==================== rr_arbiter_8
Fig. 1: rr_arbiter_8, the metal 3 layer
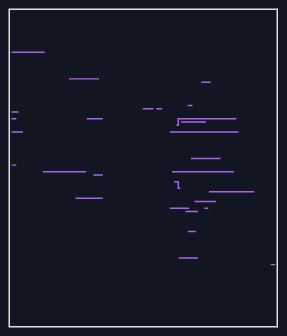

### src/rtl/rr_arbiter_8.sv
// ---------------------------------------------------------------------------
// rr_arbiter_8
//
// Eight-channel round-robin arbiter with a registered one-hot grant.
// A grant is held until the owner returns `done` or until it has been held
// for TIMEOUT cycles, whichever comes first. Every release is followed by
// one idle cycle before the next grant can be issued.
//
// Parameters:
//   TIMEOUT      maximum grant hold length in cycles (legal 2..255)
//
// Ports:
//   clk          single clock, rising edge
//   rst_n        synchronous active-low reset
//   req[7:0]     request lines, bit i = channel i
//   done         owner releases its grant (only looked at while granting)
//   grant[7:0]   registered grant, one-hot while granting, else zero
//   grant_valid  registered, high exactly when grant is non-zero
//   timeout      registered single-cycle pulse on a forced release
//
// Handshake: a channel is served when its req bit is sampled high in IDLE
// and it wins the scan; from then on req is ignored, and the grant ends on
// the first edge that samples done=1 or at the hold limit. There is no
// back-pressure on the arbiter outputs.
//
// The FSM state is held in the `state` register (IDLE/GRANT) for checkers.
// ---------------------------------------------------------------------------
module rr_arbiter_8 #(
    parameter int unsigned TIMEOUT = 16
) (
    input  logic       clk,
    input  logic       rst_n,
    input  logic [7:0] req,
    input  logic       done,
    output logic [7:0] grant,
    output logic       grant_valid,
    output logic       timeout
);

    localparam int unsigned CW = $clog2(TIMEOUT);
    localparam logic [CW-1:0] CNT_LAST = CW'(TIMEOUT - 1);

    typedef enum logic {
        IDLE  = 1'b0,
        GRANT = 1'b1
    } state_t;

    state_t        state;
    state_t        state_n;
    logic [2:0]    ptr;
    logic [2:0]    ptr_n;
    logic [2:0]    owner;
    logic [2:0]    owner_n;
    logic [CW-1:0] cnt;
    logic [CW-1:0] cnt_n;
    logic [7:0]    grant_n;
    logic          grant_valid_n;
    logic          timeout_n;

    logic          found;
    logic [2:0]    sel;

    // Scan ptr, ptr+1, ... ptr+7 (3-bit wrap) and take the first request.
    always_comb begin : pick
        found = 1'b0;
        sel   = ptr;
        for (int i = 0; i < 8; i++) begin
            if (!found && req[3'(ptr + 3'(i))]) begin
                found = 1'b1;
                sel   = 3'(ptr + 3'(i));
            end
        end
    end

    always_comb begin : next_state
        state_n       = state;
        ptr_n         = ptr;
        owner_n       = owner;
        cnt_n         = cnt;
        grant_n       = grant;
        grant_valid_n = grant_valid;
        timeout_n     = 1'b0;

        case (state)
            IDLE: begin
                grant_n       = 8'h00;
                grant_valid_n = 1'b0;
                if (found) begin
                    grant_n       = 8'h01 << sel;
                    grant_valid_n = 1'b1;
                    owner_n       = sel;
                    cnt_n         = '0;
                    state_n       = GRANT;
                end
            end
            GRANT: begin
                if (done || (cnt == CNT_LAST)) begin
                    grant_n       = 8'h00;
                    grant_valid_n = 1'b0;
                    ptr_n         = owner + 3'd1;
                    state_n       = IDLE;
                    // A done on the same edge as the limit is a normal release.
                    timeout_n     = !done;
                end else begin
                    cnt_n = cnt + CW'(1);
                end
            end
            default: begin
                state_n       = IDLE;
                grant_n       = 8'h00;
                grant_valid_n = 1'b0;
            end
        endcase
    end

    always_ff @(posedge clk) begin
        if (!rst_n) begin
            state       <= IDLE;
            ptr         <= 3'd0;
            owner       <= 3'd0;
            cnt         <= '0;
            grant       <= 8'h00;
            grant_valid <= 1'b0;
            timeout     <= 1'b0;
        end else begin
            state       <= state_n;
            ptr         <= ptr_n;
            owner       <= owner_n;
            cnt         <= cnt_n;
            grant       <= grant_n;
            grant_valid <= grant_valid_n;
            timeout     <= timeout_n;
        end
    end

endmodule

### config.mk
export PLATFORM = sky130hd
export DESIGN_NAME = rr_arbiter_8
export DESIGN_NICKNAME = d
export VERILOG_FILES = /design/src/rtl/rr_arbiter_8.sv
export SDC_FILE = /design/constraint.sdc
export NUM_CORES = 1
export LEC_CHECK = 0
export CORE_ASPECT_RATIO = 1.2
export CORE_MARGIN = 2
export CORE_UTILIZATION = 55
export CTS_CLUSTER_DIAMETER = 80
export CTS_CLUSTER_SIZE = 14
export DETAILED_ROUTE_END_ITERATION = 12
export HOLD_SLACK_MARGIN = 0.06
export PLACE_DENSITY_LB_ADDON = 0.08
export SLEW_MARGIN = 20
export SYNTH_ARGS = -nofsm -noshare
export SYNTH_HDL_FRONTEND = slang
export SYNTH_SLANG_ARGS = --single-unit
### constraint.sdc
create_clock -name clk -period 3.85 [get_ports clk]
set_input_delay 0.77 -clock clk [delete_from_list [all_inputs] [get_ports clk]]
set_output_delay 0.77 -clock clk [all_outputs]
set_load 0.01 [all_outputs]
==================== dphy_lane_byte_align
===== src/rtl/dphy_lane_byte_align.sv =====
// -----------------------------------------------------------------------------
// dphy_lane_byte_align
//
// Multi-lane D-PHY HS byte aligner. Each lane hunts on its own for the HS sync
// byte (preceded by HS-zero bits) in a two-byte sliding window. It then locks to
// the bit offset of the match and emits realigned payload bytes until
// end-of-packet. Lanes are fully independent, and no inter-lane deskew is done.
//
// Optional feature macro: DPHY_SYNC_SOFT_ERR_EN
//   defined   - if no lane offset has an exact sync match, a sync byte with a
//               single bit error (and a valid zero prefix) is accepted. Locking
//               this way pulses sync_soft_err_o for that lane.
//   undefined - exact match only, and sync_soft_err_o is always 0.
//
// Ports:
//   clk_i             in   1        byte clock
//   rst_n_i           in   1        synchronous active-low reset
//   enable_i          in   1        global enable; low forces all lanes to IDLE
//   packet_done_i     in   LANES    per-lane end of packet (LOCKED -> HUNT)
//   unaligned_data_i  in   LANES*8  lane n on [8n+7:8n], earliest bit in LSB
//   aligned_data_o    out  LANES*8  aligned payload bytes, same packing
//   valid_o           out  LANES    per-lane byte valid
//   locked_o          out  LANES    lane is in LOCKED
//   sync_timeout_o    out  LANES    one-cycle pulse on HUNT timeout
//   sync_soft_err_o   out  LANES    one-cycle pulse on lock via 1-bit-error sync
// -----------------------------------------------------------------------------
module dphy_lane_byte_align #(
  parameter int unsigned LANES        = 4,
  parameter logic [7:0]  SYNC_PATTERN = 8'hB8,
  parameter int unsigned SYNC_TIMEOUT = 1024,
  parameter int unsigned TO_CNT_W     = 11
) (
  input  logic               clk_i,
  input  logic               rst_n_i,
  input  logic               enable_i,
  input  logic [LANES-1:0]   packet_done_i,
  input  logic [LANES*8-1:0] unaligned_data_i,
  output logic [LANES*8-1:0] aligned_data_o,
  output logic [LANES-1:0]   valid_o,
  output logic [LANES-1:0]   locked_o,
  output logic [LANES-1:0]   sync_timeout_o,
  output logic [LANES-1:0]   sync_soft_err_o
);

  typedef enum logic [1:0] {
    StIdle   = 2'd0,
    StHunt   = 2'd1,
    StLocked = 2'd2
  } state_e;

  localparam bit                  ToEn   = (SYNC_TIMEOUT != 0);
  localparam logic [TO_CNT_W-1:0] ToLast = ToEn ? TO_CNT_W'(SYNC_TIMEOUT - 1) : '0;
  // With a timeout of 1, every HUNT cycle is a timeout cycle, including the
  // first one after entering HUNT.
  localparam bit                  ToPulseOnEntry = ToEn && (ToLast == '0);

  for (genvar n = 0; n < LANES; n++) begin : g_lane
    state_e              r_state;
    logic [7:0]          r_d1;
    logic [7:0]          r_d2;
    logic [2:0]          r_off;
    logic [TO_CNT_W-1:0] r_to_cnt;
    logic [7:0]          r_data;
    logic                r_valid;
    logic                r_locked;
    logic                r_to_pulse;
    logic                r_soft;

    logic [15:0]         w_win;
    logic [7:0]          w_field;
    logic                w_zero_ok;
    logic                w_exact_hit;
    logic [2:0]          w_exact_k;
    logic                w_soft_hit;
    logic [2:0]          w_soft_k;
    logic                w_cand;
    logic [2:0]          w_cand_k;
    logic                w_cand_soft;
    logic [7:0]          w_aligned;
    logic [TO_CNT_W-1:0] w_to_cnt_nxt;

    // The newer byte sits in the upper half, so bit index increases with time.
    assign w_win = {r_d1, r_d2};

    // Scan k in ascending order so that later (higher) offsets override earlier ones.
    always_comb begin
      w_field     = '0;
      w_zero_ok   = 1'b0;
      w_exact_hit = 1'b0;
      w_exact_k   = '0;
      for (int k = 0; k < 8; k++) begin
        w_field   = w_win[k+1 +: 8];
        // The shift keeps only bits [k:0], which must all be HS-zero.
        w_zero_ok = ((w_win << (15 - k)) == 16'h0000);
        if (w_zero_ok && (w_field == SYNC_PATTERN)) begin
          w_exact_hit = 1'b1;
          w_exact_k   = 3'(k);
        end
      end
    end

`ifdef DPHY_SYNC_SOFT_ERR_EN
    logic [7:0] w_diff;
    logic [7:0] w_sfield;
    logic       w_szero;

    always_comb begin
      w_diff     = '0;
      w_sfield   = '0;
      w_szero    = 1'b0;
      w_soft_hit = 1'b0;
      w_soft_k   = '0;
      for (int k = 0; k < 8; k++) begin
        w_sfield = w_win[k+1 +: 8];
        w_szero  = ((w_win << (15 - k)) == 16'h0000);
        w_diff   = w_sfield ^ SYNC_PATTERN;
        // Exactly one bit set means Hamming distance 1.
        if (w_szero && (w_diff != 8'h00) && ((w_diff & (w_diff - 8'd1)) == 8'h00)) begin
          w_soft_hit = 1'b1;
          w_soft_k   = 3'(k);
        end
      end
    end
`else
    assign w_soft_hit = 1'b0;
    assign w_soft_k   = 3'd0;
`endif

    // An exact match at any offset takes priority over every soft match.
    assign w_cand      = w_exact_hit || w_soft_hit;
    assign w_cand_k    = w_exact_hit ? w_exact_k : w_soft_k;
    assign w_cand_soft = !w_exact_hit && w_soft_hit;

    assign w_aligned    = w_win[int'(r_off) + 1 +: 8];
    assign w_to_cnt_nxt = (r_to_cnt == ToLast) ? '0 : r_to_cnt + 1'b1;

    // Lane FSM plus registered outputs. The pulse and valid outputs default low
    // each cycle. Each branch raises them only for the cycle that follows.
    always_ff @(posedge clk_i) begin
      if (!rst_n_i) begin
        r_state    <= StIdle;
        r_d1       <= '0;
        r_d2       <= '0;
        r_off      <= '0;
        r_to_cnt   <= '0;
        r_data     <= '0;
        r_valid    <= 1'b0;
        r_locked   <= 1'b0;
        r_to_pulse <= 1'b0;
        r_soft     <= 1'b0;
      end else begin
        r_d1       <= unaligned_data_i[8*n +: 8];
        r_d2       <= r_d1;
        r_valid    <= 1'b0;
        r_to_pulse <= 1'b0;
        r_soft     <= 1'b0;
        if (!enable_i) begin
          r_state  <= StIdle;
          r_locked <= 1'b0;
          r_to_cnt <= '0;
        end else begin
          case (r_state)
            StIdle: begin
              r_state    <= StHunt;
              r_to_cnt   <= '0;
              r_to_pulse <= ToPulseOnEntry;
            end
            StHunt: begin
              if (w_cand) begin
                r_state  <= StLocked;
                r_off    <= w_cand_k;
                r_locked <= 1'b1;
                r_soft   <= w_cand_soft;
                r_to_cnt <= '0;
              end else if (ToEn) begin
                r_to_cnt   <= w_to_cnt_nxt;
                r_to_pulse <= (w_to_cnt_nxt == ToLast);
              end
            end
            StLocked: begin
              // Sync matches are deliberately ignored here, so payload bytes
              // that equal the sync byte never re-align the lane.
              if (packet_done_i[n]) begin
                r_state    <= StHunt;
                r_locked   <= 1'b0;
                r_to_cnt   <= '0;
                r_to_pulse <= ToPulseOnEntry;
              end else begin
                r_valid <= 1'b1;
                r_data  <= w_aligned;
              end
            end
            default: begin
              r_state  <= StIdle;
              r_locked <= 1'b0;
            end
          endcase
        end
      end
    end

    assign aligned_data_o[8*n +: 8] = r_data;
    assign valid_o[n]               = r_valid;
    assign locked_o[n]              = r_locked;
    assign sync_timeout_o[n]        = r_to_pulse;
    assign sync_soft_err_o[n]       = r_soft;
  end

endmodule


===== config.mk =====
export PLATFORM = sky130hd
export DESIGN_NAME = dphy_lane_byte_align
export DESIGN_NICKNAME = d
export VERILOG_FILES = /design/src/rtl/dphy_lane_byte_align.sv
export SDC_FILE = /design/constraint.sdc
export NUM_CORES = 1
export LEC_CHECK = 0
export CORE_ASPECT_RATIO = 0.8
export CORE_MARGIN = 2
export CORE_UTILIZATION = 40
export DETAILED_ROUTE_END_ITERATION = 7
export GPL_ROUTABILITY_DRIVEN = 0
export PLACE_DENSITY = 0.6
export SLEW_MARGIN = 10
export SYNTH_ARGS = -nofsm -noshare
export SYNTH_HDL_FRONTEND = slang
export SYNTH_SLANG_ARGS = --single-unit

===== constraint.sdc =====
create_clock -name clk_i -period 6.1 [get_ports clk_i]
set_input_delay 1.525 -clock clk_i [delete_from_list [all_inputs] [get_ports clk_i]]
set_output_delay 1.525 -clock clk_i [all_outputs]
set_load 0.02 [all_outputs]

Fig. 2: rr_arbiter_8, routed metal per tile
The die is cut into 11 by 13 equal tiles; black is low, pale yellow is high, scaled to the fullest tile. Values are wire area over tile area, all layers added.
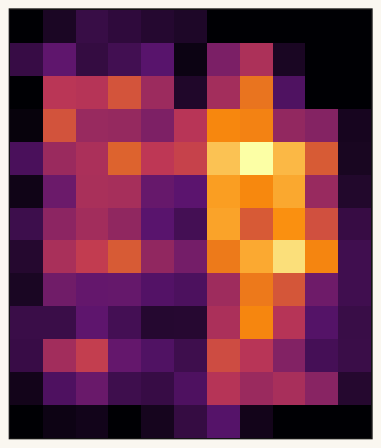
densest ninth of the die	middle right
fullest tile	0.54
mean over tiles	0.17
tiles over half the peak	20%
nearly empty tiles	12%

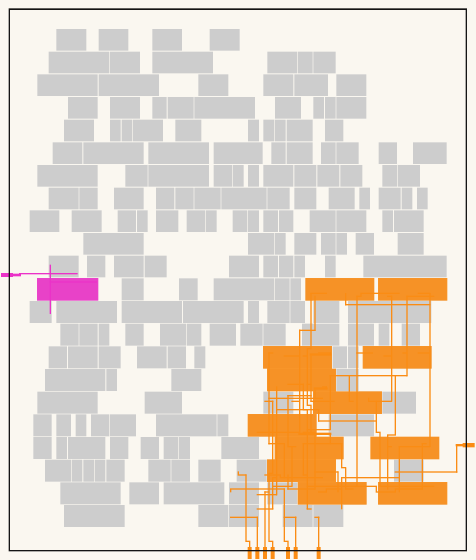
Fig. 3. Wires at chosen ports, followed through buffers (rr_arbiter_8).
port	color	direction	end cells	buffers	wire
`req`	orange	input	12	8	469 microns
`grant_valid`	magenta	output	1	1	19.1 microns

## Picture notes: Fig. 1
wire length on this layer	118 microns
nets with wire on the layer	21
longest straight run	13.8 microns

==> flow_summary.yaml, rr_arbiter_8 <==
# yosys + openroad results
status:
  status: "completed"
final_timing:
  period_used_share: 0.9017
  final_max_slew_viol_count: 0
drt:
  top_layer: "met4"
  vias_per_cell: 6.349
  drtAntennaViolNets: 0
  vias: 1473
logic_synthesis:
  area_leaders: "dfxtp_1, mux4_2, mux2i_1"
  synthArstFlopShare: 0
  common_cells: "dfxtp_1, nand2_1, mux4_2, mux2i_1, nor2_1"
  yosys_most_used_dff: "dfxtp_1"
  synthAoiAreaFrac: 0.2173
  top_logic_kind: "multiplexers"
critical_path:
  worst-path-max-fanout: 8
  r2r_end: "grant[4]"
  arrival_ns: 3.68
  end_kind: "register"
  critPathMaxStageDelay_ns: 0.56
  crit_cells: 10
  timing.rr.start: "ptr[0]"
pwr:
  switching_share: 0.3596
  p_clk_mw: 0.104
  combPwrFrac: 0.454
  pg_comb_mw: 0.290
  p_per_area_nw_per_um2: 323.7
  power_frac_clock: 0.164
hold_path:
  hold_start: "grant[4]"
  whs_endpoint: "grant[4]"
final_layout:
  ff_count: 21
  drive_above_1_share: 0.1582
  n_antenna_cell: 0
  largest_reg_flops: 8
  area_growth_pct: 16.33
placement:
  globalplace.congestion: 0.9160
  dp_cells: 228
clock_tree:
  post_cts_buffers: 0
  clkSlewWorstSetupHoldPaths_ns: 0.11
  cts_tree: "built"
job:
  drv_cap: 0
global_routing:
  grt.overflow.total: 0
  grt_busiest_layer: "met2"
floorplanning:
  tapCellCount: 36
  io_pins: 21
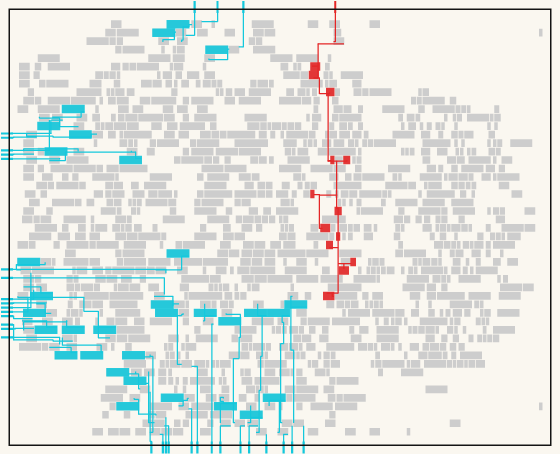
Fig. 4. Wires at chosen ports, followed through buffers (dphy_lane_byte_align).
port	color	direction	end cells	buffers	wire
`enable_i`	red	input	14	1	147 microns
`aligned_data_o`	cyan	output	32	32	1090 microns

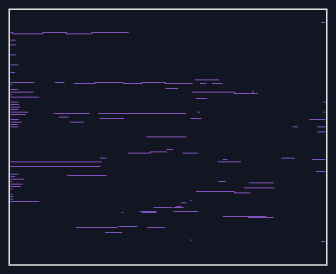
Fig. 5. The metal 3 layer (dphy_lane_byte_align).
wire length on this layer	906 microns
share of all routed wire	4.3%
main direction	horizontal
nets with wire on the layer	73

==> flow_summary.yaml, dphy_lane_byte_align <==
# yosys + openroad results
pwr:
  irDropWorstVdd_mv: 0.1775
  leakage_nw: 3.905
  combPwrFrac: 0.054
  p_sw_mw: 0.5802
  power_frac_seq: 0.475
  power_frac_clock: 0.471
  p_int_mw: 1.907
  seq_power_mw: 1.18
logic_synthesis:
  yosys_most_used_dff: "dfxtp_1"
  common_cells: "dfxtp_1, nand2_1, and2_1, mux2i_1, clkbuf_1"
  ys_seq_elements: 172
  edf_count: 0
  top_logic_kind: "simple AND/OR/NAND/NOR gates"
  yosysWarnings: 0
  ys_cells: 1036
  mux_area_frac: 0.1123
clock_tree:
  cts.path.max_buffers: 2
  cts_tree: "built"
  clkLatencyLatePin_ns: 0.43
drt:
  vias_per_cell: 5.400
  wl_met3_microns: 906
  firstDrtPassIters: 4
  vias: 7446
final_timing:
  tns_ns: 0
  worst_slack_ns: 2.233
  setup_viol: 0
  min_period_ns: 3.867
  period_used_share: 0.6340
  hold_viol_final: 0
final_layout:
  ff_count: 172
  largest_reg_flops: 44
  sh_seq_area: 0.3242
  regMostFlops: "g_lane.r_to_cnt"
  buffer_area_frac: 0.07987
  final_util: 0.4733
  drive_above_1_share: 0.07456
  area_growth_pct: 16.26
  largestClassByArea: "multi-input combinational cells"
critical_path:
  rr_worst_depth: 6
  arrival_ns: 4.24
  timing.rr.start: "g_lane[0].r_d2[6]"
  cpLargestDelayFamily: "simple AND/OR/NAND/NOR gates"
hold_path:
  min_path_cells: 2
  hold_path_class: "reg -> reg"
status:
  status: "completed"
global_routing:
  grtUsageMet2: 0.2518
  grt_pass1_vias: 6864
  use_met3: 0.04167
  grt_pass1_wl_microns: 35810
  grtUsageMet1: 0.2751
  grt_max_degree: 111
placement:
  post-place-ws_ns: 1.816
  place_area_sq_um: 9987

==> layout pictures side by side <==
Cell outlines without signal wires.
shot_01.png
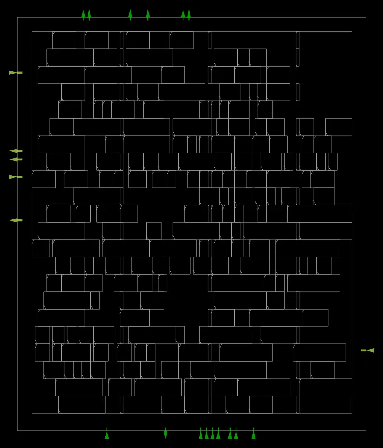
shot_02.png
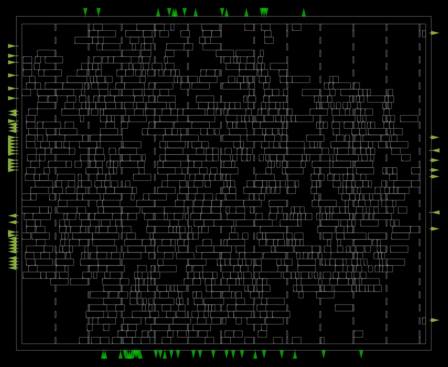
| picture | from |
|---|---|
| shot_01.png | rr_arbiter_8 |
| shot_02.png | dphy_lane_byte_align |
- most cells: shot_02.png
- most sequential cells: shot_02.png


==================== alu_unit
Fig. 6: alu_unit, wires at chosen ports, followed through buffers
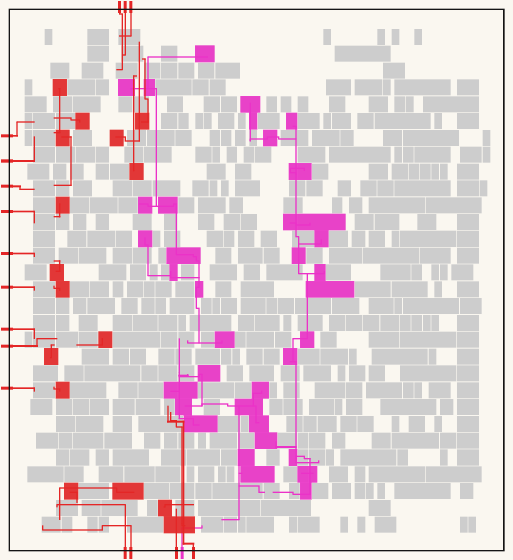

**config.mk**
```make
export PLATFORM = sky130hd
export DESIGN_NAME = alu_unit
export DESIGN_NICKNAME = d
export VERILOG_FILES = /design/src/rtl/alu_pkg.sv /design/src/rtl/alu_core.sv /design/src/rtl/alu_unit.sv
export SDC_FILE = /design/constraint.sdc
export NUM_CORES = 1
export LEC_CHECK = 0
export CAP_MARGIN = 20
export CORE_ASPECT_RATIO = 1.1
export CORE_MARGIN = 2
export CORE_UTILIZATION = 45
export DETAILED_ROUTE_END_ITERATION = 8
export MAX_ROUTING_LAYER = met4
export PLACE_DENSITY = 0.76
export SETUP_SLACK_MARGIN = 0.3
export SYNTH_ARGS = -nofsm -noshare
export SYNTH_HDL_FRONTEND = slang
export SYNTH_SLANG_ARGS = --single-unit
```
**constraint.sdc**
```tcl
create_clock -name clk -period 2.4 [get_ports clk]
set_input_delay 0.24 -clock clk [delete_from_list [all_inputs] [get_ports clk]]
set_output_delay 0.24 -clock clk [all_outputs]
set_load 0.03 [all_outputs]
```
**src/rtl/alu_pkg.sv**
```systemverilog
// Shared constants and FSM state type for the registered ALU unit.
// Multiply support is selected by the ALU_UNIT_MUL_EN macro in alu_unit.
package alu_pkg;

    localparam int BUS_WIDTH_DEFAULT = 16;

    localparam logic MODE_LOGIC = 1'b0;
    localparam logic MODE_MUL   = 1'b1;

    typedef enum logic {
        IDLE = 1'b0,
        MUL  = 1'b1
    } state_t;

endpackage

```
**src/rtl/alu_core.sv**
```systemverilog
// Combinational Hack ALU datapath (zx/nx/zy/ny/f/no) extended with a carry-in.
// Feeds the result registers of alu_unit.
module alu_core
    import alu_pkg::*;
#(
    parameter int BUS_WIDTH = BUS_WIDTH_DEFAULT
) (
    input  logic [BUS_WIDTH-1:0] x,
    input  logic [BUS_WIDTH-1:0] y,
    input  logic                 zx,
    input  logic                 nx,
    input  logic                 zy,
    input  logic                 ny,
    input  logic                 f,
    input  logic                 no,
    input  logic                 cin,
    output logic [BUS_WIDTH-1:0] r_out,
    output logic                 carry,
    output logic                 zr,
    output logic                 ng
);

    logic [BUS_WIDTH-1:0] x1, x2, y1, y2, r;
    logic [BUS_WIDTH:0]   sum;

    always_comb begin
        x1    = zx ? '0 : x;
        x2    = nx ? ~x1 : x1;
        y1    = zy ? '0 : y;
        y2    = ny ? ~y1 : y1;
        sum   = {1'b0, x2} + {1'b0, y2} + {{BUS_WIDTH{1'b0}}, cin};
        r     = f ? sum[BUS_WIDTH-1:0] : (x2 & y2);
        // Carry comes from the adder, before the optional output inversion.
        carry = f & sum[BUS_WIDTH];
        r_out = no ? ~r : r;
        zr    = (r_out == '0);
        ng    = r_out[BUS_WIDTH-1];
    end

endmodule

```
**src/rtl/alu_unit.sv**
```systemverilog
// Registered, valid/ready-handshaked ALU with carry-in and, when ALU_UNIT_MUL_EN
// is defined, a radix-2 shift-add unsigned multiplier (one partial product per cycle).
module alu_unit
    import alu_pkg::*;
#(
    parameter int BUS_WIDTH = BUS_WIDTH_DEFAULT
) (
    input  logic                 clk,
    input  logic                 rst_n,
    input  logic                 in_valid,
    output logic                 in_ready,
    input  logic                 mode,
    input  logic                 zx,
    input  logic                 nx,
    input  logic                 zy,
    input  logic                 ny,
    input  logic                 f,
    input  logic                 no,
    input  logic                 cin,
    input  logic [BUS_WIDTH-1:0] x,
    input  logic [BUS_WIDTH-1:0] y,
    output logic                 out_valid,
    input  logic                 out_ready,
    output logic [BUS_WIDTH-1:0] out,
    output logic [BUS_WIDTH-1:0] out_hi,
    output logic                 carry,
    output logic                 zr,
    output logic                 ng
);

    state_t                 state, state_next;
    logic                   accept, load_logic, mul_done;
    logic [2*BUS_WIDTH-1:0] mul_res;
    logic [BUS_WIDTH-1:0]   core_r;
    logic                   core_carry, core_zr, core_ng;

    alu_core #(.BUS_WIDTH(BUS_WIDTH)) u_core (
        .x(x), .y(y), .zx(zx), .nx(nx), .zy(zy), .ny(ny), .f(f), .no(no), .cin(cin),
        .r_out(core_r), .carry(core_carry), .zr(core_zr), .ng(core_ng)
    );

    // Handshake: a transfer happens on a rising edge where valid && ready are both 1.
    // Requests transfer on in_valid/in_ready, results on out_valid/out_ready; a held
    // result frees its slot in the same cycle it is drained.
    assign in_ready = (state == IDLE) && (!out_valid || out_ready);
    assign accept   = in_valid && in_ready;

`ifdef ALU_UNIT_MUL_EN
    localparam int CNT_W = $clog2(BUS_WIDTH);

    logic [BUS_WIDTH-1:0] mcand, p_hi, p_lo, src_hi, src_lo, src_mc;
    logic [BUS_WIDTH:0]   step_sum;
    logic [CNT_W-1:0]     cnt;
    logic                 start_mul;

    assign start_mul  = accept && (mode == MODE_MUL);
    assign load_logic = accept && (mode == MODE_LOGIC);
    assign mul_done   = (state == MUL) && (cnt == CNT_W'(BUS_WIDTH - 1));

    // The accepting edge already applies the first partial product from x/y directly.
    always_comb begin
        src_hi   = (state == MUL) ? p_hi  : '0;
        src_lo   = (state == MUL) ? p_lo  : y;
        src_mc   = (state == MUL) ? mcand : x;
        step_sum = {1'b0, src_hi} + (src_lo[0] ? {1'b0, src_mc} : '0);
        mul_res  = {step_sum, src_lo[BUS_WIDTH-1:1]};
    end

    always_ff @(posedge clk or negedge rst_n) begin
        if (!rst_n) begin
            mcand <= '0;
            p_hi  <= '0;
            p_lo  <= '0;
            cnt   <= '0;
        end else if (start_mul) begin
            mcand        <= x;
            {p_hi, p_lo} <= mul_res;
            cnt          <= CNT_W'(1);
        end else if (state == MUL) begin
            {p_hi, p_lo} <= mul_res;
            cnt          <= cnt + 1'b1;
        end
    end

    always_comb begin
        state_next = state;
        case (state)
            IDLE:    if (start_mul) state_next = MUL;
            MUL:     if (mul_done)  state_next = IDLE;
            default: state_next = IDLE;
        endcase
    end
`else
    logic unused_mode;

    assign unused_mode = mode;
    assign load_logic  = accept;
    assign mul_done    = 1'b0;
    assign mul_res     = '0;

    always_comb begin
        state_next = IDLE;
    end
`endif

    always_ff @(posedge clk or negedge rst_n) begin
        if (!rst_n) state <= IDLE;
        else        state <= state_next;
    end

    always_ff @(posedge clk or negedge rst_n) begin
        if (!rst_n)                       out_valid <= 1'b0;
        else if (load_logic || mul_done)  out_valid <= 1'b1;
        else if (out_ready)               out_valid <= 1'b0;
    end

    always_ff @(posedge clk or negedge rst_n) begin
        if (!rst_n) begin
            out    <= '0;
            out_hi <= '0;
            carry  <= 1'b0;
            zr     <= 1'b0;
            ng     <= 1'b0;
        end else if (load_logic) begin
            out    <= core_r;
            out_hi <= '0;
            carry  <= core_carry;
            zr     <= core_zr;
            ng     <= core_ng;
        end else if (mul_done) begin
            out    <= mul_res[BUS_WIDTH-1:0];
            out_hi <= mul_res[2*BUS_WIDTH-1:BUS_WIDTH];
            carry  <= |mul_res[2*BUS_WIDTH-1:BUS_WIDTH];
            zr     <= (mul_res == '0);
            ng     <= mul_res[2*BUS_WIDTH-1];
        end
    end

endmodule

```
==================== uart_cmd_reader
[config.mk]
export PLATFORM = sky130hd
export DESIGN_NAME = uart_cmd_reader
export DESIGN_NICKNAME = d
export VERILOG_FILES = /design/src/rtl/uart_cmd_reader.sv
export SDC_FILE = /design/constraint.sdc
export NUM_CORES = 1
export LEC_CHECK = 0
export CAP_MARGIN = 20
export CORE_ASPECT_RATIO = 2
export CORE_MARGIN = 10
export CORE_UTILIZATION = 41
export DETAILED_ROUTE_END_ITERATION = 8
export GPL_TIMING_DRIVEN = 0
export PLACE_DENSITY = 0.72
export SLEW_MARGIN = 10
export SYNTH_ARGS = -nofsm -noshare
export SYNTH_HDL_FRONTEND = slang
export SYNTH_SLANG_ARGS = --single-unit
[constraint.sdc]
create_clock -name clk -period 2.9 [get_ports clk]
set_input_delay 0.87 -clock clk [delete_from_list [all_inputs] [get_ports clk]]
set_output_delay 0.87 -clock clk [all_outputs]
set_load 0.005 [all_outputs]
[src/rtl/uart_cmd_reader.sv]
// UART 8N1 receiver plus command-line assembler that presents a whole CR-terminated line.
// Latency: cmd_valid rises on the cycle after the CR stop-bit sample; bytes land one cycle after their stop sample.
// Backpressure: while cmd_valid is held without ack, received bytes are discarded; RX keeps running.
module uart_cmd_reader #(
  parameter int CLKS_PER_BIT = 234,
  parameter int CMD_MAX      = 8,
  localparam int LW          = $clog2(CMD_MAX + 1)
) (
  input  logic                 clk,
  input  logic                 rst_n,
  input  logic                 rx,
  input  logic                 enable,
  input  logic                 cmd_ack,
  output logic                 cmd_valid,
  output logic [LW-1:0]        cmd_len,
  output logic [8*CMD_MAX-1:0] cmd_data,
  output logic [1:0]           cmd_error,
  output logic                 rx_busy
);

  localparam int CW = $clog2(CLKS_PER_BIT);
  localparam int IW = $clog2(8 * CMD_MAX);
  localparam logic [CW-1:0] CNT_HALF = CW'(CLKS_PER_BIT / 2 - 1);
  localparam logic [CW-1:0] CNT_LAST = CW'(CLKS_PER_BIT - 1);

  typedef enum logic [1:0] {IDLE, START, DATA, STOP} rx_state_t;

  rx_state_t     state, state_nxt;
  logic [CW-1:0] cnt, cnt_nxt;
  logic [2:0]    bit_idx, bit_nxt;
  logic [7:0]    shift, shift_nxt;
  logic          rx_meta, rx_sync;
  logic [1:0]    sync_fill;
  logic          armed;
  logic          byte_done, frame_err;
  logic [IW-1:0] wr_idx, bs_idx;

  assign rx_busy = (state != IDLE);
  assign wr_idx  = IW'(8 * int'(cmd_len));
  assign bs_idx  = IW'(8 * (int'(cmd_len) - 1));

  // Two-flop synchroniser; armed only once a genuine idle-high has passed through it after reset
  always_ff @(posedge clk or negedge rst_n) begin
    if (!rst_n) begin
      rx_meta   <= 1'b1;
      rx_sync   <= 1'b1;
      sync_fill <= 2'b00;
      armed     <= 1'b0;
    end else begin
      rx_meta   <= rx;
      rx_sync   <= rx_meta;
      sync_fill <= {sync_fill[0], 1'b1};
      armed     <= armed | (sync_fill[1] & rx_sync);
    end
  end

  // RX state register with bit counter, bit index and shift register
  always_ff @(posedge clk or negedge rst_n) begin
    if (!rst_n) begin
      state   <= IDLE;
      cnt     <= '0;
      bit_idx <= '0;
      shift   <= '0;
    end else begin
      state   <= state_nxt;
      cnt     <= cnt_nxt;
      bit_idx <= bit_nxt;
      shift   <= shift_nxt;
    end
  end

  // RX next state: sample mid-bit, LSB first, leave at mid-stop so frames can run back to back
  always_comb begin
    state_nxt = state;
    cnt_nxt   = cnt;
    bit_nxt   = bit_idx;
    shift_nxt = shift;
    byte_done = 1'b0;
    frame_err = 1'b0;
    case (state)
      IDLE: begin
        if (armed && !rx_sync) begin
          state_nxt = START;
          cnt_nxt   = '0;
        end
      end
      START: begin
        if (cnt == CNT_HALF) begin
          cnt_nxt   = '0;
          bit_nxt   = '0;
          state_nxt = rx_sync ? IDLE : DATA;
        end else begin
          cnt_nxt = cnt + 1'b1;
        end
      end
      DATA: begin
        if (cnt == CNT_LAST) begin
          cnt_nxt   = '0;
          shift_nxt = {rx_sync, shift[7:1]};
          if (bit_idx == 3'd7) state_nxt = STOP;
          else                 bit_nxt   = bit_idx + 1'b1;
        end else begin
          cnt_nxt = cnt + 1'b1;
        end
      end
      STOP: begin
        if (cnt == CNT_LAST) begin
          cnt_nxt   = '0;
          state_nxt = IDLE;
          if (rx_sync) byte_done = 1'b1;
          else         frame_err = 1'b1;
        end else begin
          cnt_nxt = cnt + 1'b1;
        end
      end
      default: state_nxt = IDLE;
    endcase
  end

  // Line assembler and valid/ack handshake; first fault in a line is the one reported
  always_ff @(posedge clk or negedge rst_n) begin
    if (!rst_n) begin
      cmd_valid <= 1'b0;
      cmd_len   <= '0;
      cmd_data  <= '0;
      cmd_error <= 2'd0;
    end else if (!enable || (cmd_valid && cmd_ack)) begin
      cmd_valid <= 1'b0;
      cmd_len   <= '0;
      cmd_data  <= '0;
      cmd_error <= 2'd0;
    end else if (!cmd_valid) begin
      if (frame_err) begin
        if (cmd_error == 2'd0) cmd_error <= 2'd2;
      end else if (byte_done) begin
        case (shift)
          8'h0D: begin
            if (cmd_len != '0 || cmd_error != 2'd0) cmd_valid <= 1'b1;
          end
          8'h0A: ;
          8'h08, 8'h7F: begin
            if (cmd_len != '0) begin
              cmd_data[bs_idx +: 8] <= 8'h00;
              cmd_len               <= cmd_len - 1'b1;
            end
          end
          default: begin
            if (cmd_len < LW'(CMD_MAX)) begin
              cmd_data[wr_idx +: 8] <= shift;
              cmd_len               <= cmd_len + 1'b1;
            end else if (cmd_error == 2'd0) begin
              cmd_error <= 2'd1;
            end
          end
        endcase
      end
    end
  end

endmodule
==================== hub75_driver_flat
## config.mk

```make
export PLATFORM = sky130hd
export DESIGN_NAME = hub75_driver_flat
export DESIGN_NICKNAME = d
export VERILOG_FILES = /design/src/rtl/hub75_driver_if.sv /design/src/rtl/hub75_driver.sv /design/src/flat_wrapper.sv
export SDC_FILE = /design/constraint.sdc
export NUM_CORES = 1
export LEC_CHECK = 0
export CAP_MARGIN = 20
export CORE_UTILIZATION = 35
export CTS_CLUSTER_DIAMETER = 100
export DETAILED_ROUTE_END_ITERATION = 8
export PLACE_DENSITY = 0.67
export SLEW_MARGIN = 30
export SYNTH_ARGS = -nofsm -noshare
export SYNTH_HDL_FRONTEND = slang
export SYNTH_SLANG_ARGS = --single-unit
```

## constraint.sdc

```tcl
create_clock -name clk25 -period 3.5 [get_ports clk25]
set_input_delay 0.7 -clock clk25 [delete_from_list [all_inputs] [get_ports clk25]]
set_output_delay 0.7 -clock clk25 [all_outputs]
set_load 0.02 [all_outputs]
```

## src/rtl/hub75_driver_if.sv

```systemverilog
// hub75_driver_if: framebuffer read port between the HUB75 scanner and pixel memory
//   rd_req  : read strobe, driven by the scanner
//   rd_addr : pixel address row*COLS + col, driven by the scanner
//   rd_data : pixel word {b, g, r}, returned by memory one cycle after rd_req
interface hub75_driver_if #(
    parameter int AW = 10,
    parameter int DW = 24
);
    logic          rd_req;
    logic [AW-1:0] rd_addr;
    logic [DW-1:0] rd_data;
    modport master (output rd_req, output rd_addr, input rd_data);
    modport slave (input rd_req, input rd_addr, output rd_data);
endinterface

```

## src/rtl/hub75_driver.sv

```systemverilog
// hub75_driver: scans a 1/8-scan two-half HUB75 panel from a framebuffer using binary-coded modulation
//   clk25, reset_         : clock, asynchronous active-low reset
//   fb (master)           : framebuffer read port (rd_req, rd_addr, rd_data)
//   hub75_clk/lat/oe_     : shift clock, latch pulse, active-low output enable
//   hub75_row             : displayed row pair address
//   hub75_{r,g,b}{0,1}    : colour lines for upper (0) and lower (1) halves
//   frame_start           : one-cycle pulse on the first shift cycle of each frame
module hub75_driver #(
    parameter int COLS      = 64,
    parameter int ROWS_HALF = 8,
    parameter int BPC       = 8,
    parameter int ON_BASE   = 16,
    parameter int AW        = $clog2(COLS * ROWS_HALF * 2)
) (
    input  logic                         clk25,
    input  logic                         reset_,
    hub75_driver_if.master               fb,
    output logic                         hub75_clk,
    output logic                         hub75_lat,
    output logic                         hub75_oe_,
    output logic [$clog2(ROWS_HALF)-1:0] hub75_row,
    output logic                         hub75_r0,
    output logic                         hub75_g0,
    output logic                         hub75_b0,
    output logic                         hub75_r1,
    output logic                         hub75_g1,
    output logic                         hub75_b1,
    output logic                         frame_start
);
    localparam int CBW = $clog2(COLS);
    localparam int RW  = $clog2(ROWS_HALF);
    localparam int PW  = $clog2(BPC);
    localparam int CW  = $clog2((ON_BASE << (BPC - 1)) + 1);

    typedef enum logic [1:0] {SHIFT, LATCH, DISPLAY} state_t;

    state_t           st_q, st_d;
    logic             run_q;
    logic [1:0]       ph_q, ph_d;
    logic [CBW-1:0]   c_q, c_d;
    logic [RW-1:0]    r_q, r_d, row_q, row_d;
    logic [PW-1:0]    p_q, p_d;
    logic [CW-1:0]    cnt_q, cnt_d, on_len;
    logic [3*BPC-1:0] up_q, up_d;
    logic [5:0]       col_q, col_d, col_live;
    logic [BPC-1:0]   ur, ug, ub, lr, lg, lb;
    logic [AW-1:0]    up_addr, lo_addr;
    logic             shift_act;

    // run_q holds every output at its reset value until the first edge after release,
    // so the state counters can describe the cycle currently on the pins.
    always_ff @(posedge clk25 or negedge reset_) begin
        if (!reset_) begin
            st_q  <= SHIFT;
            run_q <= 1'b0;
            ph_q  <= '0;
            c_q   <= CBW'(COLS - 1);
            r_q   <= '0;
            p_q   <= '0;
            cnt_q <= '0;
            up_q  <= '0;
            col_q <= '0;
            row_q <= '0;
        end else begin
            st_q  <= st_d;
            run_q <= 1'b1;
            ph_q  <= ph_d;
            c_q   <= c_d;
            r_q   <= r_d;
            p_q   <= p_d;
            cnt_q <= cnt_d;
            up_q  <= up_d;
            col_q <= col_d;
            row_q <= row_d;
        end
    end

    assign {ub, ug, ur} = up_q;
    assign {lb, lg, lr} = fb.rd_data;
    assign on_len       = CW'(ON_BASE) << p_q;
    // The lower pixel arrives during ph2 and goes straight to the pins; col_q holds it through ph3.
    assign col_live     = {lb[p_q], lg[p_q], lr[p_q], ub[p_q], ug[p_q], ur[p_q]};

    always_comb begin
        st_d  = st_q;
        ph_d  = ph_q;
        c_d   = c_q;
        r_d   = r_q;
        p_d   = p_q;
        cnt_d = cnt_q;
        up_d  = up_q;
        col_d = col_q;
        row_d = row_q;
        if (run_q) begin
            case (st_q)
                SHIFT: begin
                    ph_d  = ph_q + 2'd1;
                    up_d  = ph_q == 2'd1 ? fb.rd_data : up_q;
                    col_d = ph_q == 2'd2 ? col_live : col_q;
                    if (ph_q == 2'd3) begin
                        c_d   = c_q - 1'b1;
                        st_d  = c_q == '0 ? LATCH : SHIFT;
                        cnt_d = '0;
                    end
                end
                LATCH: begin
                    cnt_d = cnt_q + 1'b1;
                    row_d = (cnt_q == '0 && p_q == '0) ? r_q : row_q;
                    if (cnt_q == CW'(1)) begin
                        st_d  = DISPLAY;
                        cnt_d = '0;
                    end
                end
                DISPLAY: begin
                    cnt_d = cnt_q + 1'b1;
                    if (cnt_q == on_len - CW'(1)) begin
                        st_d  = SHIFT;
                        cnt_d = '0;
                        p_d   = p_q == PW'(BPC - 1) ? '0 : p_q + 1'b1;
                        r_d   = p_q != PW'(BPC - 1) ? r_q : r_q == RW'(ROWS_HALF - 1) ? '0 : r_q + 1'b1;
                    end
                end
                default: st_d = SHIFT;
            endcase
        end
    end

    assign shift_act   = run_q && st_q == SHIFT;
    assign up_addr     = AW'(r_q) * AW'(COLS) + AW'(c_q);
    assign lo_addr     = (AW'(r_q) + AW'(ROWS_HALF)) * AW'(COLS) + AW'(c_q);
    assign fb.rd_req   = shift_act && !ph_q[1];
    assign fb.rd_addr  = !fb.rd_req ? '0 : ph_q[0] ? lo_addr : up_addr;
    assign hub75_clk   = shift_act && ph_q == 2'd3;
    assign hub75_lat   = run_q && st_q == LATCH && cnt_q == '0;
    assign hub75_oe_   = !(run_q && st_q == DISPLAY);
    assign hub75_row   = row_q;
    assign frame_start = shift_act && ph_q == '0 && c_q == CBW'(COLS - 1) && r_q == '0 && p_q == '0;
    assign {hub75_b1, hub75_g1, hub75_r1, hub75_b0, hub75_g0, hub75_r0} =
        (shift_act && ph_q == 2'd2) ? col_live : col_q;
endmodule
```

## src/flat_wrapper.sv

```systemverilog
// flat-port wrapper written by rule: the top's interface ports become plain ports
module hub75_driver_flat 
#(
    parameter int COLS      = 64,
    parameter int ROWS_HALF = 8,
    parameter int BPC       = 8,
    parameter int ON_BASE   = 16,
    parameter int AW        = $clog2(COLS * ROWS_HALF * 2)
)
  (clk25, reset_, hub75_clk, hub75_lat, hub75_oe_, hub75_row, hub75_r0, hub75_g0, hub75_b0, hub75_r1, hub75_g1, hub75_b1, frame_start, fb_rd_req, fb_rd_addr, fb_rd_data);
  hub75_driver_if #(.AW(AW)) fb_i ();
  input  logic clk25;
  input  logic reset_;
  output logic hub75_clk;
  output logic hub75_lat;
  output logic hub75_oe_;
  output logic [$clog2(ROWS_HALF)-1:0] hub75_row;
  output logic hub75_r0;
  output logic hub75_g0;
  output logic hub75_b0;
  output logic hub75_r1;
  output logic hub75_g1;
  output logic hub75_b1;
  output logic frame_start;
  output wire logic [$bits(fb_i.rd_req)-1:0] fb_rd_req;
  output wire logic [$bits(fb_i.rd_addr)-1:0] fb_rd_addr;
  input wire logic [$bits(fb_i.rd_data)-1:0] fb_rd_data;
  assign fb_rd_req = fb_i.rd_req;
  assign fb_rd_addr = fb_i.rd_addr;
  assign fb_i.rd_data = fb_rd_data;
  hub75_driver #(.COLS(COLS), .ROWS_HALF(ROWS_HALF), .BPC(BPC), .ON_BASE(ON_BASE), .AW(AW)) u_core (.clk25(clk25), .reset_(reset_), .fb(fb_i), .hub75_clk(hub75_clk), .hub75_lat(hub75_lat), .hub75_oe_(hub75_oe_), .hub75_row(hub75_row), .hub75_r0(hub75_r0), .hub75_g0(hub75_g0), .hub75_b0(hub75_b0), .hub75_r1(hub75_r1), .hub75_g1(hub75_g1), .hub75_b1(hub75_b1), .frame_start(frame_start));
endmodule
```

==================== compare_iter
===== src/rtl/compare_iter.sv =====
// Multi-cycle magnitude comparator: compares two WIDTH-bit operands one CHUNK-bit slice per cycle,
// MSB slice first, finishing at the first differing slice. Signed mode uses an offset-binary rewrite.
module compare_iter #(
    parameter int WIDTH = 32,
    parameter int CHUNK = 8
) (
    input  logic             i_clk,
    input  logic             i_rst,
    input  logic             i_valid,
    output logic             o_ready,
    input  logic [WIDTH-1:0] i_operand_a,
    input  logic [WIDTH-1:0] i_operand_b,
    input  logic             i_signed,
    output logic             o_valid,
    input  logic             i_ready,
    output logic             o_less,
    output logic             o_equal
);

    localparam int NCHUNK = WIDTH / CHUNK;
    localparam int IW     = (NCHUNK > 1) ? $clog2(NCHUNK) : 1;
    localparam logic [IW-1:0] IDX_TOP  = IW'(NCHUNK - 1);
    localparam logic [IW-1:0] IDX_ZERO = {IW{1'b0}};

    if ((WIDTH % CHUNK) != 0) begin : g_bad_chunk
        $error("compare_iter: WIDTH must be a multiple of CHUNK");
    end

    typedef enum logic [1:0] {
        ST_IDLE = 2'd0,
        ST_RUN  = 2'd1,
        ST_DONE = 2'd2
    } state_t;

    state_t           state_q, state_d;
    logic [WIDTH-1:0] a_q, a_d, b_q, b_d;
    logic [IW-1:0]    idx_q, idx_d;
    logic             ready_q, ready_d;
    logic             valid_q, valid_d;
    logic             less_q, less_d;
    logic             equal_q, equal_d;

    logic [CHUNK-1:0] a_slice_s, b_slice_s;
    logic             slice_ne_s, slice_lt_s, accept_s;
    logic [WIDTH-1:0] sign_flip_s;

    assign accept_s   = i_valid && ready_q;
    assign a_slice_s  = a_q[int'(idx_q) * CHUNK +: CHUNK];
    assign b_slice_s  = b_q[int'(idx_q) * CHUNK +: CHUNK];
    assign slice_ne_s = (a_slice_s != b_slice_s);
    assign slice_lt_s = (a_slice_s < b_slice_s);
    // Flipping the sign bit maps two's complement onto unsigned order.
    assign sign_flip_s = {i_signed, {(WIDTH-1){1'b0}}};

    assign o_ready = ready_q;
    assign o_valid = valid_q;
    assign o_less  = less_q;
    assign o_equal = equal_q;

    // State register.
    always_ff @(posedge i_clk or posedge i_rst) begin
        if (i_rst) begin
            state_q <= ST_IDLE;
        end else begin
            state_q <= state_d;
        end
    end

    // Next-state logic.
    always_comb begin
        state_d = state_q;
        case (state_q)
            ST_IDLE: begin
                if (accept_s) begin
                    state_d = ST_RUN;
                end else begin
                    state_d = ST_IDLE;
                end
            end
            ST_RUN: begin
                if (slice_ne_s || (idx_q == IDX_ZERO)) begin
                    state_d = ST_DONE;
                end else begin
                    state_d = ST_RUN;
                end
            end
            ST_DONE: begin
                if (i_ready) begin
                    state_d = ST_IDLE;
                end else begin
                    state_d = ST_DONE;
                end
            end
            default: state_d = ST_IDLE;
        endcase
    end

    // Output and datapath next-values; handshake flags are registered from the next state.
    always_comb begin
        a_d     = a_q;
        b_d     = b_q;
        idx_d   = idx_q;
        less_d  = less_q;
        equal_d = equal_q;
        ready_d = (state_d == ST_IDLE);
        valid_d = (state_d == ST_DONE);
        case (state_q)
            ST_IDLE: begin
                if (accept_s) begin
                    a_d   = i_operand_a ^ sign_flip_s;
                    b_d   = i_operand_b ^ sign_flip_s;
                    idx_d = IDX_TOP;
                end else begin
                    idx_d = idx_q;
                end
            end
            ST_RUN: begin
                if (slice_ne_s) begin
                    less_d  = slice_lt_s;
                    equal_d = 1'b0;
                end else if (idx_q == IDX_ZERO) begin
                    less_d  = 1'b0;
                    equal_d = 1'b1;
                end else begin
                    idx_d = idx_q - {{(IW-1){1'b0}}, 1'b1};
                end
            end
            ST_DONE: begin
                idx_d = idx_q;
            end
            default: begin
                idx_d = IDX_ZERO;
            end
        endcase
    end

    // Datapath and registered output flags.
    always_ff @(posedge i_clk or posedge i_rst) begin
        if (i_rst) begin
            a_q     <= {WIDTH{1'b0}};
            b_q     <= {WIDTH{1'b0}};
            idx_q   <= IDX_ZERO;
            ready_q <= 1'b0;
            valid_q <= 1'b0;
            less_q  <= 1'b0;
            equal_q <= 1'b0;
        end else begin
            a_q     <= a_d;
            b_q     <= b_d;
            idx_q   <= idx_d;
            ready_q <= ready_d;
            valid_q <= valid_d;
            less_q  <= less_d;
            equal_q <= equal_d;
        end
    end

endmodule


===== config.mk =====
export PLATFORM = sky130hd
export DESIGN_NAME = compare_iter
export DESIGN_NICKNAME = d
export VERILOG_FILES = /design/src/rtl/compare_iter.sv
export SDC_FILE = /design/constraint.sdc
export NUM_CORES = 1
export LEC_CHECK = 0
export CAP_MARGIN = 0
export CORE_MARGIN = 4
export CORE_UTILIZATION = 54
export CTS_CLUSTER_DIAMETER = 30
export DETAILED_ROUTE_END_ITERATION = 10
export PLACE_DENSITY = 0.85
export SLEW_MARGIN = 15
export SYNTH_ARGS = -nofsm -noshare
export SYNTH_HDL_FRONTEND = slang
export SYNTH_SLANG_ARGS = --single-unit

===== constraint.sdc =====
create_clock -name i_clk -period 6.8 [get_ports i_clk]
set_input_delay 1.36 -clock i_clk [delete_from_list [all_inputs] [get_ports i_clk]]
set_output_delay 1.36 -clock i_clk [all_outputs]
set_load 0.03 [all_outputs]

Fig. 7: compare_iter, where the registers sit
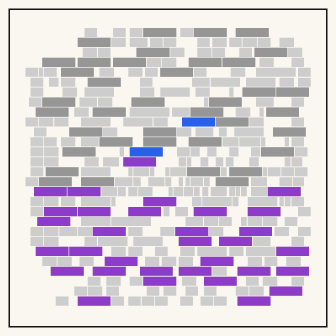
signal	color	flops
`a_q`	purple	32
`idx_q`	blue	2
not colored	38

==> flow_summary.yaml, compare_iter <==
# yosys + openroad results
status:
  status: "completed"
logic_synthesis:
  mux_area_frac: 0.3224
  synthAoiAreaFrac: 0.02753
  fp_nets: 296
  synthDominantCellAreaShare: 0.5430
final_layout:
  comb_area_frac: 0.3223
  buffer_area_frac: 0.1712
placement:
  dp_hpwl_microns: 4361
  post-place-ws_ns: 3.783
pwr:
  leakage_nw: 1.833
  pg_comb_mw: 0.743
  irDropWorstVdd_mv: 0.2578
critical_path:
  critPathBufInv: 0
  critPathMaxStageDelay_ns: 0.98
  rr_worst_depth: 6
  crit_chain: "mux4_2, ha_1, nand4_1, nor3_2, o21ai_0, mux2_2"
final_timing:
  setup_viol: 0
  fmax_mhz: 338.9
  hold_viol_final: 0
  slew_headroom: 0.3572
drt:
  top_layer: "met4"
  routed_wirelength_microns: 6148
floorplanning:
  coreArea_sq_um: 5956
global_routing:
  antenna_found_initial: 0
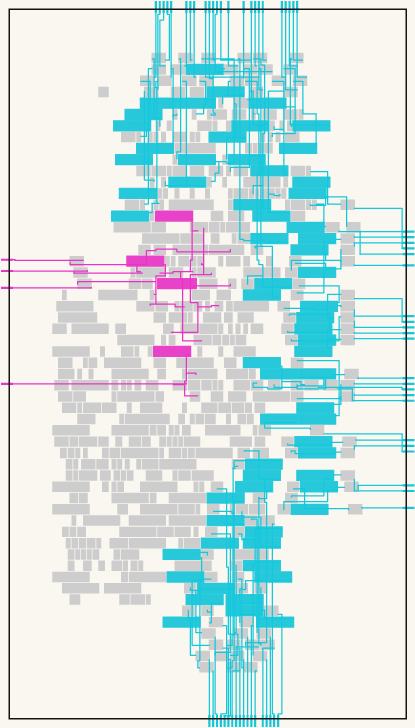
Fig. 8. Wires at chosen ports, followed through buffers (uart_cmd_reader).
port	color	direction	end cells	buffers	wire
`cmd_data`	cyan	output	64	64	2810 microns
`cmd_len`	magenta	output	4	4	323 microns

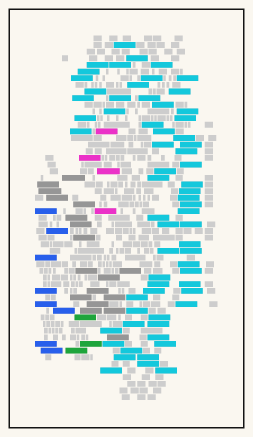
Fig. 9. Where the registers sit (uart_cmd_reader).
signal	color	flops
`cmd_len`	magenta	4
`bit_idx`	green	3
`cnt`	blue	8
`cmd_data`	cyan	64

==> flow_summary.yaml, uart_cmd_reader <==
# yosys + openroad results
status:
  status: "completed"
pwr:
  pg_comb_mw: 0.295
  p_per_area_nw_per_um2: 503.7
  total_power_mw: 3.039
  switching_share: 0.2439
global_routing:
  grt_pass1_wl_microns: 19340
  grt_pass1_vias: 3674
  grt_busiest_layer: "met2"
  antenna_found_initial: 0
  grtUsageMet2: 0.2781
clock_tree:
  clkSlewWorstSetupHoldPaths_ns: 0.06
final_timing:
  setup_viol: 0
  worst_slack_ns: 0.08631
drt:
  vias: 3620
  firstDrtPassIters: 5
  wl_met2_microns: 6897
  routed_wirelength_microns: 12400
  drt_iter0_drc: 242
  top_layer: "met4"
  wl_met3_microns: 645
critical_path:
  critPathBufInv: 1
  r2r_end: "cmd_data[4]"
  cp_slowest_cell: "nor3_1"
  cpLargestDelayFamily: "simple AND/OR/NAND/NOR gates"
  timing.rr.start: "cmd_len[0]"
  arrival_ns: 3.07
  critPathMaxStageDelay_ns: 0.74
  critPathRequiredTime_ns: 3.16
logic_synthesis:
  xor_share: 0.007523
  synthArstFlopShare: 1.000
  synthesis.area_sq_um: 4657
  fp_nets: 444
  synthDominantCellAreaShare: 0.5105
  yosys_most_used_dff: "dfrtp_1"
  top_logic_kind: "AND-OR/OR-AND gates"
  edf_count: 0
  mux_area_frac: 0.07980
  synth.avg_cell_area_sq_um: 11.01
  syn_inst: 423
final_layout:
  logic_area_sq_um: 2141
  nets: 535
  seqCellArea_sq_um: 2431
  nClkBuffers: 11
  ff_count: 97
  fill_cells: 979
floorplanning:
  coreArea_sq_um: 11220
placement:
  place_area_sq_um: 5635
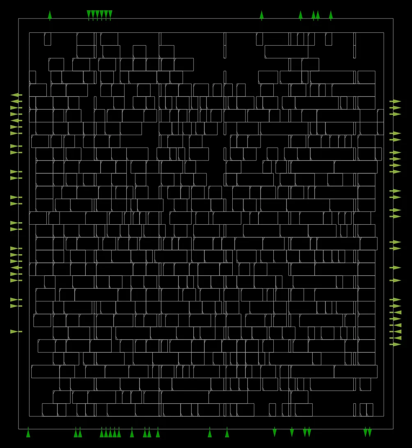
Fig. 10. Cell outlines without signal wires (alu_unit).
fin util: 0.7289
# Taps: 80

About Fig. 6:
port	color	direction	end cells	buffers	wire
`y`	red	input	16	16	280 microns
`f`	magenta	input	39	5	291 microns

==> flow_summary.yaml, alu_unit <==
# yosys + openroad results
critical_path:
  rr_worst_depth: 8
  path_class: "in -> reg"
  critPathRequiredTime_ns: 2.58
  worst-path-max-fanout: 3
  cpLargestDelayFamily: "simple AND/OR/NAND/NOR gates"
final_layout:
  logic_area_sq_um: 2495
  nets: 552
  nClkBuffers: 4
  largestClassByArea: "multi-input combinational cells"
  fill_cells: 481
  comb_area_frac: 0.5561
  drive_above_1_share: 0.3313
  seqCellArea_sq_um: 475.5
  buffer_area_frac: 0.2948
  nonClockInverterCount: 13
  num-multi-input-gates: 303
  area_growth_pct: 57.97
  clk_share: 0.01004
global_routing:
  antenna_found_initial: 0
  grt.overflow.total: 0
clock_tree:
  cts_resized: 66
  clkSlewWorstSetupHoldPaths_ns: 0.07
  cts_tree: "built"
  root_buffer: "clkbuf_8"
drt:
  drtAntennaViolNets: 0
  vias_per_cell: 5.209
  wl_met1_microns: 3359
  wl_met3_microns: 205
  vias: 2964
  drc_errors: 0
pwr:
  power.group.top: "combinational cells"
  irDropWorstVdd_mv: 0.5029
  power_frac_seq: 0.174
  p_int_mw: 1.454
  pg_comb_mw: 1.85
  p_clk_mw: 0.209
final_timing:
  hold_ws_ns: 0.4592
  hold_viol_final: 0
  setup_viol: 12
  slew_headroom: 0.4628
  worst_slack_ns: -0.6862
floorplanning:
  coreArea_sq_um: 6156
  die_h_microns: 87.33
  die_w_microns: 79.75
  row_count: 30
  chip_area_sq_um: 6964
logic_synthesis:
  top_logic_kind: "simple AND/OR/NAND/NOR gates"
  yosys_most_used_dff: "dfrtp_1"
  ys_seq_elements: 19
  synthAoiAreaFrac: 0.2286
  fa_ha_area_frac: 0.08458
  common_cells: "xnor2_1, nand2b_1, nand2_1, o21ai_0, buf_4"
  synth.most_common_cell: "xnor2_1"
  mux_area_frac: 0.003524
  synthDominantCellAreaShare: 0.1674
  synth.avg_cell_area_sq_um: 8.023
  area_leaders: "dfrtp_1, xnor2_1, nand2b_1"
  edf_count: 0
  simple_gate_share: 0.2767
job:
  openroad.warnings: 31
status:
  violations: "setup timing"
  status: "finished with violations"
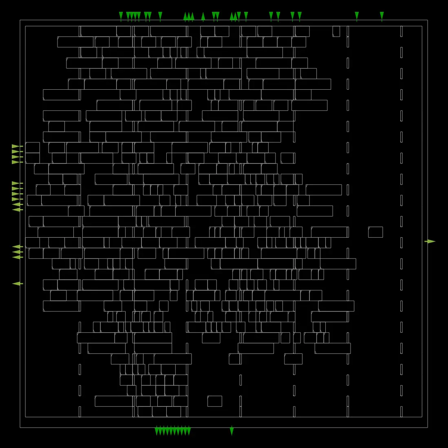
Fig. 11. Cell outlines without signal wires (hub75_driver_flat).
Core Region: 10280 sq um
FILL cells: 964
fraction of area in registers: 0.3392

==> flow_summary.yaml, hub75_driver_flat <==
# yosys + openroad results
final_layout:
  nClkBuffers: 9
  nonClockInverterCount: 17
  seqCellArea_sq_um: 1559
final_timing:
  hold_ws_ns: 0.3889
  tightest_slew_ns: 0.6802
clock_tree:
  clkLatencyLatePin_ns: 0.34
placement:
  post-place-ws_ns: 0.1784
critical_path:
  cpLargestDelayFamily: "simple AND/OR/NAND/NOR gates"
  crit_chain: "or4_1, nor4_2, and4_1, clkdlybuf4s50_1"
  crit_path_end: "hub75_lat"
  crit_cells: 4
pwr:
  power_frac_seq: 0.386
  power.group.top: "sequential cells"
drt:
  wl_met1_microns: 3764
  wl_met3_microns: 219
status:
  status: "completed"
global_routing:
  grt_busiest_layer: "met2"

==> screenshots <==
Routed metal per tile.
image #1
The die is cut into 17 by 17 equal tiles; black is low, pale yellow is high, scaled to the fullest tile. Values are wire area over tile area, all layers added.
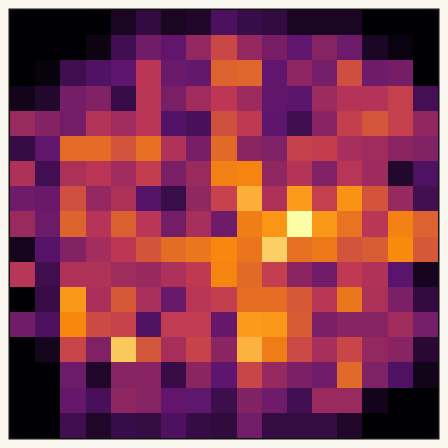
image #2
The die is cut into 21 by 21 equal tiles; black is low, pale yellow is high, scaled to the fullest tile. Values are wire area over tile area, all layers added.
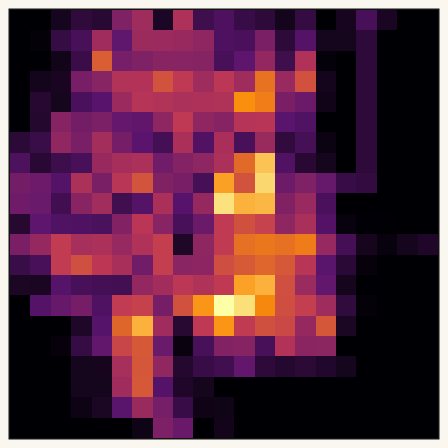
image #3
The die is cut into 19 by 34 equal tiles; black is low, pale yellow is high, scaled to the fullest tile. Values are wire area over tile area, all layers added.
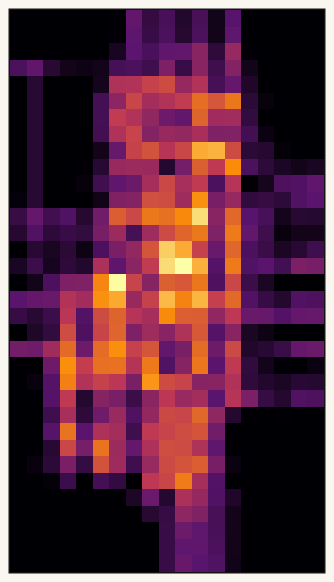
image #4
The die is cut into 16 by 17 equal tiles; black is low, pale yellow is high, scaled to the fullest tile. Values are wire area over tile area, all layers added.
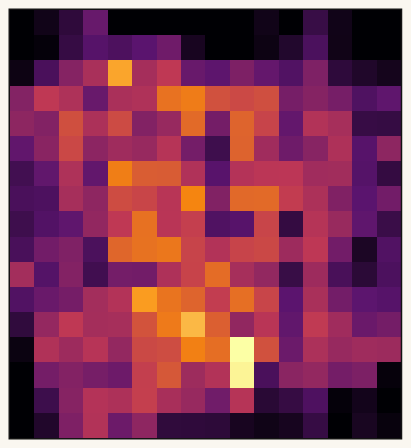
| picture | from |
|---|---|
| image #4 | alu_unit |
| image #3 | uart_cmd_reader |
| image #1 | compare_iter |
| image #2 | hub75_driver_flat |

Key to image #1:
fullest tile	0.36
tiles over half the peak	27%
mean over tiles	0.13
densest ninth of the die	center
emptiest ninth of the die	upper left


==================== naive_bus_rr_arbiter
Fig. 12: naive_bus_rr_arbiter, wires at chosen ports, followed through buffers
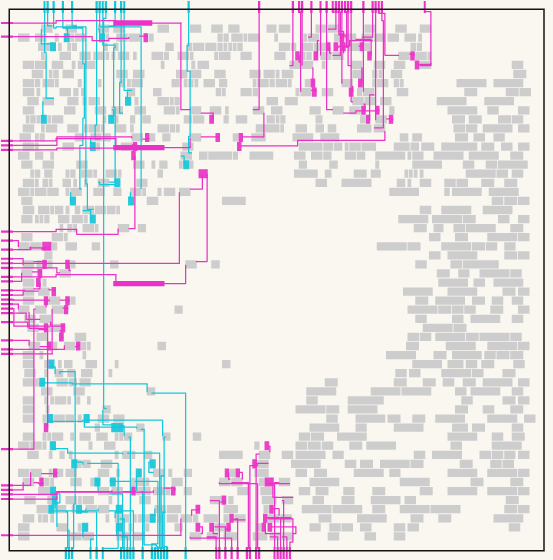

**src/rtl/naive_bus_rr_arbiter.sv**
```systemverilog
// rtl/naive_bus_rr_arbiter.sv - N-master to 1-slave round-robin arbiter for the naive bus
module naive_bus_rr_arbiter #(
    parameter int NUM_MASTERS = 2,
    parameter int PTR_W       = 3
) (
    input  logic                      clk,
    input  logic                      rst_n,
    input  logic [NUM_MASTERS-1:0]    m_rd_req,
    output logic [NUM_MASTERS-1:0]    m_rd_gnt,
    input  logic [32*NUM_MASTERS-1:0] m_rd_addr,
    output logic [32*NUM_MASTERS-1:0] m_rd_data,
    input  logic [NUM_MASTERS-1:0]    m_wr_req,
    output logic [NUM_MASTERS-1:0]    m_wr_gnt,
    input  logic [32*NUM_MASTERS-1:0] m_wr_addr,
    input  logic [32*NUM_MASTERS-1:0] m_wr_data,
    input  logic [4*NUM_MASTERS-1:0]  m_wr_be,
    output logic                      s_rd_req,
    input  logic                      s_rd_gnt,
    output logic [31:0]               s_rd_addr,
    input  logic [31:0]               s_rd_data,
    output logic                      s_wr_req,
    input  logic                      s_wr_gnt,
    output logic [31:0]               s_wr_addr,
    output logic [31:0]               s_wr_data,
    output logic [3:0]                s_wr_be
);

    logic [NUM_MASTERS-1:0] req;
    logic [PTR_W-1:0]       rr_ptr_q, rr_ptr_d;
    logic [PTR_W-1:0]       rd_owner_q, rd_owner_d;
    logic                   rd_pending_q, rd_pending_d;
    logic [31:0]            rd_hold_q [NUM_MASTERS];
    logic [31:0]            rd_hold_d [NUM_MASTERS];

    logic [PTR_W-1:0]       winner, win_hi, win_lo, winner_inc;
    logic                   found_hi, found_lo, any_req;
    logic                   rd_fire, wr_fire;

    assign req = m_rd_req | m_wr_req;

    // Lowest requester at or above the pointer wins; otherwise wrap to the lowest requester overall.
    always_comb begin
        found_hi = 1'b0;
        found_lo = 1'b0;
        win_hi   = '0;
        win_lo   = '0;
        for (int i = NUM_MASTERS - 1; i >= 0; i--) begin
            if (req[i]) begin
                found_lo = 1'b1;
                win_lo   = PTR_W'(i);
                if (i >= int'(rr_ptr_q)) begin
                    found_hi = 1'b1;
                    win_hi   = PTR_W'(i);
                end
            end
        end
    end

    assign winner  = found_hi ? win_hi : win_lo;
    assign any_req = found_lo;

    always_comb begin
        s_rd_req  = 1'b0;
        s_wr_req  = 1'b0;
        s_rd_addr = '0;
        s_wr_addr = '0;
        s_wr_data = '0;
        s_wr_be   = '0;
        if (rst_n && any_req) begin
            for (int i = 0; i < NUM_MASTERS; i++) begin
                if (winner == PTR_W'(i)) begin
                    s_rd_req  = m_rd_req[i];
                    s_wr_req  = ~m_rd_req[i];
                    s_rd_addr = m_rd_addr[32*i +: 32];
                    s_wr_addr = m_wr_addr[32*i +: 32];
                    s_wr_data = m_wr_data[32*i +: 32];
                    s_wr_be   = m_wr_be[4*i +: 4];
                end
            end
        end
    end

    assign rd_fire = s_rd_req & s_rd_gnt;
    assign wr_fire = s_wr_req & s_wr_gnt;

    always_comb begin
        m_rd_gnt = '0;
        m_wr_gnt = '0;
        for (int i = 0; i < NUM_MASTERS; i++) begin
            if (winner == PTR_W'(i)) begin
                m_rd_gnt[i] = rd_fire;
                m_wr_gnt[i] = wr_fire;
            end
        end
    end

    assign winner_inc = (winner == PTR_W'(NUM_MASTERS - 1)) ? '0 : winner + PTR_W'(1);

    always_comb begin
        rr_ptr_d     = (rd_fire | wr_fire) ? winner_inc : rr_ptr_q;
        rd_pending_d = rd_fire;
        rd_owner_d   = rd_fire ? winner : rd_owner_q;
        for (int i = 0; i < NUM_MASTERS; i++) begin
            rd_hold_d[i] = rd_hold_q[i];
            if (rd_pending_q && (rd_owner_q == PTR_W'(i))) begin
                rd_hold_d[i] = s_rd_data;
            end
        end
    end

    // The owner sees slave data combinationally; the hold register keeps it afterwards.
    always_comb begin
        for (int i = 0; i < NUM_MASTERS; i++) begin
            if (rd_pending_q && (rd_owner_q == PTR_W'(i))) begin
                m_rd_data[32*i +: 32] = s_rd_data;
            end else begin
                m_rd_data[32*i +: 32] = rd_hold_q[i];
            end
        end
    end

    always_ff @(posedge clk or negedge rst_n) begin
        if (!rst_n) begin
            rr_ptr_q     <= '0;
            rd_owner_q   <= '0;
            rd_pending_q <= 1'b0;
            for (int i = 0; i < NUM_MASTERS; i++) begin
                rd_hold_q[i] <= '0;
            end
        end else begin
            rr_ptr_q     <= rr_ptr_d;
            rd_owner_q   <= rd_owner_d;
            rd_pending_q <= rd_pending_d;
            for (int i = 0; i < NUM_MASTERS; i++) begin
                rd_hold_q[i] <= rd_hold_d[i];
            end
        end
    end

endmodule

```
**config.mk**
```make
export PLATFORM = sky130hd
export DESIGN_NAME = naive_bus_rr_arbiter
export DESIGN_NICKNAME = d
export VERILOG_FILES = /design/src/rtl/naive_bus_rr_arbiter.sv
export SDC_FILE = /design/constraint.sdc
export NUM_CORES = 1
export LEC_CHECK = 0
export CAP_MARGIN = 20
export CORE_AREA = 2 2 158 160
export DETAILED_ROUTE_END_ITERATION = 10
export DIE_AREA = 0 0 160 162
export PLACE_DENSITY = 0.49
export SETUP_SLACK_MARGIN = 0.15
export SLEW_MARGIN = 40
export SYNTH_ARGS = -nofsm -noshare
export SYNTH_HDL_FRONTEND = slang
export SYNTH_SLANG_ARGS = --single-unit
```
**constraint.sdc**
```tcl
create_clock -name clk -period 4.4 [get_ports clk]
set_clock_uncertainty 0.15 [all_clocks]
set_input_delay 0.88 -clock clk [delete_from_list [all_inputs] [get_ports clk]]
set_output_delay 0.88 -clock clk [all_outputs]
set_load 0.03 [all_outputs]
```
==================== mi_tmp_comp_c
`config.mk`:
```
export PLATFORM = sky130hd
export DESIGN_NAME = mi_tmp_comp_c
export DESIGN_NICKNAME = d
export VERILOG_FILES = /design/src/rtl/mi_tmp_comp_c.sv
export SDC_FILE = /design/constraint.sdc
export NUM_CORES = 1
export LEC_CHECK = 0
export CORE_MARGIN = 2
export CORE_UTILIZATION = 40
export CTS_BUF_LIST = sky130_fd_sc_hd__clkbuf_8
export CTS_CLUSTER_DIAMETER = 60
export DETAILED_ROUTE_END_ITERATION = 12
export PLACE_DENSITY_LB_ADDON = 0.1
export SKIP_LAST_GASP = 1
export SLEW_MARGIN = 10
export SYNTH_ARGS = -nofsm -noshare
export SYNTH_HDL_FRONTEND = slang
export SYNTH_SLANG_ARGS = --single-unit
export TNS_END_PERCENT = 5
```
`constraint.sdc`:
```
create_clock -name AClkH -period 18.62 [get_ports AClkH]
set_clock_uncertainty 0.15 [all_clocks]
set_input_delay 3.724 -clock AClkH [delete_from_list [all_inputs] [get_ports AClkH]]
set_output_delay 3.724 -clock AClkH [all_outputs]
set_load 0.05 [all_outputs]
```
`src/rtl/mi_tmp_comp_c.sv`:
```
// mi_tmp_comp_c -- serial-lane test compressor.
//
// Each serial input lane fills a CFrame-bit shift register. The lanes together
// form the parallel word AParO, and every CFrame enabled cycles a frame is
// committed and AFrameO pulses. In the other direction, the wide capture bus
// ACapI is split into one slice per lane. Each slice is XOR-folded into a
// per-lane MISR, and the MISR MSBs drive the serial output lanes. The MISRs
// stay at CSeed until the first frame commit (FLUSH) and then run (RUN).
//
// Optional feature (macro MI_TMP_COMP_SHADOW_EN):
//   defined   : AParO is a shadow register, loaded only at frame commit.
//   undefined : AParO follows the shift registers live.
//
// Ports:
//   AClkH    in   1       clock, rising edge
//   AResetH  in   1       asynchronous active-high reset
//   AClkHEn  in   1       clock enable; all state advances only when high
//   ADataI   in   CLanes  serial input lanes
//   ADataO   out  CLanes  serial output lanes (MISR MSBs, 0 during FLUSH)
//   ACapI    in   CLenI   bus to be compressed
//   AParO    out  CLenO   parallel word assembled from the serial inputs
//   AFrameO  out  1       one-clock pulse after each frame commit
//
// The design assumes CFrame = ceil(CLenO/CLanes) is at least 2.
module mi_tmp_comp_c #(
  parameter int                 CLenI  = 256,
  parameter int                 CLenO  = 128,
  parameter int                 CLanes = 2,
  parameter int                 CMisrW = 32,
  parameter logic [CMisrW-1:0]  CPoly  = CMisrW'(32'h04C11DB7),
  parameter logic [CMisrW-1:0]  CSeed  = '0
) (
  input  logic              AClkH,
  input  logic              AResetH,
  input  logic              AClkHEn,
  input  logic [CLanes-1:0] ADataI,
  output logic [CLanes-1:0] ADataO,
  input  logic [CLenI-1:0]  ACapI,
  output logic [CLenO-1:0]  AParO,
  output logic              AFrameO
);

  localparam int CFrame  = (CLenO + CLanes - 1) / CLanes;
  localparam int CSliceW = (CLenI + CLanes - 1) / CLanes;
  localparam int NChunk  = (CSliceW + CMisrW - 1) / CMisrW;
  localparam int FcW     = (CFrame > 1) ? $clog2(CFrame) : 1;
  localparam logic [FcW-1:0] FcLast = FcW'(CFrame - 1);

  typedef enum logic {
    FLUSH = 1'b0,
    RUN   = 1'b1
  } state_t;

  state_t state, state_nxt;

  logic [FcW-1:0]            fc;
  logic                      last;
  logic                      commit;
  logic                      frame_p1;
  logic [CFrame-1:0]         sr      [CLanes];
  logic [CFrame-1:0]         sr_nxt  [CLanes];
  logic [CMisrW-1:0]         misr    [CLanes];
  logic [CMisrW-1:0]         fold_p0 [CLanes];
  logic [CLanes*CSliceW-1:0] cap_ext;

  // XOR-fold one zero-padded lane slice down to MISR width.
  function automatic logic [CMisrW-1:0] fold(input logic [CSliceW-1:0] s);
    logic [NChunk*CMisrW-1:0] pad;
    logic [CMisrW-1:0]        acc;
    pad              = '0;
    pad[CSliceW-1:0] = s;
    acc              = '0;
    for (int i = 0; i < NChunk; i++) begin
      acc = acc ^ pad[i*CMisrW +: CMisrW];
    end
    return acc;
  endfunction

  // One Galois-style MISR step: shift left, reduce by CPoly, absorb input.
  function automatic logic [CMisrW-1:0] misr_step(input logic [CMisrW-1:0] m,
                                                  input logic [CMisrW-1:0] f);
    logic [CMisrW-1:0] sh;
    sh = {m[CMisrW-2:0], 1'b0};
    if (m[CMisrW-1]) begin
      sh = sh ^ CPoly;
    end
    return sh ^ f;
  endfunction

  assign last    = (fc == FcLast);
  assign commit  = AClkHEn && last;
  assign cap_ext = (CLanes*CSliceW)'(ACapI);
  assign AFrameO = frame_p1;

  // Stage p0: per-lane next shift value, folded capture slice, serial output.
  // ADataO comes only from registered state, so ACapI has no path to it.
  always_comb begin
    ADataO = '0;
    for (int l = 0; l < CLanes; l++) begin
      sr_nxt[l]  = {sr[l][CFrame-2:0], ADataI[l]};
      fold_p0[l] = fold(cap_ext[l*CSliceW +: CSliceW]);
      ADataO[l]  = (state == RUN) && misr[l][CMisrW-1];
    end
  end

  always_comb begin
    state_nxt = state;
    if (commit) begin
      state_nxt = RUN;
    end
  end

  always_ff @(posedge AClkH or posedge AResetH) begin
    if (AResetH) begin
      state <= FLUSH;
    end else begin
      state <= state_nxt;
    end
  end

  // Stage p1: shift registers, frame counter, MISRs and the commit pulse.
  always_ff @(posedge AClkH or posedge AResetH) begin
    if (AResetH) begin
      fc       <= '0;
      frame_p1 <= 1'b0;
      for (int l = 0; l < CLanes; l++) begin
        sr[l]   <= '0;
        misr[l] <= CSeed;
      end
    end else begin
      frame_p1 <= commit;
      if (AClkHEn) begin
        fc <= last ? '0 : fc + FcW'(1);
        for (int l = 0; l < CLanes; l++) begin
          sr[l]   <= sr_nxt[l];
          misr[l] <= (state == RUN) ? misr_step(misr[l], fold_p0[l]) : CSeed;
        end
      end
    end
  end

`ifdef MI_TMP_COMP_SHADOW_EN
  logic [CLanes*CFrame-1:0] par_nxt;
  logic [CLenO-1:0]         shadow;

  // The shadow takes the post-shift word so the commit cycle's bit is included.
  always_comb begin
    par_nxt = '0;
    for (int l = 0; l < CLanes; l++) begin
      par_nxt[l*CFrame +: CFrame] = sr_nxt[l];
    end
  end

  always_ff @(posedge AClkH or posedge AResetH) begin
    if (AResetH) begin
      shadow <= '0;
    end else if (commit) begin
      shadow <= par_nxt[CLenO-1:0];
    end
  end

  assign AParO = shadow;
`else
  logic [CLanes*CFrame-1:0] par_live;

  always_comb begin
    par_live = '0;
    for (int l = 0; l < CLanes; l++) begin
      par_live[l*CFrame +: CFrame] = sr[l];
    end
  end

  assign AParO = par_live[CLenO-1:0];
`endif

endmodule
```
==================== t_ff_seq_ctrl
$ cat config.mk
export PLATFORM = sky130hd
export DESIGN_NAME = t_ff_seq_ctrl
export DESIGN_NICKNAME = d
export VERILOG_FILES = /design/src/rtl/t_ff_seq_pkg.sv /design/src/rtl/t_ff_bank.sv /design/src/rtl/t_ff_seq_ctrl.sv
export SDC_FILE = /design/constraint.sdc
export NUM_CORES = 1
export LEC_CHECK = 0
export ABC_AREA = 0
export CAP_MARGIN = 20
export CORE_ASPECT_RATIO = 0.9
export CORE_MARGIN = 3
export CORE_UTILIZATION = 51
export CTS_CLUSTER_SIZE = 10
export DETAILED_ROUTE_END_ITERATION = 10
export PLACE_DENSITY = 0.89
export SLEW_MARGIN = 20
export SYNTH_ARGS = -nofsm -noshare
export SYNTH_HDL_FRONTEND = slang
export SYNTH_HIERARCHICAL = 1
export SYNTH_SLANG_ARGS = --single-unit
$ cat constraint.sdc
create_clock -name clk -period 3.8 [get_ports clk]
set_input_delay 0.76 -clock clk [delete_from_list [all_inputs] [get_ports clk]]
set_output_delay 0.76 -clock clk [all_outputs]
set_load 0.1 [all_outputs]
$ cat src/rtl/t_ff_seq_pkg.sv
// Shared op-codes and FSM state encoding for the T flip-flop sequencer.
package t_ff_seq_pkg;

    localparam logic [1:0] OP_CLEAR  = 2'd0;
    localparam logic [1:0] OP_LOAD   = 2'd1;
    localparam logic [1:0] OP_COUNT  = 2'd2;
    localparam logic [1:0] OP_TOGGLE = 2'd3;

    typedef enum logic [1:0] {
        IDLE = 2'd0,
        EXEC = 2'd1,
        DONE = 2'd2
    } state_t;

endpackage

$ cat src/rtl/t_ff_bank.sv
// Bank of WIDTH T flip-flops; each bit flips on a clock edge where its t input is 1.
module t_ff_bank #(
    parameter int WIDTH = 4
) (
    input  logic             clk,
    input  logic             reset,
    input  logic [WIDTH-1:0] t,
    output logic [WIDTH-1:0] q,
    output logic [WIDTH-1:0] q_bar
);

    always_ff @(posedge clk or negedge reset) begin
        if (!reset) q <= '0;
        else        q <= q ^ t;
    end

    assign q_bar = ~q;

endmodule

$ cat src/rtl/t_ff_seq_ctrl.sv
// Command sequencer driving a T flip-flop bank (clear / load / count / masked toggle).
// Optional abort input enabled by defining T_FF_SEQ_CTRL_ABORT_EN.
module t_ff_seq_ctrl
    import t_ff_seq_pkg::*;
#(
    parameter int WIDTH = 4,
    parameter int LEN_W = 8
) (
    input  logic             clk,
    input  logic             reset,
    input  logic             cmd_valid,
    output logic             cmd_ready,
    input  logic [1:0]       cmd_op,
    input  logic [WIDTH-1:0] cmd_data,
    input  logic [LEN_W-1:0] cmd_len,
    output logic [WIDTH-1:0] t_vec,
    output logic [WIDTH-1:0] q,
    output logic [WIDTH-1:0] q_bar,
    output logic             busy,
    output logic             done,
    output logic             wrap
`ifdef T_FF_SEQ_CTRL_ABORT_EN
    ,
    input  logic             abort
`endif
);

    state_t           state, state_next;
    logic [1:0]       op_r;
    logic [WIDTH-1:0] data_r;
    logic [LEN_W-1:0] rem;
    logic [WIDTH-1:0] t_bank;
    logic             accept;
    logic             abort_now;
    logic             carry;

    assign accept = (state == IDLE) && cmd_valid;

`ifdef T_FF_SEQ_CTRL_ABORT_EN
    assign abort_now = abort && (state == EXEC);
`else
    assign abort_now = 1'b0;
`endif

    always_ff @(posedge clk or negedge reset) begin
        if (!reset) state <= IDLE;
        else        state <= state_next;
    end

    always_comb begin
        state_next = state;
        case (state)
            IDLE:    if (cmd_valid) state_next = EXEC;
            EXEC:    if (abort_now || rem == LEN_W'(1)) state_next = DONE;
            DONE:    state_next = IDLE;
            default: state_next = IDLE;
        endcase
    end

    always_comb begin
        cmd_ready = (state == IDLE);
        busy      = (state == EXEC) || (state == DONE);
        done      = (state == DONE);
    end

    always_ff @(posedge clk or negedge reset) begin
        if (!reset) begin
            op_r   <= OP_CLEAR;
            data_r <= '0;
            rem    <= '0;
            wrap   <= 1'b0;
        end else begin
            wrap <= (state == EXEC) && (op_r == OP_COUNT) && (&q) && !abort_now;
            if (accept) begin
                op_r   <= cmd_op;
                data_r <= cmd_data;
                if (cmd_op == OP_CLEAR || cmd_op == OP_LOAD) rem <= LEN_W'(1);
                else if (cmd_len == '0)                      rem <= LEN_W'(1);
                else                                         rem <= cmd_len;
            end else if (state == EXEC) begin
                rem <= abort_now ? '0 : rem - LEN_W'(1);
            end
        end
    end

    // COUNT toggles bit i when all lower bits are one (ripple-carry increment).
    always_comb begin
        t_vec = '0;
        carry = 1'b1;
        if (state == EXEC) begin
            case (op_r)
                OP_CLEAR:  t_vec = q;
                OP_LOAD:   t_vec = q ^ data_r;
                OP_COUNT: begin
                    for (int unsigned i = 0; i < WIDTH; i++) begin
                        t_vec[i] = carry;
                        carry    = carry & q[i];
                    end
                end
                OP_TOGGLE: t_vec = data_r;
                default:   t_vec = '0;
            endcase
        end
    end

    assign t_bank = abort_now ? '0 : t_vec;

    t_ff_bank #(
        .WIDTH(WIDTH)
    ) u_bank (
        .clk   (clk),
        .reset (reset),
        .t     (t_bank),
        .q     (q),
        .q_bar (q_bar)
    );

endmodule


## Gallery

Routed metal per tile.
(a)
The die is cut into 12 by 11 equal tiles; black is low, pale yellow is high, scaled to the fullest tile. Values are wire area over tile area, all layers added.
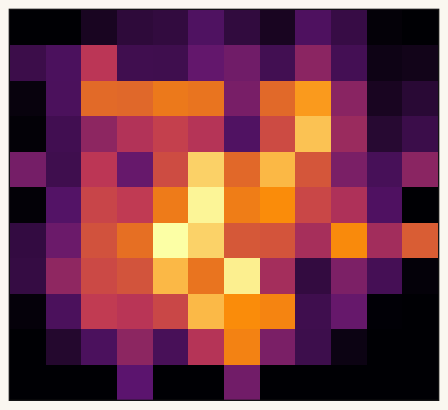
(b)
The die is cut into 33 by 33 equal tiles; black is low, pale yellow is high, scaled to the fullest tile. Values are wire area over tile area, all layers added.
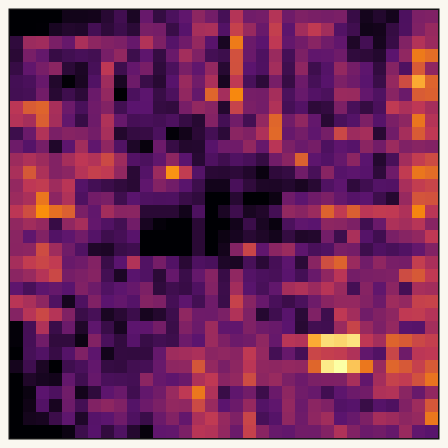
(c)
The die is cut into 32 by 32 equal tiles; black is low, pale yellow is high, scaled to the fullest tile. Values are wire area over tile area, all layers added.
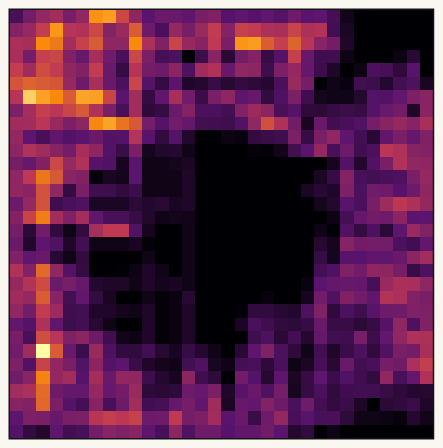
(b): mi_tmp_comp_c
(c): naive_bus_rr_arbiter
(a): t_ff_seq_ctrl

Key to (c):
mean over tiles	0.14
tiles over half the peak	7.3%
densest ninth of the die	upper left
emptiest ninth of the die	center
nearly empty tiles	17%

Fig. 13: t_ff_seq_ctrl, wires at chosen ports, followed through buffers
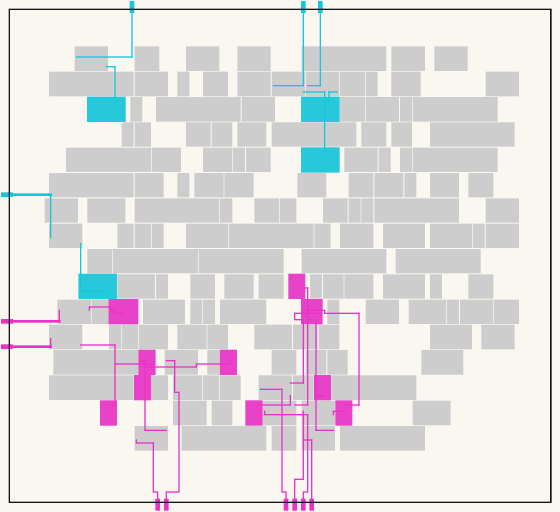
port	color	direction	end cells	buffers	wire
`cmd_len`	magenta	input	10	8	189 microns
`cmd_data`	cyan	input	4	4	63.6 microns

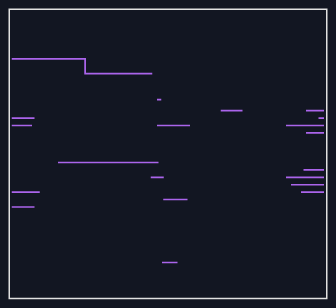
Fig. 14. The metal 3 layer (t_ff_seq_ctrl).
nets with wire on the layer	17
longest straight run	18.2 microns
main direction	horizontal
wire length on this layer	114 microns

==> flow_summary.yaml, t_ff_seq_ctrl <==
# yosys + openroad results
final_layout:
  fill_cells: 172
  final_cells: 182
  sh_seq_area: 0.3307
  area_growth_pct: 27.89
  regMostFlops: "rem"
  num-multi-input-gates: 87
logic_synthesis:
  yosys_area_sq_um: 1242
  synthArstFlopShare: 1.000
  ys_seq_frac: 0.4230
final_timing:
  tns_ns: 0
drt:
  vias: 1036
status:
  status: "completed"
floorplanning:
  die_w_microns: 58.03
critical_path:
  ff2ff_setup_slack_ns: 1.59
  path_class: "reg -> out"
clock_tree:
  holdBufCountCts: 0
  cts_made_buffers: 3
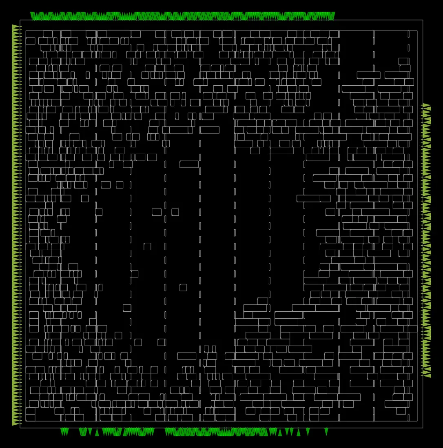
Fig. 15. Cell outlines without signal wires (naive_bus_rr_arbiter).
fraction of area in registers: 0.1878
fin util: 0.3703
FILL cells: 2602

Notes on Fig. 12 above:
port	color	direction	end cells	buffers	wire
`s_wr_data`	cyan	output	32	32	1300 microns
`m_rd_addr`	magenta	input	64	64	1820 microns

==> flow_summary.yaml, naive_bus_rr_arbiter <==
# yosys + openroad results
status:
  status: "completed"
logic_synthesis:
  synth.avg_cell_area_sq_um: 8.065
  xor_share: 0
  ys_seq_elements: 67
clock_tree:
  cts_resized: 1
drt:
  drtAntennaViolNets: 0
  drc_errors: 0
  routed_wirelength_microns: 21850
final_layout:
  final_cells: 1229
  logic_area_sq_um: 2186
  ff_count: 67
placement:
  place_area_sq_um: 8508
  io_buffers: 409
global_routing:
  grtUsageMet2: 0.2696
  grt.overflow.total: 0
  grt_busiest_layer: "met2"
final_timing:
  tightest_slew_ns: 0.6145
  slew_headroom: 0.5903
  hold_viol_final: 0
  worst_slack_ns: 0.1967
critical_path:
  arrival_ns: 3.17
  crit_start: "m_wr_req[1]"
  end_kind: "output pin"
floorplanning:
  chip_area_sq_um: 25920
hold_path:
  hold_start: "rd_hold_q[38]"
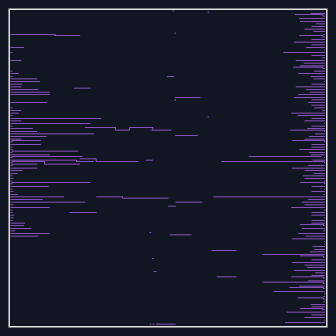
Fig. 16. The metal 3 layer (mi_tmp_comp_c).
main direction	horizontal
wire length on this layer	2330 microns
nets with wire on the layer	192
longest straight run	57.7 microns
share of all routed wire	9.3%

==> flow_summary.yaml, mi_tmp_comp_c <==
# yosys + openroad results
global_routing:
  grtUsageMet1: 0.2207
  use_met3: 0.06919
  grtUsageMet2: 0.3231
  grt_pass1_vias: 7061
final_layout:
  largestClassByArea: "registers"
  ff_count: 200
  lay_top_count: "clkdlybuf4s50_1"
  num-multi-input-gates: 432
critical_path:
  rr_worst_depth: 3
  cp_slowest_cell: "dfrtp_1"
hold_path:
  hold_start: "fc[5]"
  whs_endpoint: "fc[5]"
status:
  status: "completed"
drt:
  routed_wirelength_microns: 25070
  vias: 6711
clock_tree:
  cts_tree: "built"
  htreeDepth: 4
logic_synthesis:
  area_leaders: "dfrtp_1, mux2_2, xnor3_1"
  synth_top_cell_by_area: "dfrtp_1"

==================== keypad_entry
Fig. 17: keypad_entry, wires at chosen ports, followed through buffers
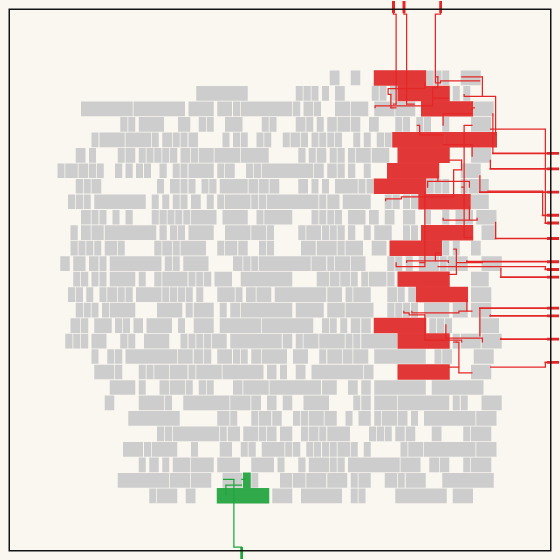

**src/rtl/keypad_entry.sv**
```systemverilog
// Keypad digit accumulator: edge-detected keys build a signed operand; operator/execute/clear keys
// emit one event through a single-entry valid/ready buffer (event visible the cycle after the key edge).
module keypad_entry #(
    parameter int WIDTH      = 16,
    parameter int MAX_DIGITS = 4,
    parameter int ALLOW_NEG  = 1
) (
    input  logic                                 clk,
    input  logic                                 rst_n,
    input  logic                                 keystrobe,
    input  logic [3:0]                           keycode,
    input  logic                                 ev_ready,
    output logic                                 ev_valid,
    output logic [1:0]                           ev_kind,
    output logic [1:0]                           ev_op,
    output logic                                 ev_has_operand,
    output logic [WIDTH-1:0]                     ev_value,
    output logic [WIDTH-1:0]                     entry_value,
    output logic [$clog2(MAX_DIGITS+1)-1:0]      entry_digits,
    output logic                                 entry_neg,
    output logic                                 key_drop
);

    localparam int DW = $clog2(MAX_DIGITS + 1);
    localparam logic [DW-1:0] MAXD = DW'(MAX_DIGITS);

    function automatic longint pow10(input int n);
        longint r;
        r = 1;
        for (int i = 0; i < n; i++) r = r * 10;
        return r;
    endfunction

    localparam int MIN_W = $clog2(pow10(MAX_DIGITS)) + 1;

    generate
        if (WIDTH < MIN_W) begin : g_width_check
            $error("keypad_entry: WIDTH too small to hold MAX_DIGITS decimal digits plus sign");
        end
    endgenerate

    localparam logic [1:0] KIND_OP    = 2'd0;
    localparam logic [1:0] KIND_EXEC  = 2'd1;
    localparam logic [1:0] KIND_CLEAR = 2'd2;

    typedef enum logic [1:0] {
        EMPTY = 2'd0,
        NEG   = 2'd1,
        ENTRY = 2'd2
    } state_t;

    state_t            state_q, state_d;
    logic              strobe_q;
    logic [WIDTH-1:0]  mag_q, mag_d;
    logic [DW-1:0]     digits_q, digits_d;
    logic              neg_q, neg_d;
    logic              ev_valid_q, ev_valid_d;
    logic [1:0]        ev_kind_q, ev_kind_d;
    logic [1:0]        ev_op_q, ev_op_d;
    logic              ev_has_q, ev_has_d;
    logic [WIDTH-1:0]  ev_value_q, ev_value_d;
    logic              drop_q, drop_d;

    logic              key_ev;
    logic              buf_free;
    logic              neg_toggle;
    logic [WIDTH-1:0]  signed_mag;

    assign key_ev     = keystrobe & ~strobe_q;
    assign buf_free   = ~ev_valid_q | ev_ready;
    assign signed_mag = neg_q ? -mag_q : mag_q;
    // Subtract only acts as a sign key before any digit has been entered.
    assign neg_toggle = (ALLOW_NEG != 0) && (keycode == 4'd14) && (state_q != ENTRY);

    always_comb begin
        state_d    = state_q;
        mag_d      = mag_q;
        digits_d   = digits_q;
        neg_d      = neg_q;
        ev_valid_d = ev_valid_q & ~ev_ready;
        ev_kind_d  = ev_kind_q;
        ev_op_d    = ev_op_q;
        ev_has_d   = ev_has_q;
        ev_value_d = ev_value_q;
        drop_d     = 1'b0;

        if (key_ev) begin
            if (keycode <= 4'd9) begin
                if (state_q != ENTRY) begin
                    state_d  = ENTRY;
                    mag_d    = WIDTH'(keycode);
                    digits_d = (keycode != 4'd0) ? DW'(1) : '0;
                end else if (digits_q < MAXD) begin
                    mag_d = (mag_q << 3) + (mag_q << 1) + WIDTH'(keycode);
                    if (!(mag_q == '0 && keycode == 4'd0)) digits_d = digits_q + 1'b1;
                end
            end else if (keycode == 4'd10) begin
                state_d    = EMPTY;
                mag_d      = '0;
                digits_d   = '0;
                neg_d      = 1'b0;
                ev_valid_d = 1'b1;
                ev_kind_d  = KIND_CLEAR;
                ev_op_d    = 2'd0;
                ev_has_d   = 1'b0;
                ev_value_d = '0;
            end else if (neg_toggle) begin
                state_d = (state_q == EMPTY) ? NEG : EMPTY;
                neg_d   = (state_q == EMPTY);
            end else if (buf_free) begin
                ev_valid_d = 1'b1;
                ev_kind_d  = (keycode == 4'd11) ? KIND_EXEC : KIND_OP;
                ev_op_d    = (keycode == 4'd11) ? 2'd0 : ~keycode[1:0];
                ev_has_d   = (state_q == ENTRY);
                ev_value_d = (state_q == ENTRY) ? signed_mag : '0;
                state_d    = EMPTY;
                mag_d      = '0;
                digits_d   = '0;
                neg_d      = 1'b0;
            end else begin
                drop_d = 1'b1;
            end
        end
    end

    always_ff @(posedge clk or negedge rst_n) begin
        if (!rst_n) begin
            state_q    <= EMPTY;
            strobe_q   <= 1'b0;
            mag_q      <= '0;
            digits_q   <= '0;
            neg_q      <= 1'b0;
            ev_valid_q <= 1'b0;
            ev_kind_q  <= 2'd0;
            ev_op_q    <= 2'd0;
            ev_has_q   <= 1'b0;
            ev_value_q <= '0;
            drop_q     <= 1'b0;
        end else begin
            state_q    <= state_d;
            strobe_q   <= keystrobe;
            mag_q      <= mag_d;
            digits_q   <= digits_d;
            neg_q      <= neg_d;
            ev_valid_q <= ev_valid_d;
            ev_kind_q  <= ev_kind_d;
            ev_op_q    <= ev_op_d;
            ev_has_q   <= ev_has_d;
            ev_value_q <= ev_value_d;
            drop_q     <= drop_d;
        end
    end

    assign ev_valid       = ev_valid_q;
    assign ev_kind        = ev_kind_q;
    assign ev_op          = ev_op_q;
    assign ev_has_operand = ev_has_q;
    assign ev_value       = ev_value_q;
    assign entry_value    = signed_mag;
    assign entry_digits   = digits_q;
    assign entry_neg      = neg_q;
    assign key_drop       = drop_q;

endmodule

```
**config.mk**
```make
export PLATFORM = sky130hd
export DESIGN_NAME = keypad_entry
export DESIGN_NICKNAME = d
export VERILOG_FILES = /design/src/rtl/keypad_entry.sv
export SDC_FILE = /design/constraint.sdc
export NUM_CORES = 1
export LEC_CHECK = 0
export ABC_AREA = 1
export CAP_MARGIN = 30
export CORE_MARGIN = 8
export CORE_UTILIZATION = 55
export CTS_CLUSTER_SIZE = 30
export DETAILED_ROUTE_END_ITERATION = 12
export GPL_ROUTABILITY_DRIVEN = 0
export HOLD_SLACK_MARGIN = 0.08
export PLACE_DENSITY = 0.81
export SLEW_MARGIN = 20
export SYNTH_ARGS = -nofsm -noshare
export SYNTH_HDL_FRONTEND = slang
export SYNTH_SLANG_ARGS = --single-unit
```
**constraint.sdc**
```tcl
create_clock -name clk -period 2.9 [get_ports clk]
set_clock_uncertainty 0.1 [all_clocks]
set_input_delay 0.725 -clock clk [delete_from_list [all_inputs] [get_ports clk]]
set_output_delay 0.725 -clock clk [all_outputs]
set_load 0.02 [all_outputs]
```
==================== best_hop_select
File: src/rtl/best_hop_select.sv
// Next-hop selector: scans neighbour qValues in node memory, picks the best eligible hop and writes the node's own value.
// Optional battery filter enabled by defining BEST_HOP_BATT_FILTER_EN.
module best_hop_select #(
  parameter int                    WORD_WIDTH = 16,
  parameter logic [WORD_WIDTH-1:0] HOP_COST   = 16'd1,
  parameter logic [WORD_WIDTH-1:0] BATT_MIN   = 16'd10
) (
  input  logic                  clock,
  input  logic                  rst,
  input  logic                  start,
  input  logic [WORD_WIDTH-1:0] data_in,
  output logic [WORD_WIDTH-1:0] address,
  output logic                  wr_en,
  output logic [WORD_WIDTH-1:0] data_out,
  output logic                  busy,
  output logic                  done,
  output logic                  found,
  output logic [WORD_WIDTH-1:0] best_id,
  output logic [WORD_WIDTH-1:0] best_q
);

  localparam logic [WORD_WIDTH-1:0] ADDR_CNT  = 16'h068A;
  localparam logic [WORD_WIDTH-1:0] ADDR_ID   = 16'h0048;
  localparam logic [WORD_WIDTH-1:0] ADDR_BATT = 16'h0148;
  localparam logic [WORD_WIDTH-1:0] ADDR_Q    = 16'h01C8;
  localparam logic [WORD_WIDTH-1:0] ADDR_OWN  = 16'h068C;
  localparam logic [WORD_WIDTH-1:0] ZERO_W    = {WORD_WIDTH{1'b0}};
  localparam logic [WORD_WIDTH-1:0] ONES_W    = {WORD_WIDTH{1'b1}};
  localparam logic [WORD_WIDTH-1:0] ONE_W     = {{(WORD_WIDTH-1){1'b0}}, 1'b1};

  typedef enum logic [2:0] {
    S_IDLE   = 3'd0,
    S_LD_CNT = 3'd1,
    S_Q_ADDR = 3'd2,
    S_Q_LAT  = 3'd3,
`ifdef BEST_HOP_BATT_FILTER_EN
    S_B_EVAL = 3'd6,
`endif
    S_ID_LAT = 3'd4,
    S_WR     = 3'd5
  } state_t;

  state_t                state_r;
  logic [WORD_WIDTH-1:0] n_r;
  logic [WORD_WIDTH-1:0] cnt_r;
  logic [WORD_WIDTH-1:0] cand_q_r;
  logic [WORD_WIDTH-1:0] cand_idx_r;
  logic                  cand_found_r;
`ifdef BEST_HOP_BATT_FILTER_EN
  logic [WORD_WIDTH-1:0] q_r;
`endif

  logic [WORD_WIDTH-1:0] eval_q_s;
  logic                  eligible_s;
  logic                  replace_s;
  logic [WORD_WIDTH-1:0] own_value_s;

  function automatic logic [WORD_WIDTH-1:0] sat_sub(input logic [WORD_WIDTH-1:0] a,
                                                    input logic [WORD_WIDTH-1:0] b);
    return (a >= b) ? (a - b) : ZERO_W;
  endfunction

  function automatic logic batt_ok(input logic [WORD_WIDTH-1:0] batt);
    return batt >= BATT_MIN;
  endfunction

  function automatic logic [WORD_WIDTH-1:0] word_offset(input logic [WORD_WIDTH-1:0] base,
                                                        input logic [WORD_WIDTH-1:0] idx);
    return base + {idx[WORD_WIDTH-2:0], 1'b0};
  endfunction

  // Candidate evaluation and own-value computation
  always_comb begin
`ifdef BEST_HOP_BATT_FILTER_EN
    eval_q_s   = q_r;
    eligible_s = batt_ok(data_in);
`else
    eval_q_s   = data_in;
    eligible_s = 1'b1;
`endif
    replace_s   = eligible_s && (!cand_found_r || (eval_q_s > cand_q_r));
    own_value_s = cand_found_r ? sat_sub(cand_q_r, HOP_COST) : ZERO_W;
  end

  // Scan sequencer with registered memory and result outputs
  always_ff @(posedge clock or posedge rst) begin
    if (rst) begin
      state_r      <= S_IDLE;
      address      <= ZERO_W;
      data_out     <= ZERO_W;
      wr_en        <= 1'b0;
      done         <= 1'b0;
      busy         <= 1'b0;
      found        <= 1'b0;
      best_id      <= ONES_W;
      best_q       <= ZERO_W;
      n_r          <= ZERO_W;
      cnt_r        <= ZERO_W;
      cand_q_r     <= ZERO_W;
      cand_idx_r   <= ZERO_W;
      cand_found_r <= 1'b0;
`ifdef BEST_HOP_BATT_FILTER_EN
      q_r          <= ZERO_W;
`endif
    end else begin
      wr_en <= 1'b0;
      done  <= 1'b0;
      case (state_r)
        S_IDLE: begin
          if (start) begin
            address      <= ADDR_CNT;
            n_r          <= ZERO_W;
            cand_found_r <= 1'b0;
            cand_q_r     <= ZERO_W;
            cand_idx_r   <= ZERO_W;
            busy         <= 1'b1;
            state_r      <= S_LD_CNT;
          end else begin
            busy    <= 1'b0;
            state_r <= S_IDLE;
          end
        end
        S_LD_CNT: begin
          cnt_r   <= data_in;
          state_r <= S_Q_ADDR;
        end
        S_Q_ADDR: begin
          if (n_r == cnt_r) begin
            address <= word_offset(ADDR_ID, cand_idx_r);
            state_r <= S_ID_LAT;
          end else begin
            address <= word_offset(ADDR_Q, n_r);
            state_r <= S_Q_LAT;
          end
        end
        S_Q_LAT: begin
`ifdef BEST_HOP_BATT_FILTER_EN
          q_r     <= data_in;
          address <= word_offset(ADDR_BATT, n_r);
          state_r <= S_B_EVAL;
`else
          if (replace_s) begin
            cand_q_r     <= eval_q_s;
            cand_idx_r   <= n_r;
            cand_found_r <= 1'b1;
          end
          n_r     <= n_r + ONE_W;
          state_r <= S_Q_ADDR;
`endif
        end
`ifdef BEST_HOP_BATT_FILTER_EN
        S_B_EVAL: begin
          if (replace_s) begin
            cand_q_r     <= eval_q_s;
            cand_idx_r   <= n_r;
            cand_found_r <= 1'b1;
          end
          n_r     <= n_r + ONE_W;
          state_r <= S_Q_ADDR;
        end
`endif
        S_ID_LAT: begin
          // The ID read happens even with no candidate; it is discarded then.
          found    <= cand_found_r;
          best_id  <= cand_found_r ? data_in : ONES_W;
          best_q   <= cand_found_r ? cand_q_r : ZERO_W;
          address  <= ADDR_OWN;
          data_out <= own_value_s;
          wr_en    <= 1'b1;
          state_r  <= S_WR;
        end
        S_WR: begin
          done    <= 1'b1;
          busy    <= 1'b0;
          state_r <= S_IDLE;
        end
        default: begin
          busy    <= 1'b0;
          state_r <= S_IDLE;
        end
      endcase
    end
  end

endmodule
File: config.mk
export PLATFORM = sky130hd
export DESIGN_NAME = best_hop_select
export DESIGN_NICKNAME = d
export VERILOG_FILES = /design/src/rtl/best_hop_select.sv
export SDC_FILE = /design/constraint.sdc
export NUM_CORES = 1
export LEC_CHECK = 0
export ABC_AREA = 1
export CAP_MARGIN = 5
export CORE_MARGIN = 4
export CORE_UTILIZATION = 56
export DETAILED_ROUTE_END_ITERATION = 8
export GPL_TIMING_DRIVEN = 0
export PLACE_DENSITY_LB_ADDON = 0.25
export SLEW_MARGIN = 20
export SYNTH_ARGS = -nofsm -noshare
export SYNTH_HDL_FRONTEND = slang
export SYNTH_SLANG_ARGS = --single-unit
export TNS_END_PERCENT = 30
File: constraint.sdc
create_clock -name clock -period 5.7 [get_ports clock]
set_input_delay 1.425 -clock clock [delete_from_list [all_inputs] [get_ports clock]]
set_output_delay 1.425 -clock clock [all_outputs]
set_load 0.03 [all_outputs]
==================== param_loader_flat
`src/rtl/nn_loader_pkg.sv`:
```
// Shared header layout, packet types, FSM states and header struct for the parameter loader.
package nn_loader_pkg;

    localparam int HDR_TYPE_LSB   = 28;
    localparam int HDR_LAYER_LSB  = 24;
    localparam int HDR_NEURON_LSB = 12;
    localparam int HDR_COUNT_LSB  = 0;
    localparam int COUNT_WIDTH    = 12;

    typedef enum logic [3:0] {
        PKT_WEIGHT = 4'h1,
        PKT_BIAS   = 4'h2,
        PKT_COMMIT = 4'hF
    } pkt_type_t;

    typedef enum logic [1:0] {
        S_HDR,
        S_PAYLOAD,
        S_DRAIN
    } state_t;

    // Field order matches the header word, MSB first.
    typedef struct packed {
        logic [3:0]             pkt_type;
        logic [3:0]             layer;
        logic [11:0]            neuron;
        logic [COUNT_WIDTH-1:0] count;
    } hdr_t;

    function automatic hdr_t decode_hdr(input logic [31:0] word);
        return hdr_t'(word);
    endfunction

endpackage

```
`src/rtl/param_loader_if.sv`:
```
// AXI-stream slave bundle feeding the parameter loader.
interface param_loader_if #(
    parameter int DATA_WIDTH = 32
) ();
    logic [DATA_WIDTH-1:0] s_axis_data;
    logic                  s_axis_valid;
    logic                  s_axis_last;
    logic                  s_axis_ready;

    modport master (output s_axis_data, output s_axis_valid, output s_axis_last, input  s_axis_ready);
    modport slave  (input  s_axis_data, input  s_axis_valid, input  s_axis_last, output s_axis_ready);
endinterface

```
`src/rtl/param_loader.sv`:
```
// Decodes framed parameter packets into one-cycle weight/bias strobes with held layer/neuron IDs.
// Optional trailing XOR checksum word per weight/bias packet: define PARAM_LOADER_CHECKSUM_EN.
module param_loader
    import nn_loader_pkg::*;
#(
    parameter int DATA_WIDTH = 32,
    parameter int NUM_LAYERS = 4
) (
    input  logic                  i_clk,
    input  logic                  i_reset_n,
    param_loader_if.slave         axis,
    output logic [DATA_WIDTH-1:0] o_weight,
    output logic                  o_weight_valid,
    output logic [DATA_WIDTH-1:0] o_bias,
    output logic                  o_bias_valid,
    output logic [31:0]           o_layer_id,
    output logic [31:0]           o_neuron_id,
    output logic                  o_busy,
    output logic                  o_done,
    output logic                  o_error
);

    localparam logic [3:0] MAX_LAYER = NUM_LAYERS[3:0];

    state_t                  state_reg;
    logic [COUNT_WIDTH-1:0]  count_reg;
    logic [COUNT_WIDTH-1:0]  n_reg;
    logic                    is_bias_reg;
    logic                    ready_reg;
    logic [DATA_WIDTH-1:0]   weight_reg;
    logic                    weight_valid_reg;
    logic [DATA_WIDTH-1:0]   bias_reg;
    logic                    bias_valid_reg;
    logic [3:0]              layer_reg;
    logic [11:0]             neuron_reg;
    logic                    done_reg;
    logic                    error_reg;
`ifdef PARAM_LOADER_CHECKSUM_EN
    logic [DATA_WIDTH-1:0]   csum_reg;
`endif

    hdr_t                    hdr;
    logic                    accept;
    logic                    last;
    logic                    layer_ok;
    logic                    wb_ok;
    logic                    weight_ok;
    logic                    bias_ok;
    logic                    commit_ok;
    logic [COUNT_WIDTH-1:0]  count_next;

    assign hdr        = decode_hdr(axis.s_axis_data[31:0]);
    assign accept     = axis.s_axis_valid & ready_reg;
    assign last       = axis.s_axis_last;
    assign layer_ok   = (hdr.layer != 4'd0) && (hdr.layer <= MAX_LAYER);
    assign wb_ok      = layer_ok && (hdr.count != '0) && !last;
    assign weight_ok  = (hdr.pkt_type == PKT_WEIGHT) && wb_ok;
    assign bias_ok    = (hdr.pkt_type == PKT_BIAS) && wb_ok && (hdr.count == 12'd1);
    assign commit_ok  = (hdr.pkt_type == PKT_COMMIT) && (hdr.count == '0) && last;
    assign count_next = count_reg + 12'd1;

    always_ff @(posedge i_clk or negedge i_reset_n) begin
        if (!i_reset_n) begin
            state_reg        <= S_HDR;
            count_reg        <= '0;
            n_reg            <= '0;
            is_bias_reg      <= 1'b0;
            ready_reg        <= 1'b0;
            weight_reg       <= '0;
            weight_valid_reg <= 1'b0;
            bias_reg         <= '0;
            bias_valid_reg   <= 1'b0;
            layer_reg        <= '0;
            neuron_reg       <= '0;
            done_reg         <= 1'b0;
            error_reg        <= 1'b0;
`ifdef PARAM_LOADER_CHECKSUM_EN
            csum_reg         <= '0;
`endif
        end else begin
            ready_reg        <= 1'b1;
            weight_valid_reg <= 1'b0;
            bias_valid_reg   <= 1'b0;
            if (accept) begin
                case (state_reg)
                    S_HDR: begin
                        if (weight_ok || bias_ok) begin
                            layer_reg   <= hdr.layer;
                            neuron_reg  <= hdr.neuron;
                            n_reg       <= hdr.count;
                            count_reg   <= '0;
                            is_bias_reg <= bias_ok;
                            done_reg    <= 1'b0;
                            state_reg   <= S_PAYLOAD;
`ifdef PARAM_LOADER_CHECKSUM_EN
                            csum_reg    <= axis.s_axis_data;
`endif
                        end else if (commit_ok) begin
                            done_reg <= 1'b1;
                        end else begin
                            error_reg <= 1'b1;
                            state_reg <= last ? S_HDR : S_DRAIN;
                        end
                    end
                    S_PAYLOAD: begin
`ifdef PARAM_LOADER_CHECKSUM_EN
                        // Once all N beats are in, the next word is the checksum and strobes nothing.
                        if (count_reg == n_reg) begin
                            if (!last) begin
                                error_reg <= 1'b1;
                                state_reg <= S_DRAIN;
                            end else begin
                                if (axis.s_axis_data != csum_reg) error_reg <= 1'b1;
                                state_reg <= S_HDR;
                            end
                        end else begin
                            if (is_bias_reg) begin
                                bias_reg       <= axis.s_axis_data;
                                bias_valid_reg <= 1'b1;
                            end else begin
                                weight_reg       <= axis.s_axis_data;
                                weight_valid_reg <= 1'b1;
                            end
                            count_reg <= count_next;
                            csum_reg  <= csum_reg ^ axis.s_axis_data;
                            if (last) begin
                                error_reg <= 1'b1;
                                state_reg <= S_HDR;
                            end
                        end
`else
                        if (is_bias_reg) begin
                            bias_reg       <= axis.s_axis_data;
                            bias_valid_reg <= 1'b1;
                        end else begin
                            weight_reg       <= axis.s_axis_data;
                            weight_valid_reg <= 1'b1;
                        end
                        count_reg <= count_next;
                        if (count_next == n_reg) begin
                            if (!last) begin
                                error_reg <= 1'b1;
                                state_reg <= S_DRAIN;
                            end else begin
                                state_reg <= S_HDR;
                            end
                        end else if (last) begin
                            error_reg <= 1'b1;
                            state_reg <= S_HDR;
                        end
`endif
                    end
                    S_DRAIN: begin
                        if (last) state_reg <= S_HDR;
                    end
                    default: state_reg <= S_HDR;
                endcase
            end
        end
    end

    assign axis.s_axis_ready = ready_reg;
    assign o_weight          = weight_reg;
    assign o_weight_valid    = weight_valid_reg;
    assign o_bias            = bias_reg;
    assign o_bias_valid      = bias_valid_reg;
    assign o_layer_id        = {28'd0, layer_reg};
    assign o_neuron_id       = {20'd0, neuron_reg};
    assign o_busy            = (state_reg != S_HDR);
    assign o_done            = done_reg;
    assign o_error           = error_reg;

endmodule

```
`src/flat_wrapper.sv`:
```
// flat-port wrapper written by rule: the top's interface ports become plain ports
module param_loader_flat import nn_loader_pkg::*;
#(
    parameter int DATA_WIDTH = 32,
    parameter int NUM_LAYERS = 4
)
  (i_clk, i_reset_n, o_weight, o_weight_valid, o_bias, o_bias_valid, o_layer_id, o_neuron_id, o_busy, o_done, o_error, axis_s_axis_data, axis_s_axis_valid, axis_s_axis_last, axis_s_axis_ready);
  param_loader_if #(.DATA_WIDTH(DATA_WIDTH)) axis_i ();
  input  logic i_clk;
  input  logic i_reset_n;
  output logic [DATA_WIDTH-1:0] o_weight;
  output logic o_weight_valid;
  output logic [DATA_WIDTH-1:0] o_bias;
  output logic o_bias_valid;
  output logic [31:0] o_layer_id;
  output logic [31:0] o_neuron_id;
  output logic o_busy;
  output logic o_done;
  output logic o_error;
  input wire logic [$bits(axis_i.s_axis_data)-1:0] axis_s_axis_data;
  input wire logic [$bits(axis_i.s_axis_valid)-1:0] axis_s_axis_valid;
  input wire logic [$bits(axis_i.s_axis_last)-1:0] axis_s_axis_last;
  output wire logic [$bits(axis_i.s_axis_ready)-1:0] axis_s_axis_ready;
  assign axis_i.s_axis_data = axis_s_axis_data;
  assign axis_i.s_axis_valid = axis_s_axis_valid;
  assign axis_i.s_axis_last = axis_s_axis_last;
  assign axis_s_axis_ready = axis_i.s_axis_ready;
  param_loader #(.DATA_WIDTH(DATA_WIDTH), .NUM_LAYERS(NUM_LAYERS)) u_core (.i_clk(i_clk), .i_reset_n(i_reset_n), .axis(axis_i), .o_weight(o_weight), .o_weight_valid(o_weight_valid), .o_bias(o_bias), .o_bias_valid(o_bias_valid), .o_layer_id(o_layer_id), .o_neuron_id(o_neuron_id), .o_busy(o_busy), .o_done(o_done), .o_error(o_error));
endmodule
```
`config.mk`:
```
export PLATFORM = sky130hd
export DESIGN_NAME = param_loader_flat
export DESIGN_NICKNAME = d
export VERILOG_FILES = /design/src/rtl/nn_loader_pkg.sv /design/src/rtl/param_loader_if.sv /design/src/rtl/param_loader.sv /design/src/flat_wrapper.sv
export SDC_FILE = /design/constraint.sdc
export NUM_CORES = 1
export LEC_CHECK = 0
export CAP_MARGIN = 5
export CORE_ASPECT_RATIO = 1.1
export CORE_MARGIN = 2
export CORE_UTILIZATION = 50
export DETAILED_ROUTE_END_ITERATION = 7
export PLACE_DENSITY = 0.86
export SYNTH_ARGS = -nofsm -noshare
export SYNTH_HDL_FRONTEND = slang
export SYNTH_SLANG_ARGS = --single-unit
export TNS_END_PERCENT = 10
```
`constraint.sdc`:
```
create_clock -name i_clk -period 7.22 [get_ports i_clk]
set_clock_uncertainty 0.05 [all_clocks]
set_input_delay 1.444 -clock i_clk [delete_from_list [all_inputs] [get_ports i_clk]]
set_output_delay 1.444 -clock i_clk [all_outputs]
set_load 0.02 [all_outputs]
```
Fig. 18: param_loader_flat, cell outlines without signal wires
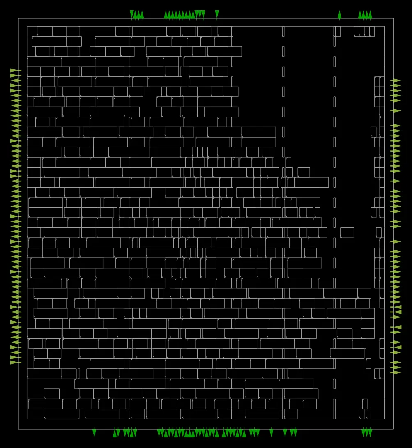
Core Region: 10250 sq um
fraction of area in registers: 0.4233
Finished Layout Cells: 656

==> flow_summary.yaml, param_loader_flat <==
# yosys + openroad results
final_layout:
  area_growth_pct: 27.40
  buffers: 125
  seqCellArea_sq_um: 2803
  fill_cells: 739
  largestClassByArea: "registers"
  clk_share: 0.04649
  drive_above_1_share: 0.2270
  buffer_area_frac: 0.1871
drt:
  drt_iter0_drc: 251
  wl_met3_microns: 1116
  wl_met2_microns: 5696
  wl_met1_microns: 4536
  top_layer: "met4"
placement:
  dp_cells: 640
  io_buffers: 121
  place_area_sq_um: 6314
final_timing:
  hold_ws_ns: 0.4576
  period_used_share: 0.6358
  fmax_mhz: 217.9
pwr:
  power_frac_seq: 0.491
  p_per_area_nw_per_um2: 205.4
  seq_power_mw: 0.668
  pg_comb_mw: 0.179
  power.group.top: "sequential cells"
floorplanning:
  row_count: 39
  fp_util: 0.5072
job:
  drv_cap: 0
clock_tree:
  cts_resized: 0
  cts.path.max_buffers: 2
  post_cts_buffers: 0
hold_path:
  whs_endpoint: "u_core.o_bias[2]"
global_routing:
  use_met3: 0.09458
  grtUsageMet2: 0.3510
  grt_max_degree: 60
critical_path:
  startpoint_type: "input pin"
  end_kind: "register"
status:
  status: "completed"
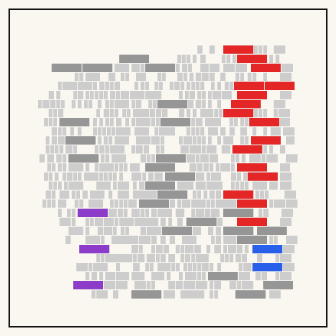
Fig. 19. Where the registers sit (keypad_entry).
signal	color	flops
`entry_digits`	purple	3
`ev_value`	red	16
`ev_op`	blue	2
not colored	25

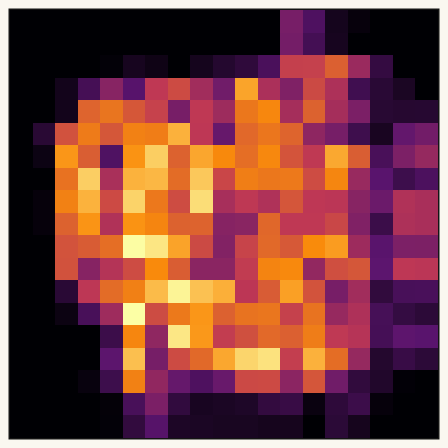
Fig. 20. Routed metal per tile (keypad_entry).
The die is cut into 19 by 19 equal tiles; black is low, pale yellow is high, scaled to the fullest tile. Values are wire area over tile area, all layers added.
mean over tiles	0.15
fullest tile	0.44
nearly empty tiles	25%
tiles over half the peak	36%
densest ninth of the die	center

Notes on Fig. 17 above:
port	color	direction	end cells	buffers	wire
`ev_value`	red	output	16	16	469 microns
`keystrobe`	green	input	2	1	20.4 microns

==> flow_summary.yaml, keypad_entry <==
# yosys + openroad results
critical_path:
  end_kind: "output pin"
  cpLargestDelayFamily: "buffers and inverters"
  path_class: "reg -> out"
  ff2ff_setup_slack_ns: 0.35
  arrival_ns: 1.97
  worst-path-max-fanout: 4
  crit_chain: "inv_1, buf_4, nand3_1, nand2_1, xor2_1, inv_1, clkdlybuf4s50_1"
  startpoint_type: "register"
  cp_slowest_cell: "clkdlybuf4s50_1"
  crit_top_cell: "inv_1"
  critPathBufInv: 4
final_timing:
  tightest_slew_ns: 0.5024
  min_period_ns: 2.799
  hold_viol_final: 0
  setup_viol: 0
  tns_ns: 0
  rsz0062_at_grt: "yes"
  fmax_mhz: 357.3
drt:
  routed_wirelength_microns: 8750
  firstDrtPassIters: 4
  drt_iter0_drc: 161
global_routing:
  antenna_found_initial: 0
  grt_pass1_wl_microns: 14970
  grtUsageMet1: 0.2634
  use_met3: 0.02222
  grtUsageMet2: 0.3552
  track_usage: 0.2046
logic_synthesis:
  ys_seq_frac: 0.3363
  simple_gate_share: 0.3735
  ys_seq_elements: 46
  yosysWarnings: 0
  edf_count: 0
  synth_top_cell_by_area: "dfrtp_1"
  synth.avg_cell_area_sq_um: 7.029
  common_cells: "nand2_1, inv_1, dfrtp_1, nand3_1, nor2_1"
  fa_ha_area_frac: 0.1140
  yosys_area_sq_um: 3423
  xor_share: 0.03070
  top_logic_kind: "simple AND/OR/NAND/NOR gates"
final_layout:
  num-multi-input-gates: 363
  drive_above_1_share: 0.1263
  sh_seq_area: 0.2708
  logic_area_sq_um: 1992
  nonClockInverterCount: 70
  nets: 599
  seqCellArea_sq_um: 1151
  clk_share: 0.02149
  final_cell_mix: "nand2_1, inv_1, dfrtp_1, clkdlybuf4s50_1, nand3_1"
  buffer_area_frac: 0.1551
  comb_area_frac: 0.4686
clock_tree:
  clkLatencyLatePin_ns: 0.30
  clkSlewWorstSetupHoldPaths_ns: 0.09
  cts.path.max_buffers: 2
  htreeDepth: 2
hold_path:
  hold_path_class: "in -> async"
pwr:
  seq_power_mw: 0.874
  p_sw_mw: 1.334
  leakage_nw: 2.469
  p_int_mw: 1.679
  power_frac_seq: 0.290
  p_per_area_nw_per_um2: 708.7
job:
  drv_cap: 0
placement:
  post-place-ws_ns: -0.3054
  dp_hpwl_microns: 7114
floorplanning:
  tapCellCount: 75
  chip_area_sq_um: 9005
  io_pins: 51
  die_h_microns: 94.90
  row_count: 28
status:
  status: "completed"
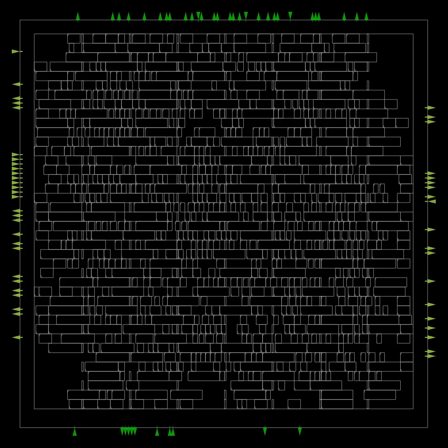
Fig. 21. Cell outlines without signal wires (best_hop_select).
Core Region: 11960 sq um
# Taps: 147
flop count: 134
fraction of area in registers: 0.4005

==> flow_summary.yaml, best_hop_select <==
# yosys + openroad results
final_layout:
  final_util: 0.7042
  largestClassByArea: "registers"
  drive_above_1_share: 0.08021
  nonClockInverterCount: 93
  final_cell_mix: "nand2_1, dfrtp_1, inv_1, clkdlybuf4s50_1, nand3_1"
  fill_cells: 995
  area_growth_pct: 23.68
  lay_top_count: "nand2_1"
global_routing:
  grtUsageMet2: 0.4080
  grt_pass1_vias: 5755
  grtUsageMet1: 0.3551
  grt_max_degree: 106
  track_usage: 0.2588
clock_tree:
  cts.path.max_buffers: 2
  clkSlewWorstSetupHoldPaths_ns: 0.05
  cts_tree: "built"
  holdBufCountCts: 0
  clkLatencyLatePin_ns: 0.42
drt:
  drc_errors: 0
  wl_met1_microns: 7828
  vias: 5984
  top_layer: "met4"
  wl_met3_microns: 1044
  vias_per_cell: 5.406
critical_path:
  critPathBufInv: 2
  rr_worst_depth: 12
  timing.rr.start: "cand_q_r[15]"
  cpLargestDelayFamily: "simple AND/OR/NAND/NOR gates"
  startpoint_type: "input pin"
  crit_chain: "clkdlybuf4s50_1, ha_1, nand2_1, nor3_1, nand2_1, nand2_1, nand2_1, nand2_1, nand2_1, buf_4, nand2_1, nand2_1"
  critPathMaxStageDelay_ns: 0.48
  arrival_ns: 3.51
  crit_start: "data_in[15]"
  crit_top_cell: "nand2_1"
  ff2ff_setup_slack_ns: 3.50
  path_class: "in -> reg"
floorplanning:
  chip_area_sq_um: 13990
  fp_util: 0.5694
  io_pins: 87
pwr:
  leakage_nw: 4.166
  pg_comb_mw: 1.46
  p_sw_mw: 1.518
  seq_power_mw: 1.35
  combPwrFrac: 0.383
  irDropWorstVdd_mv: 0.1984
  switching_share: 0.3968
  p_int_mw: 2.308
  p_per_area_nw_per_um2: 454.2
placement:
  post-place-ws_ns: 2.126
  io_buffers: 85
  globalplace.congestion: 0.8875
  place_area_sq_um: 7880
  dp_hpwl_microns: 12350
final_timing:
  setup_viol: 0
  worst_slack_ns: 2.492
  hold_viol_final: 0
  slew_headroom: 0.6031
  tns_ns: 0
  tightest_slew_ns: 0.5954
  period_used_share: 0.5628
  hold_ws_ns: 0.4740
  min_period_ns: 3.208
status:
  status: "completed"
logic_synthesis:
  ys_seq_frac: 0.4953
  synth_top_cell_by_area: "dfrtp_1"
  ys_seq_elements: 134
  synth.avg_cell_area_sq_um: 8.088
hold_path:
  hold_start: "cand_idx_r[1]"

==> screenshots <==
The metal 3 layer.
Plate I
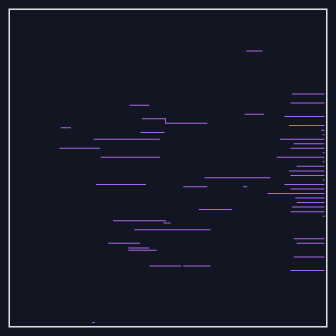
Plate II
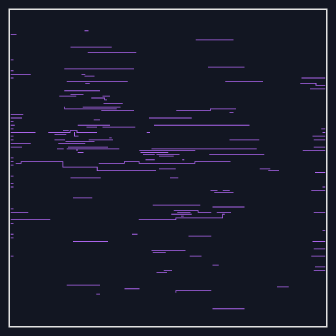
Plate III
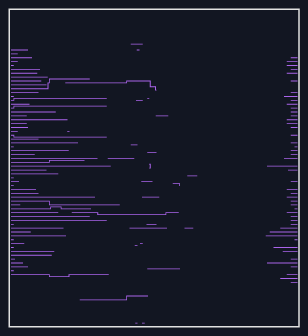
best_hop_select is Plate II.
keypad_entry is Plate I.
param_loader_flat is Plate III.

Key to Plate III:
nets with wire on the layer	119
main direction	horizontal
longest straight run	34.7 microns
wire length on this layer	1120 microns



## Gallery

Where the registers sit.
picture 1
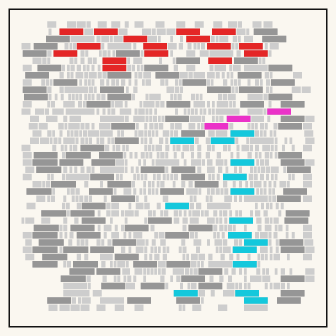
picture 2
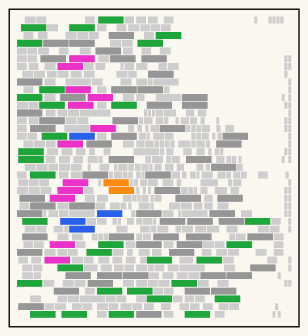
picture 3
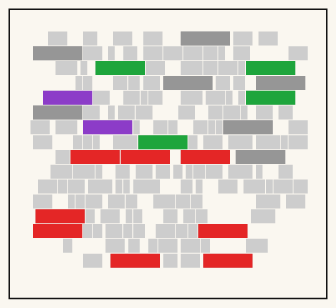
picture 4
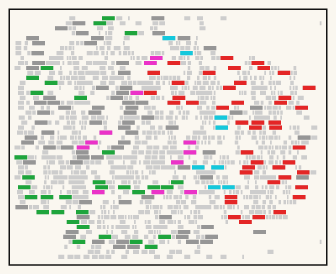
picture 5
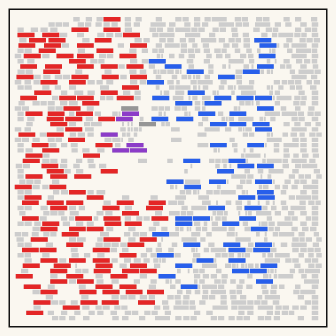
picture 6
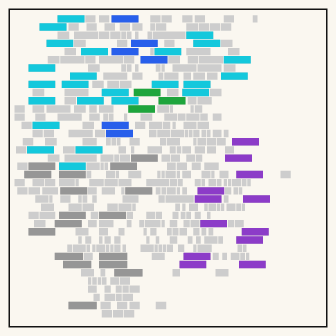
- fewest cells: picture 3
- fewest sequential cells: picture 3
param_loader_flat: picture 2
t_ff_seq_ctrl: picture 3
mi_tmp_comp_c: picture 5
hub75_driver_flat: picture 6
dphy_lane_byte_align: picture 4
best_hop_select: picture 1

Key to picture 2:
signal	color	flops
`u_core.layer_reg`	blue	4
`u_core.o_weight`	green	32
`u_core.state_reg`	orange	2
`u_core.neuron_reg`	magenta	12
not colored	62


==> layout pictures side by side <==
Routed metal per tile.
panel A
The die is cut into 20 by 22 equal tiles; black is low, pale yellow is high, scaled to the fullest tile. Values are wire area over tile area, all layers added.
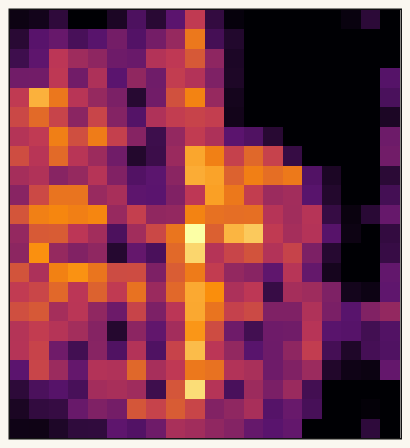
panel B
The die is cut into 24 by 24 equal tiles; black is low, pale yellow is high, scaled to the fullest tile. Values are wire area over tile area, all layers added.
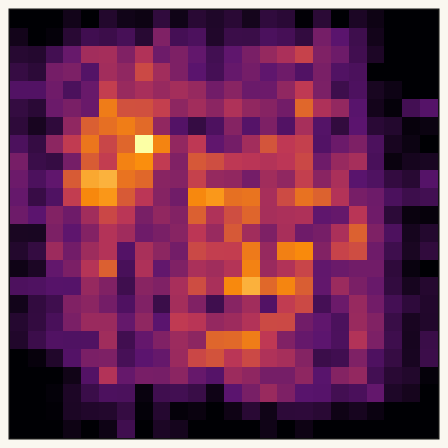
panel C
The die is cut into 35 by 28 equal tiles; black is low, pale yellow is high, scaled to the fullest tile. Values are wire area over tile area, all layers added.
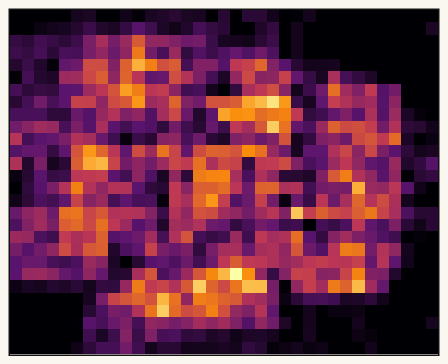
| from | picture |
|---|---|
| dphy_lane_byte_align | panel C |
| best_hop_select | panel B |
| param_loader_flat | panel A |

Power is estimated from default activity; no workload was simulated.
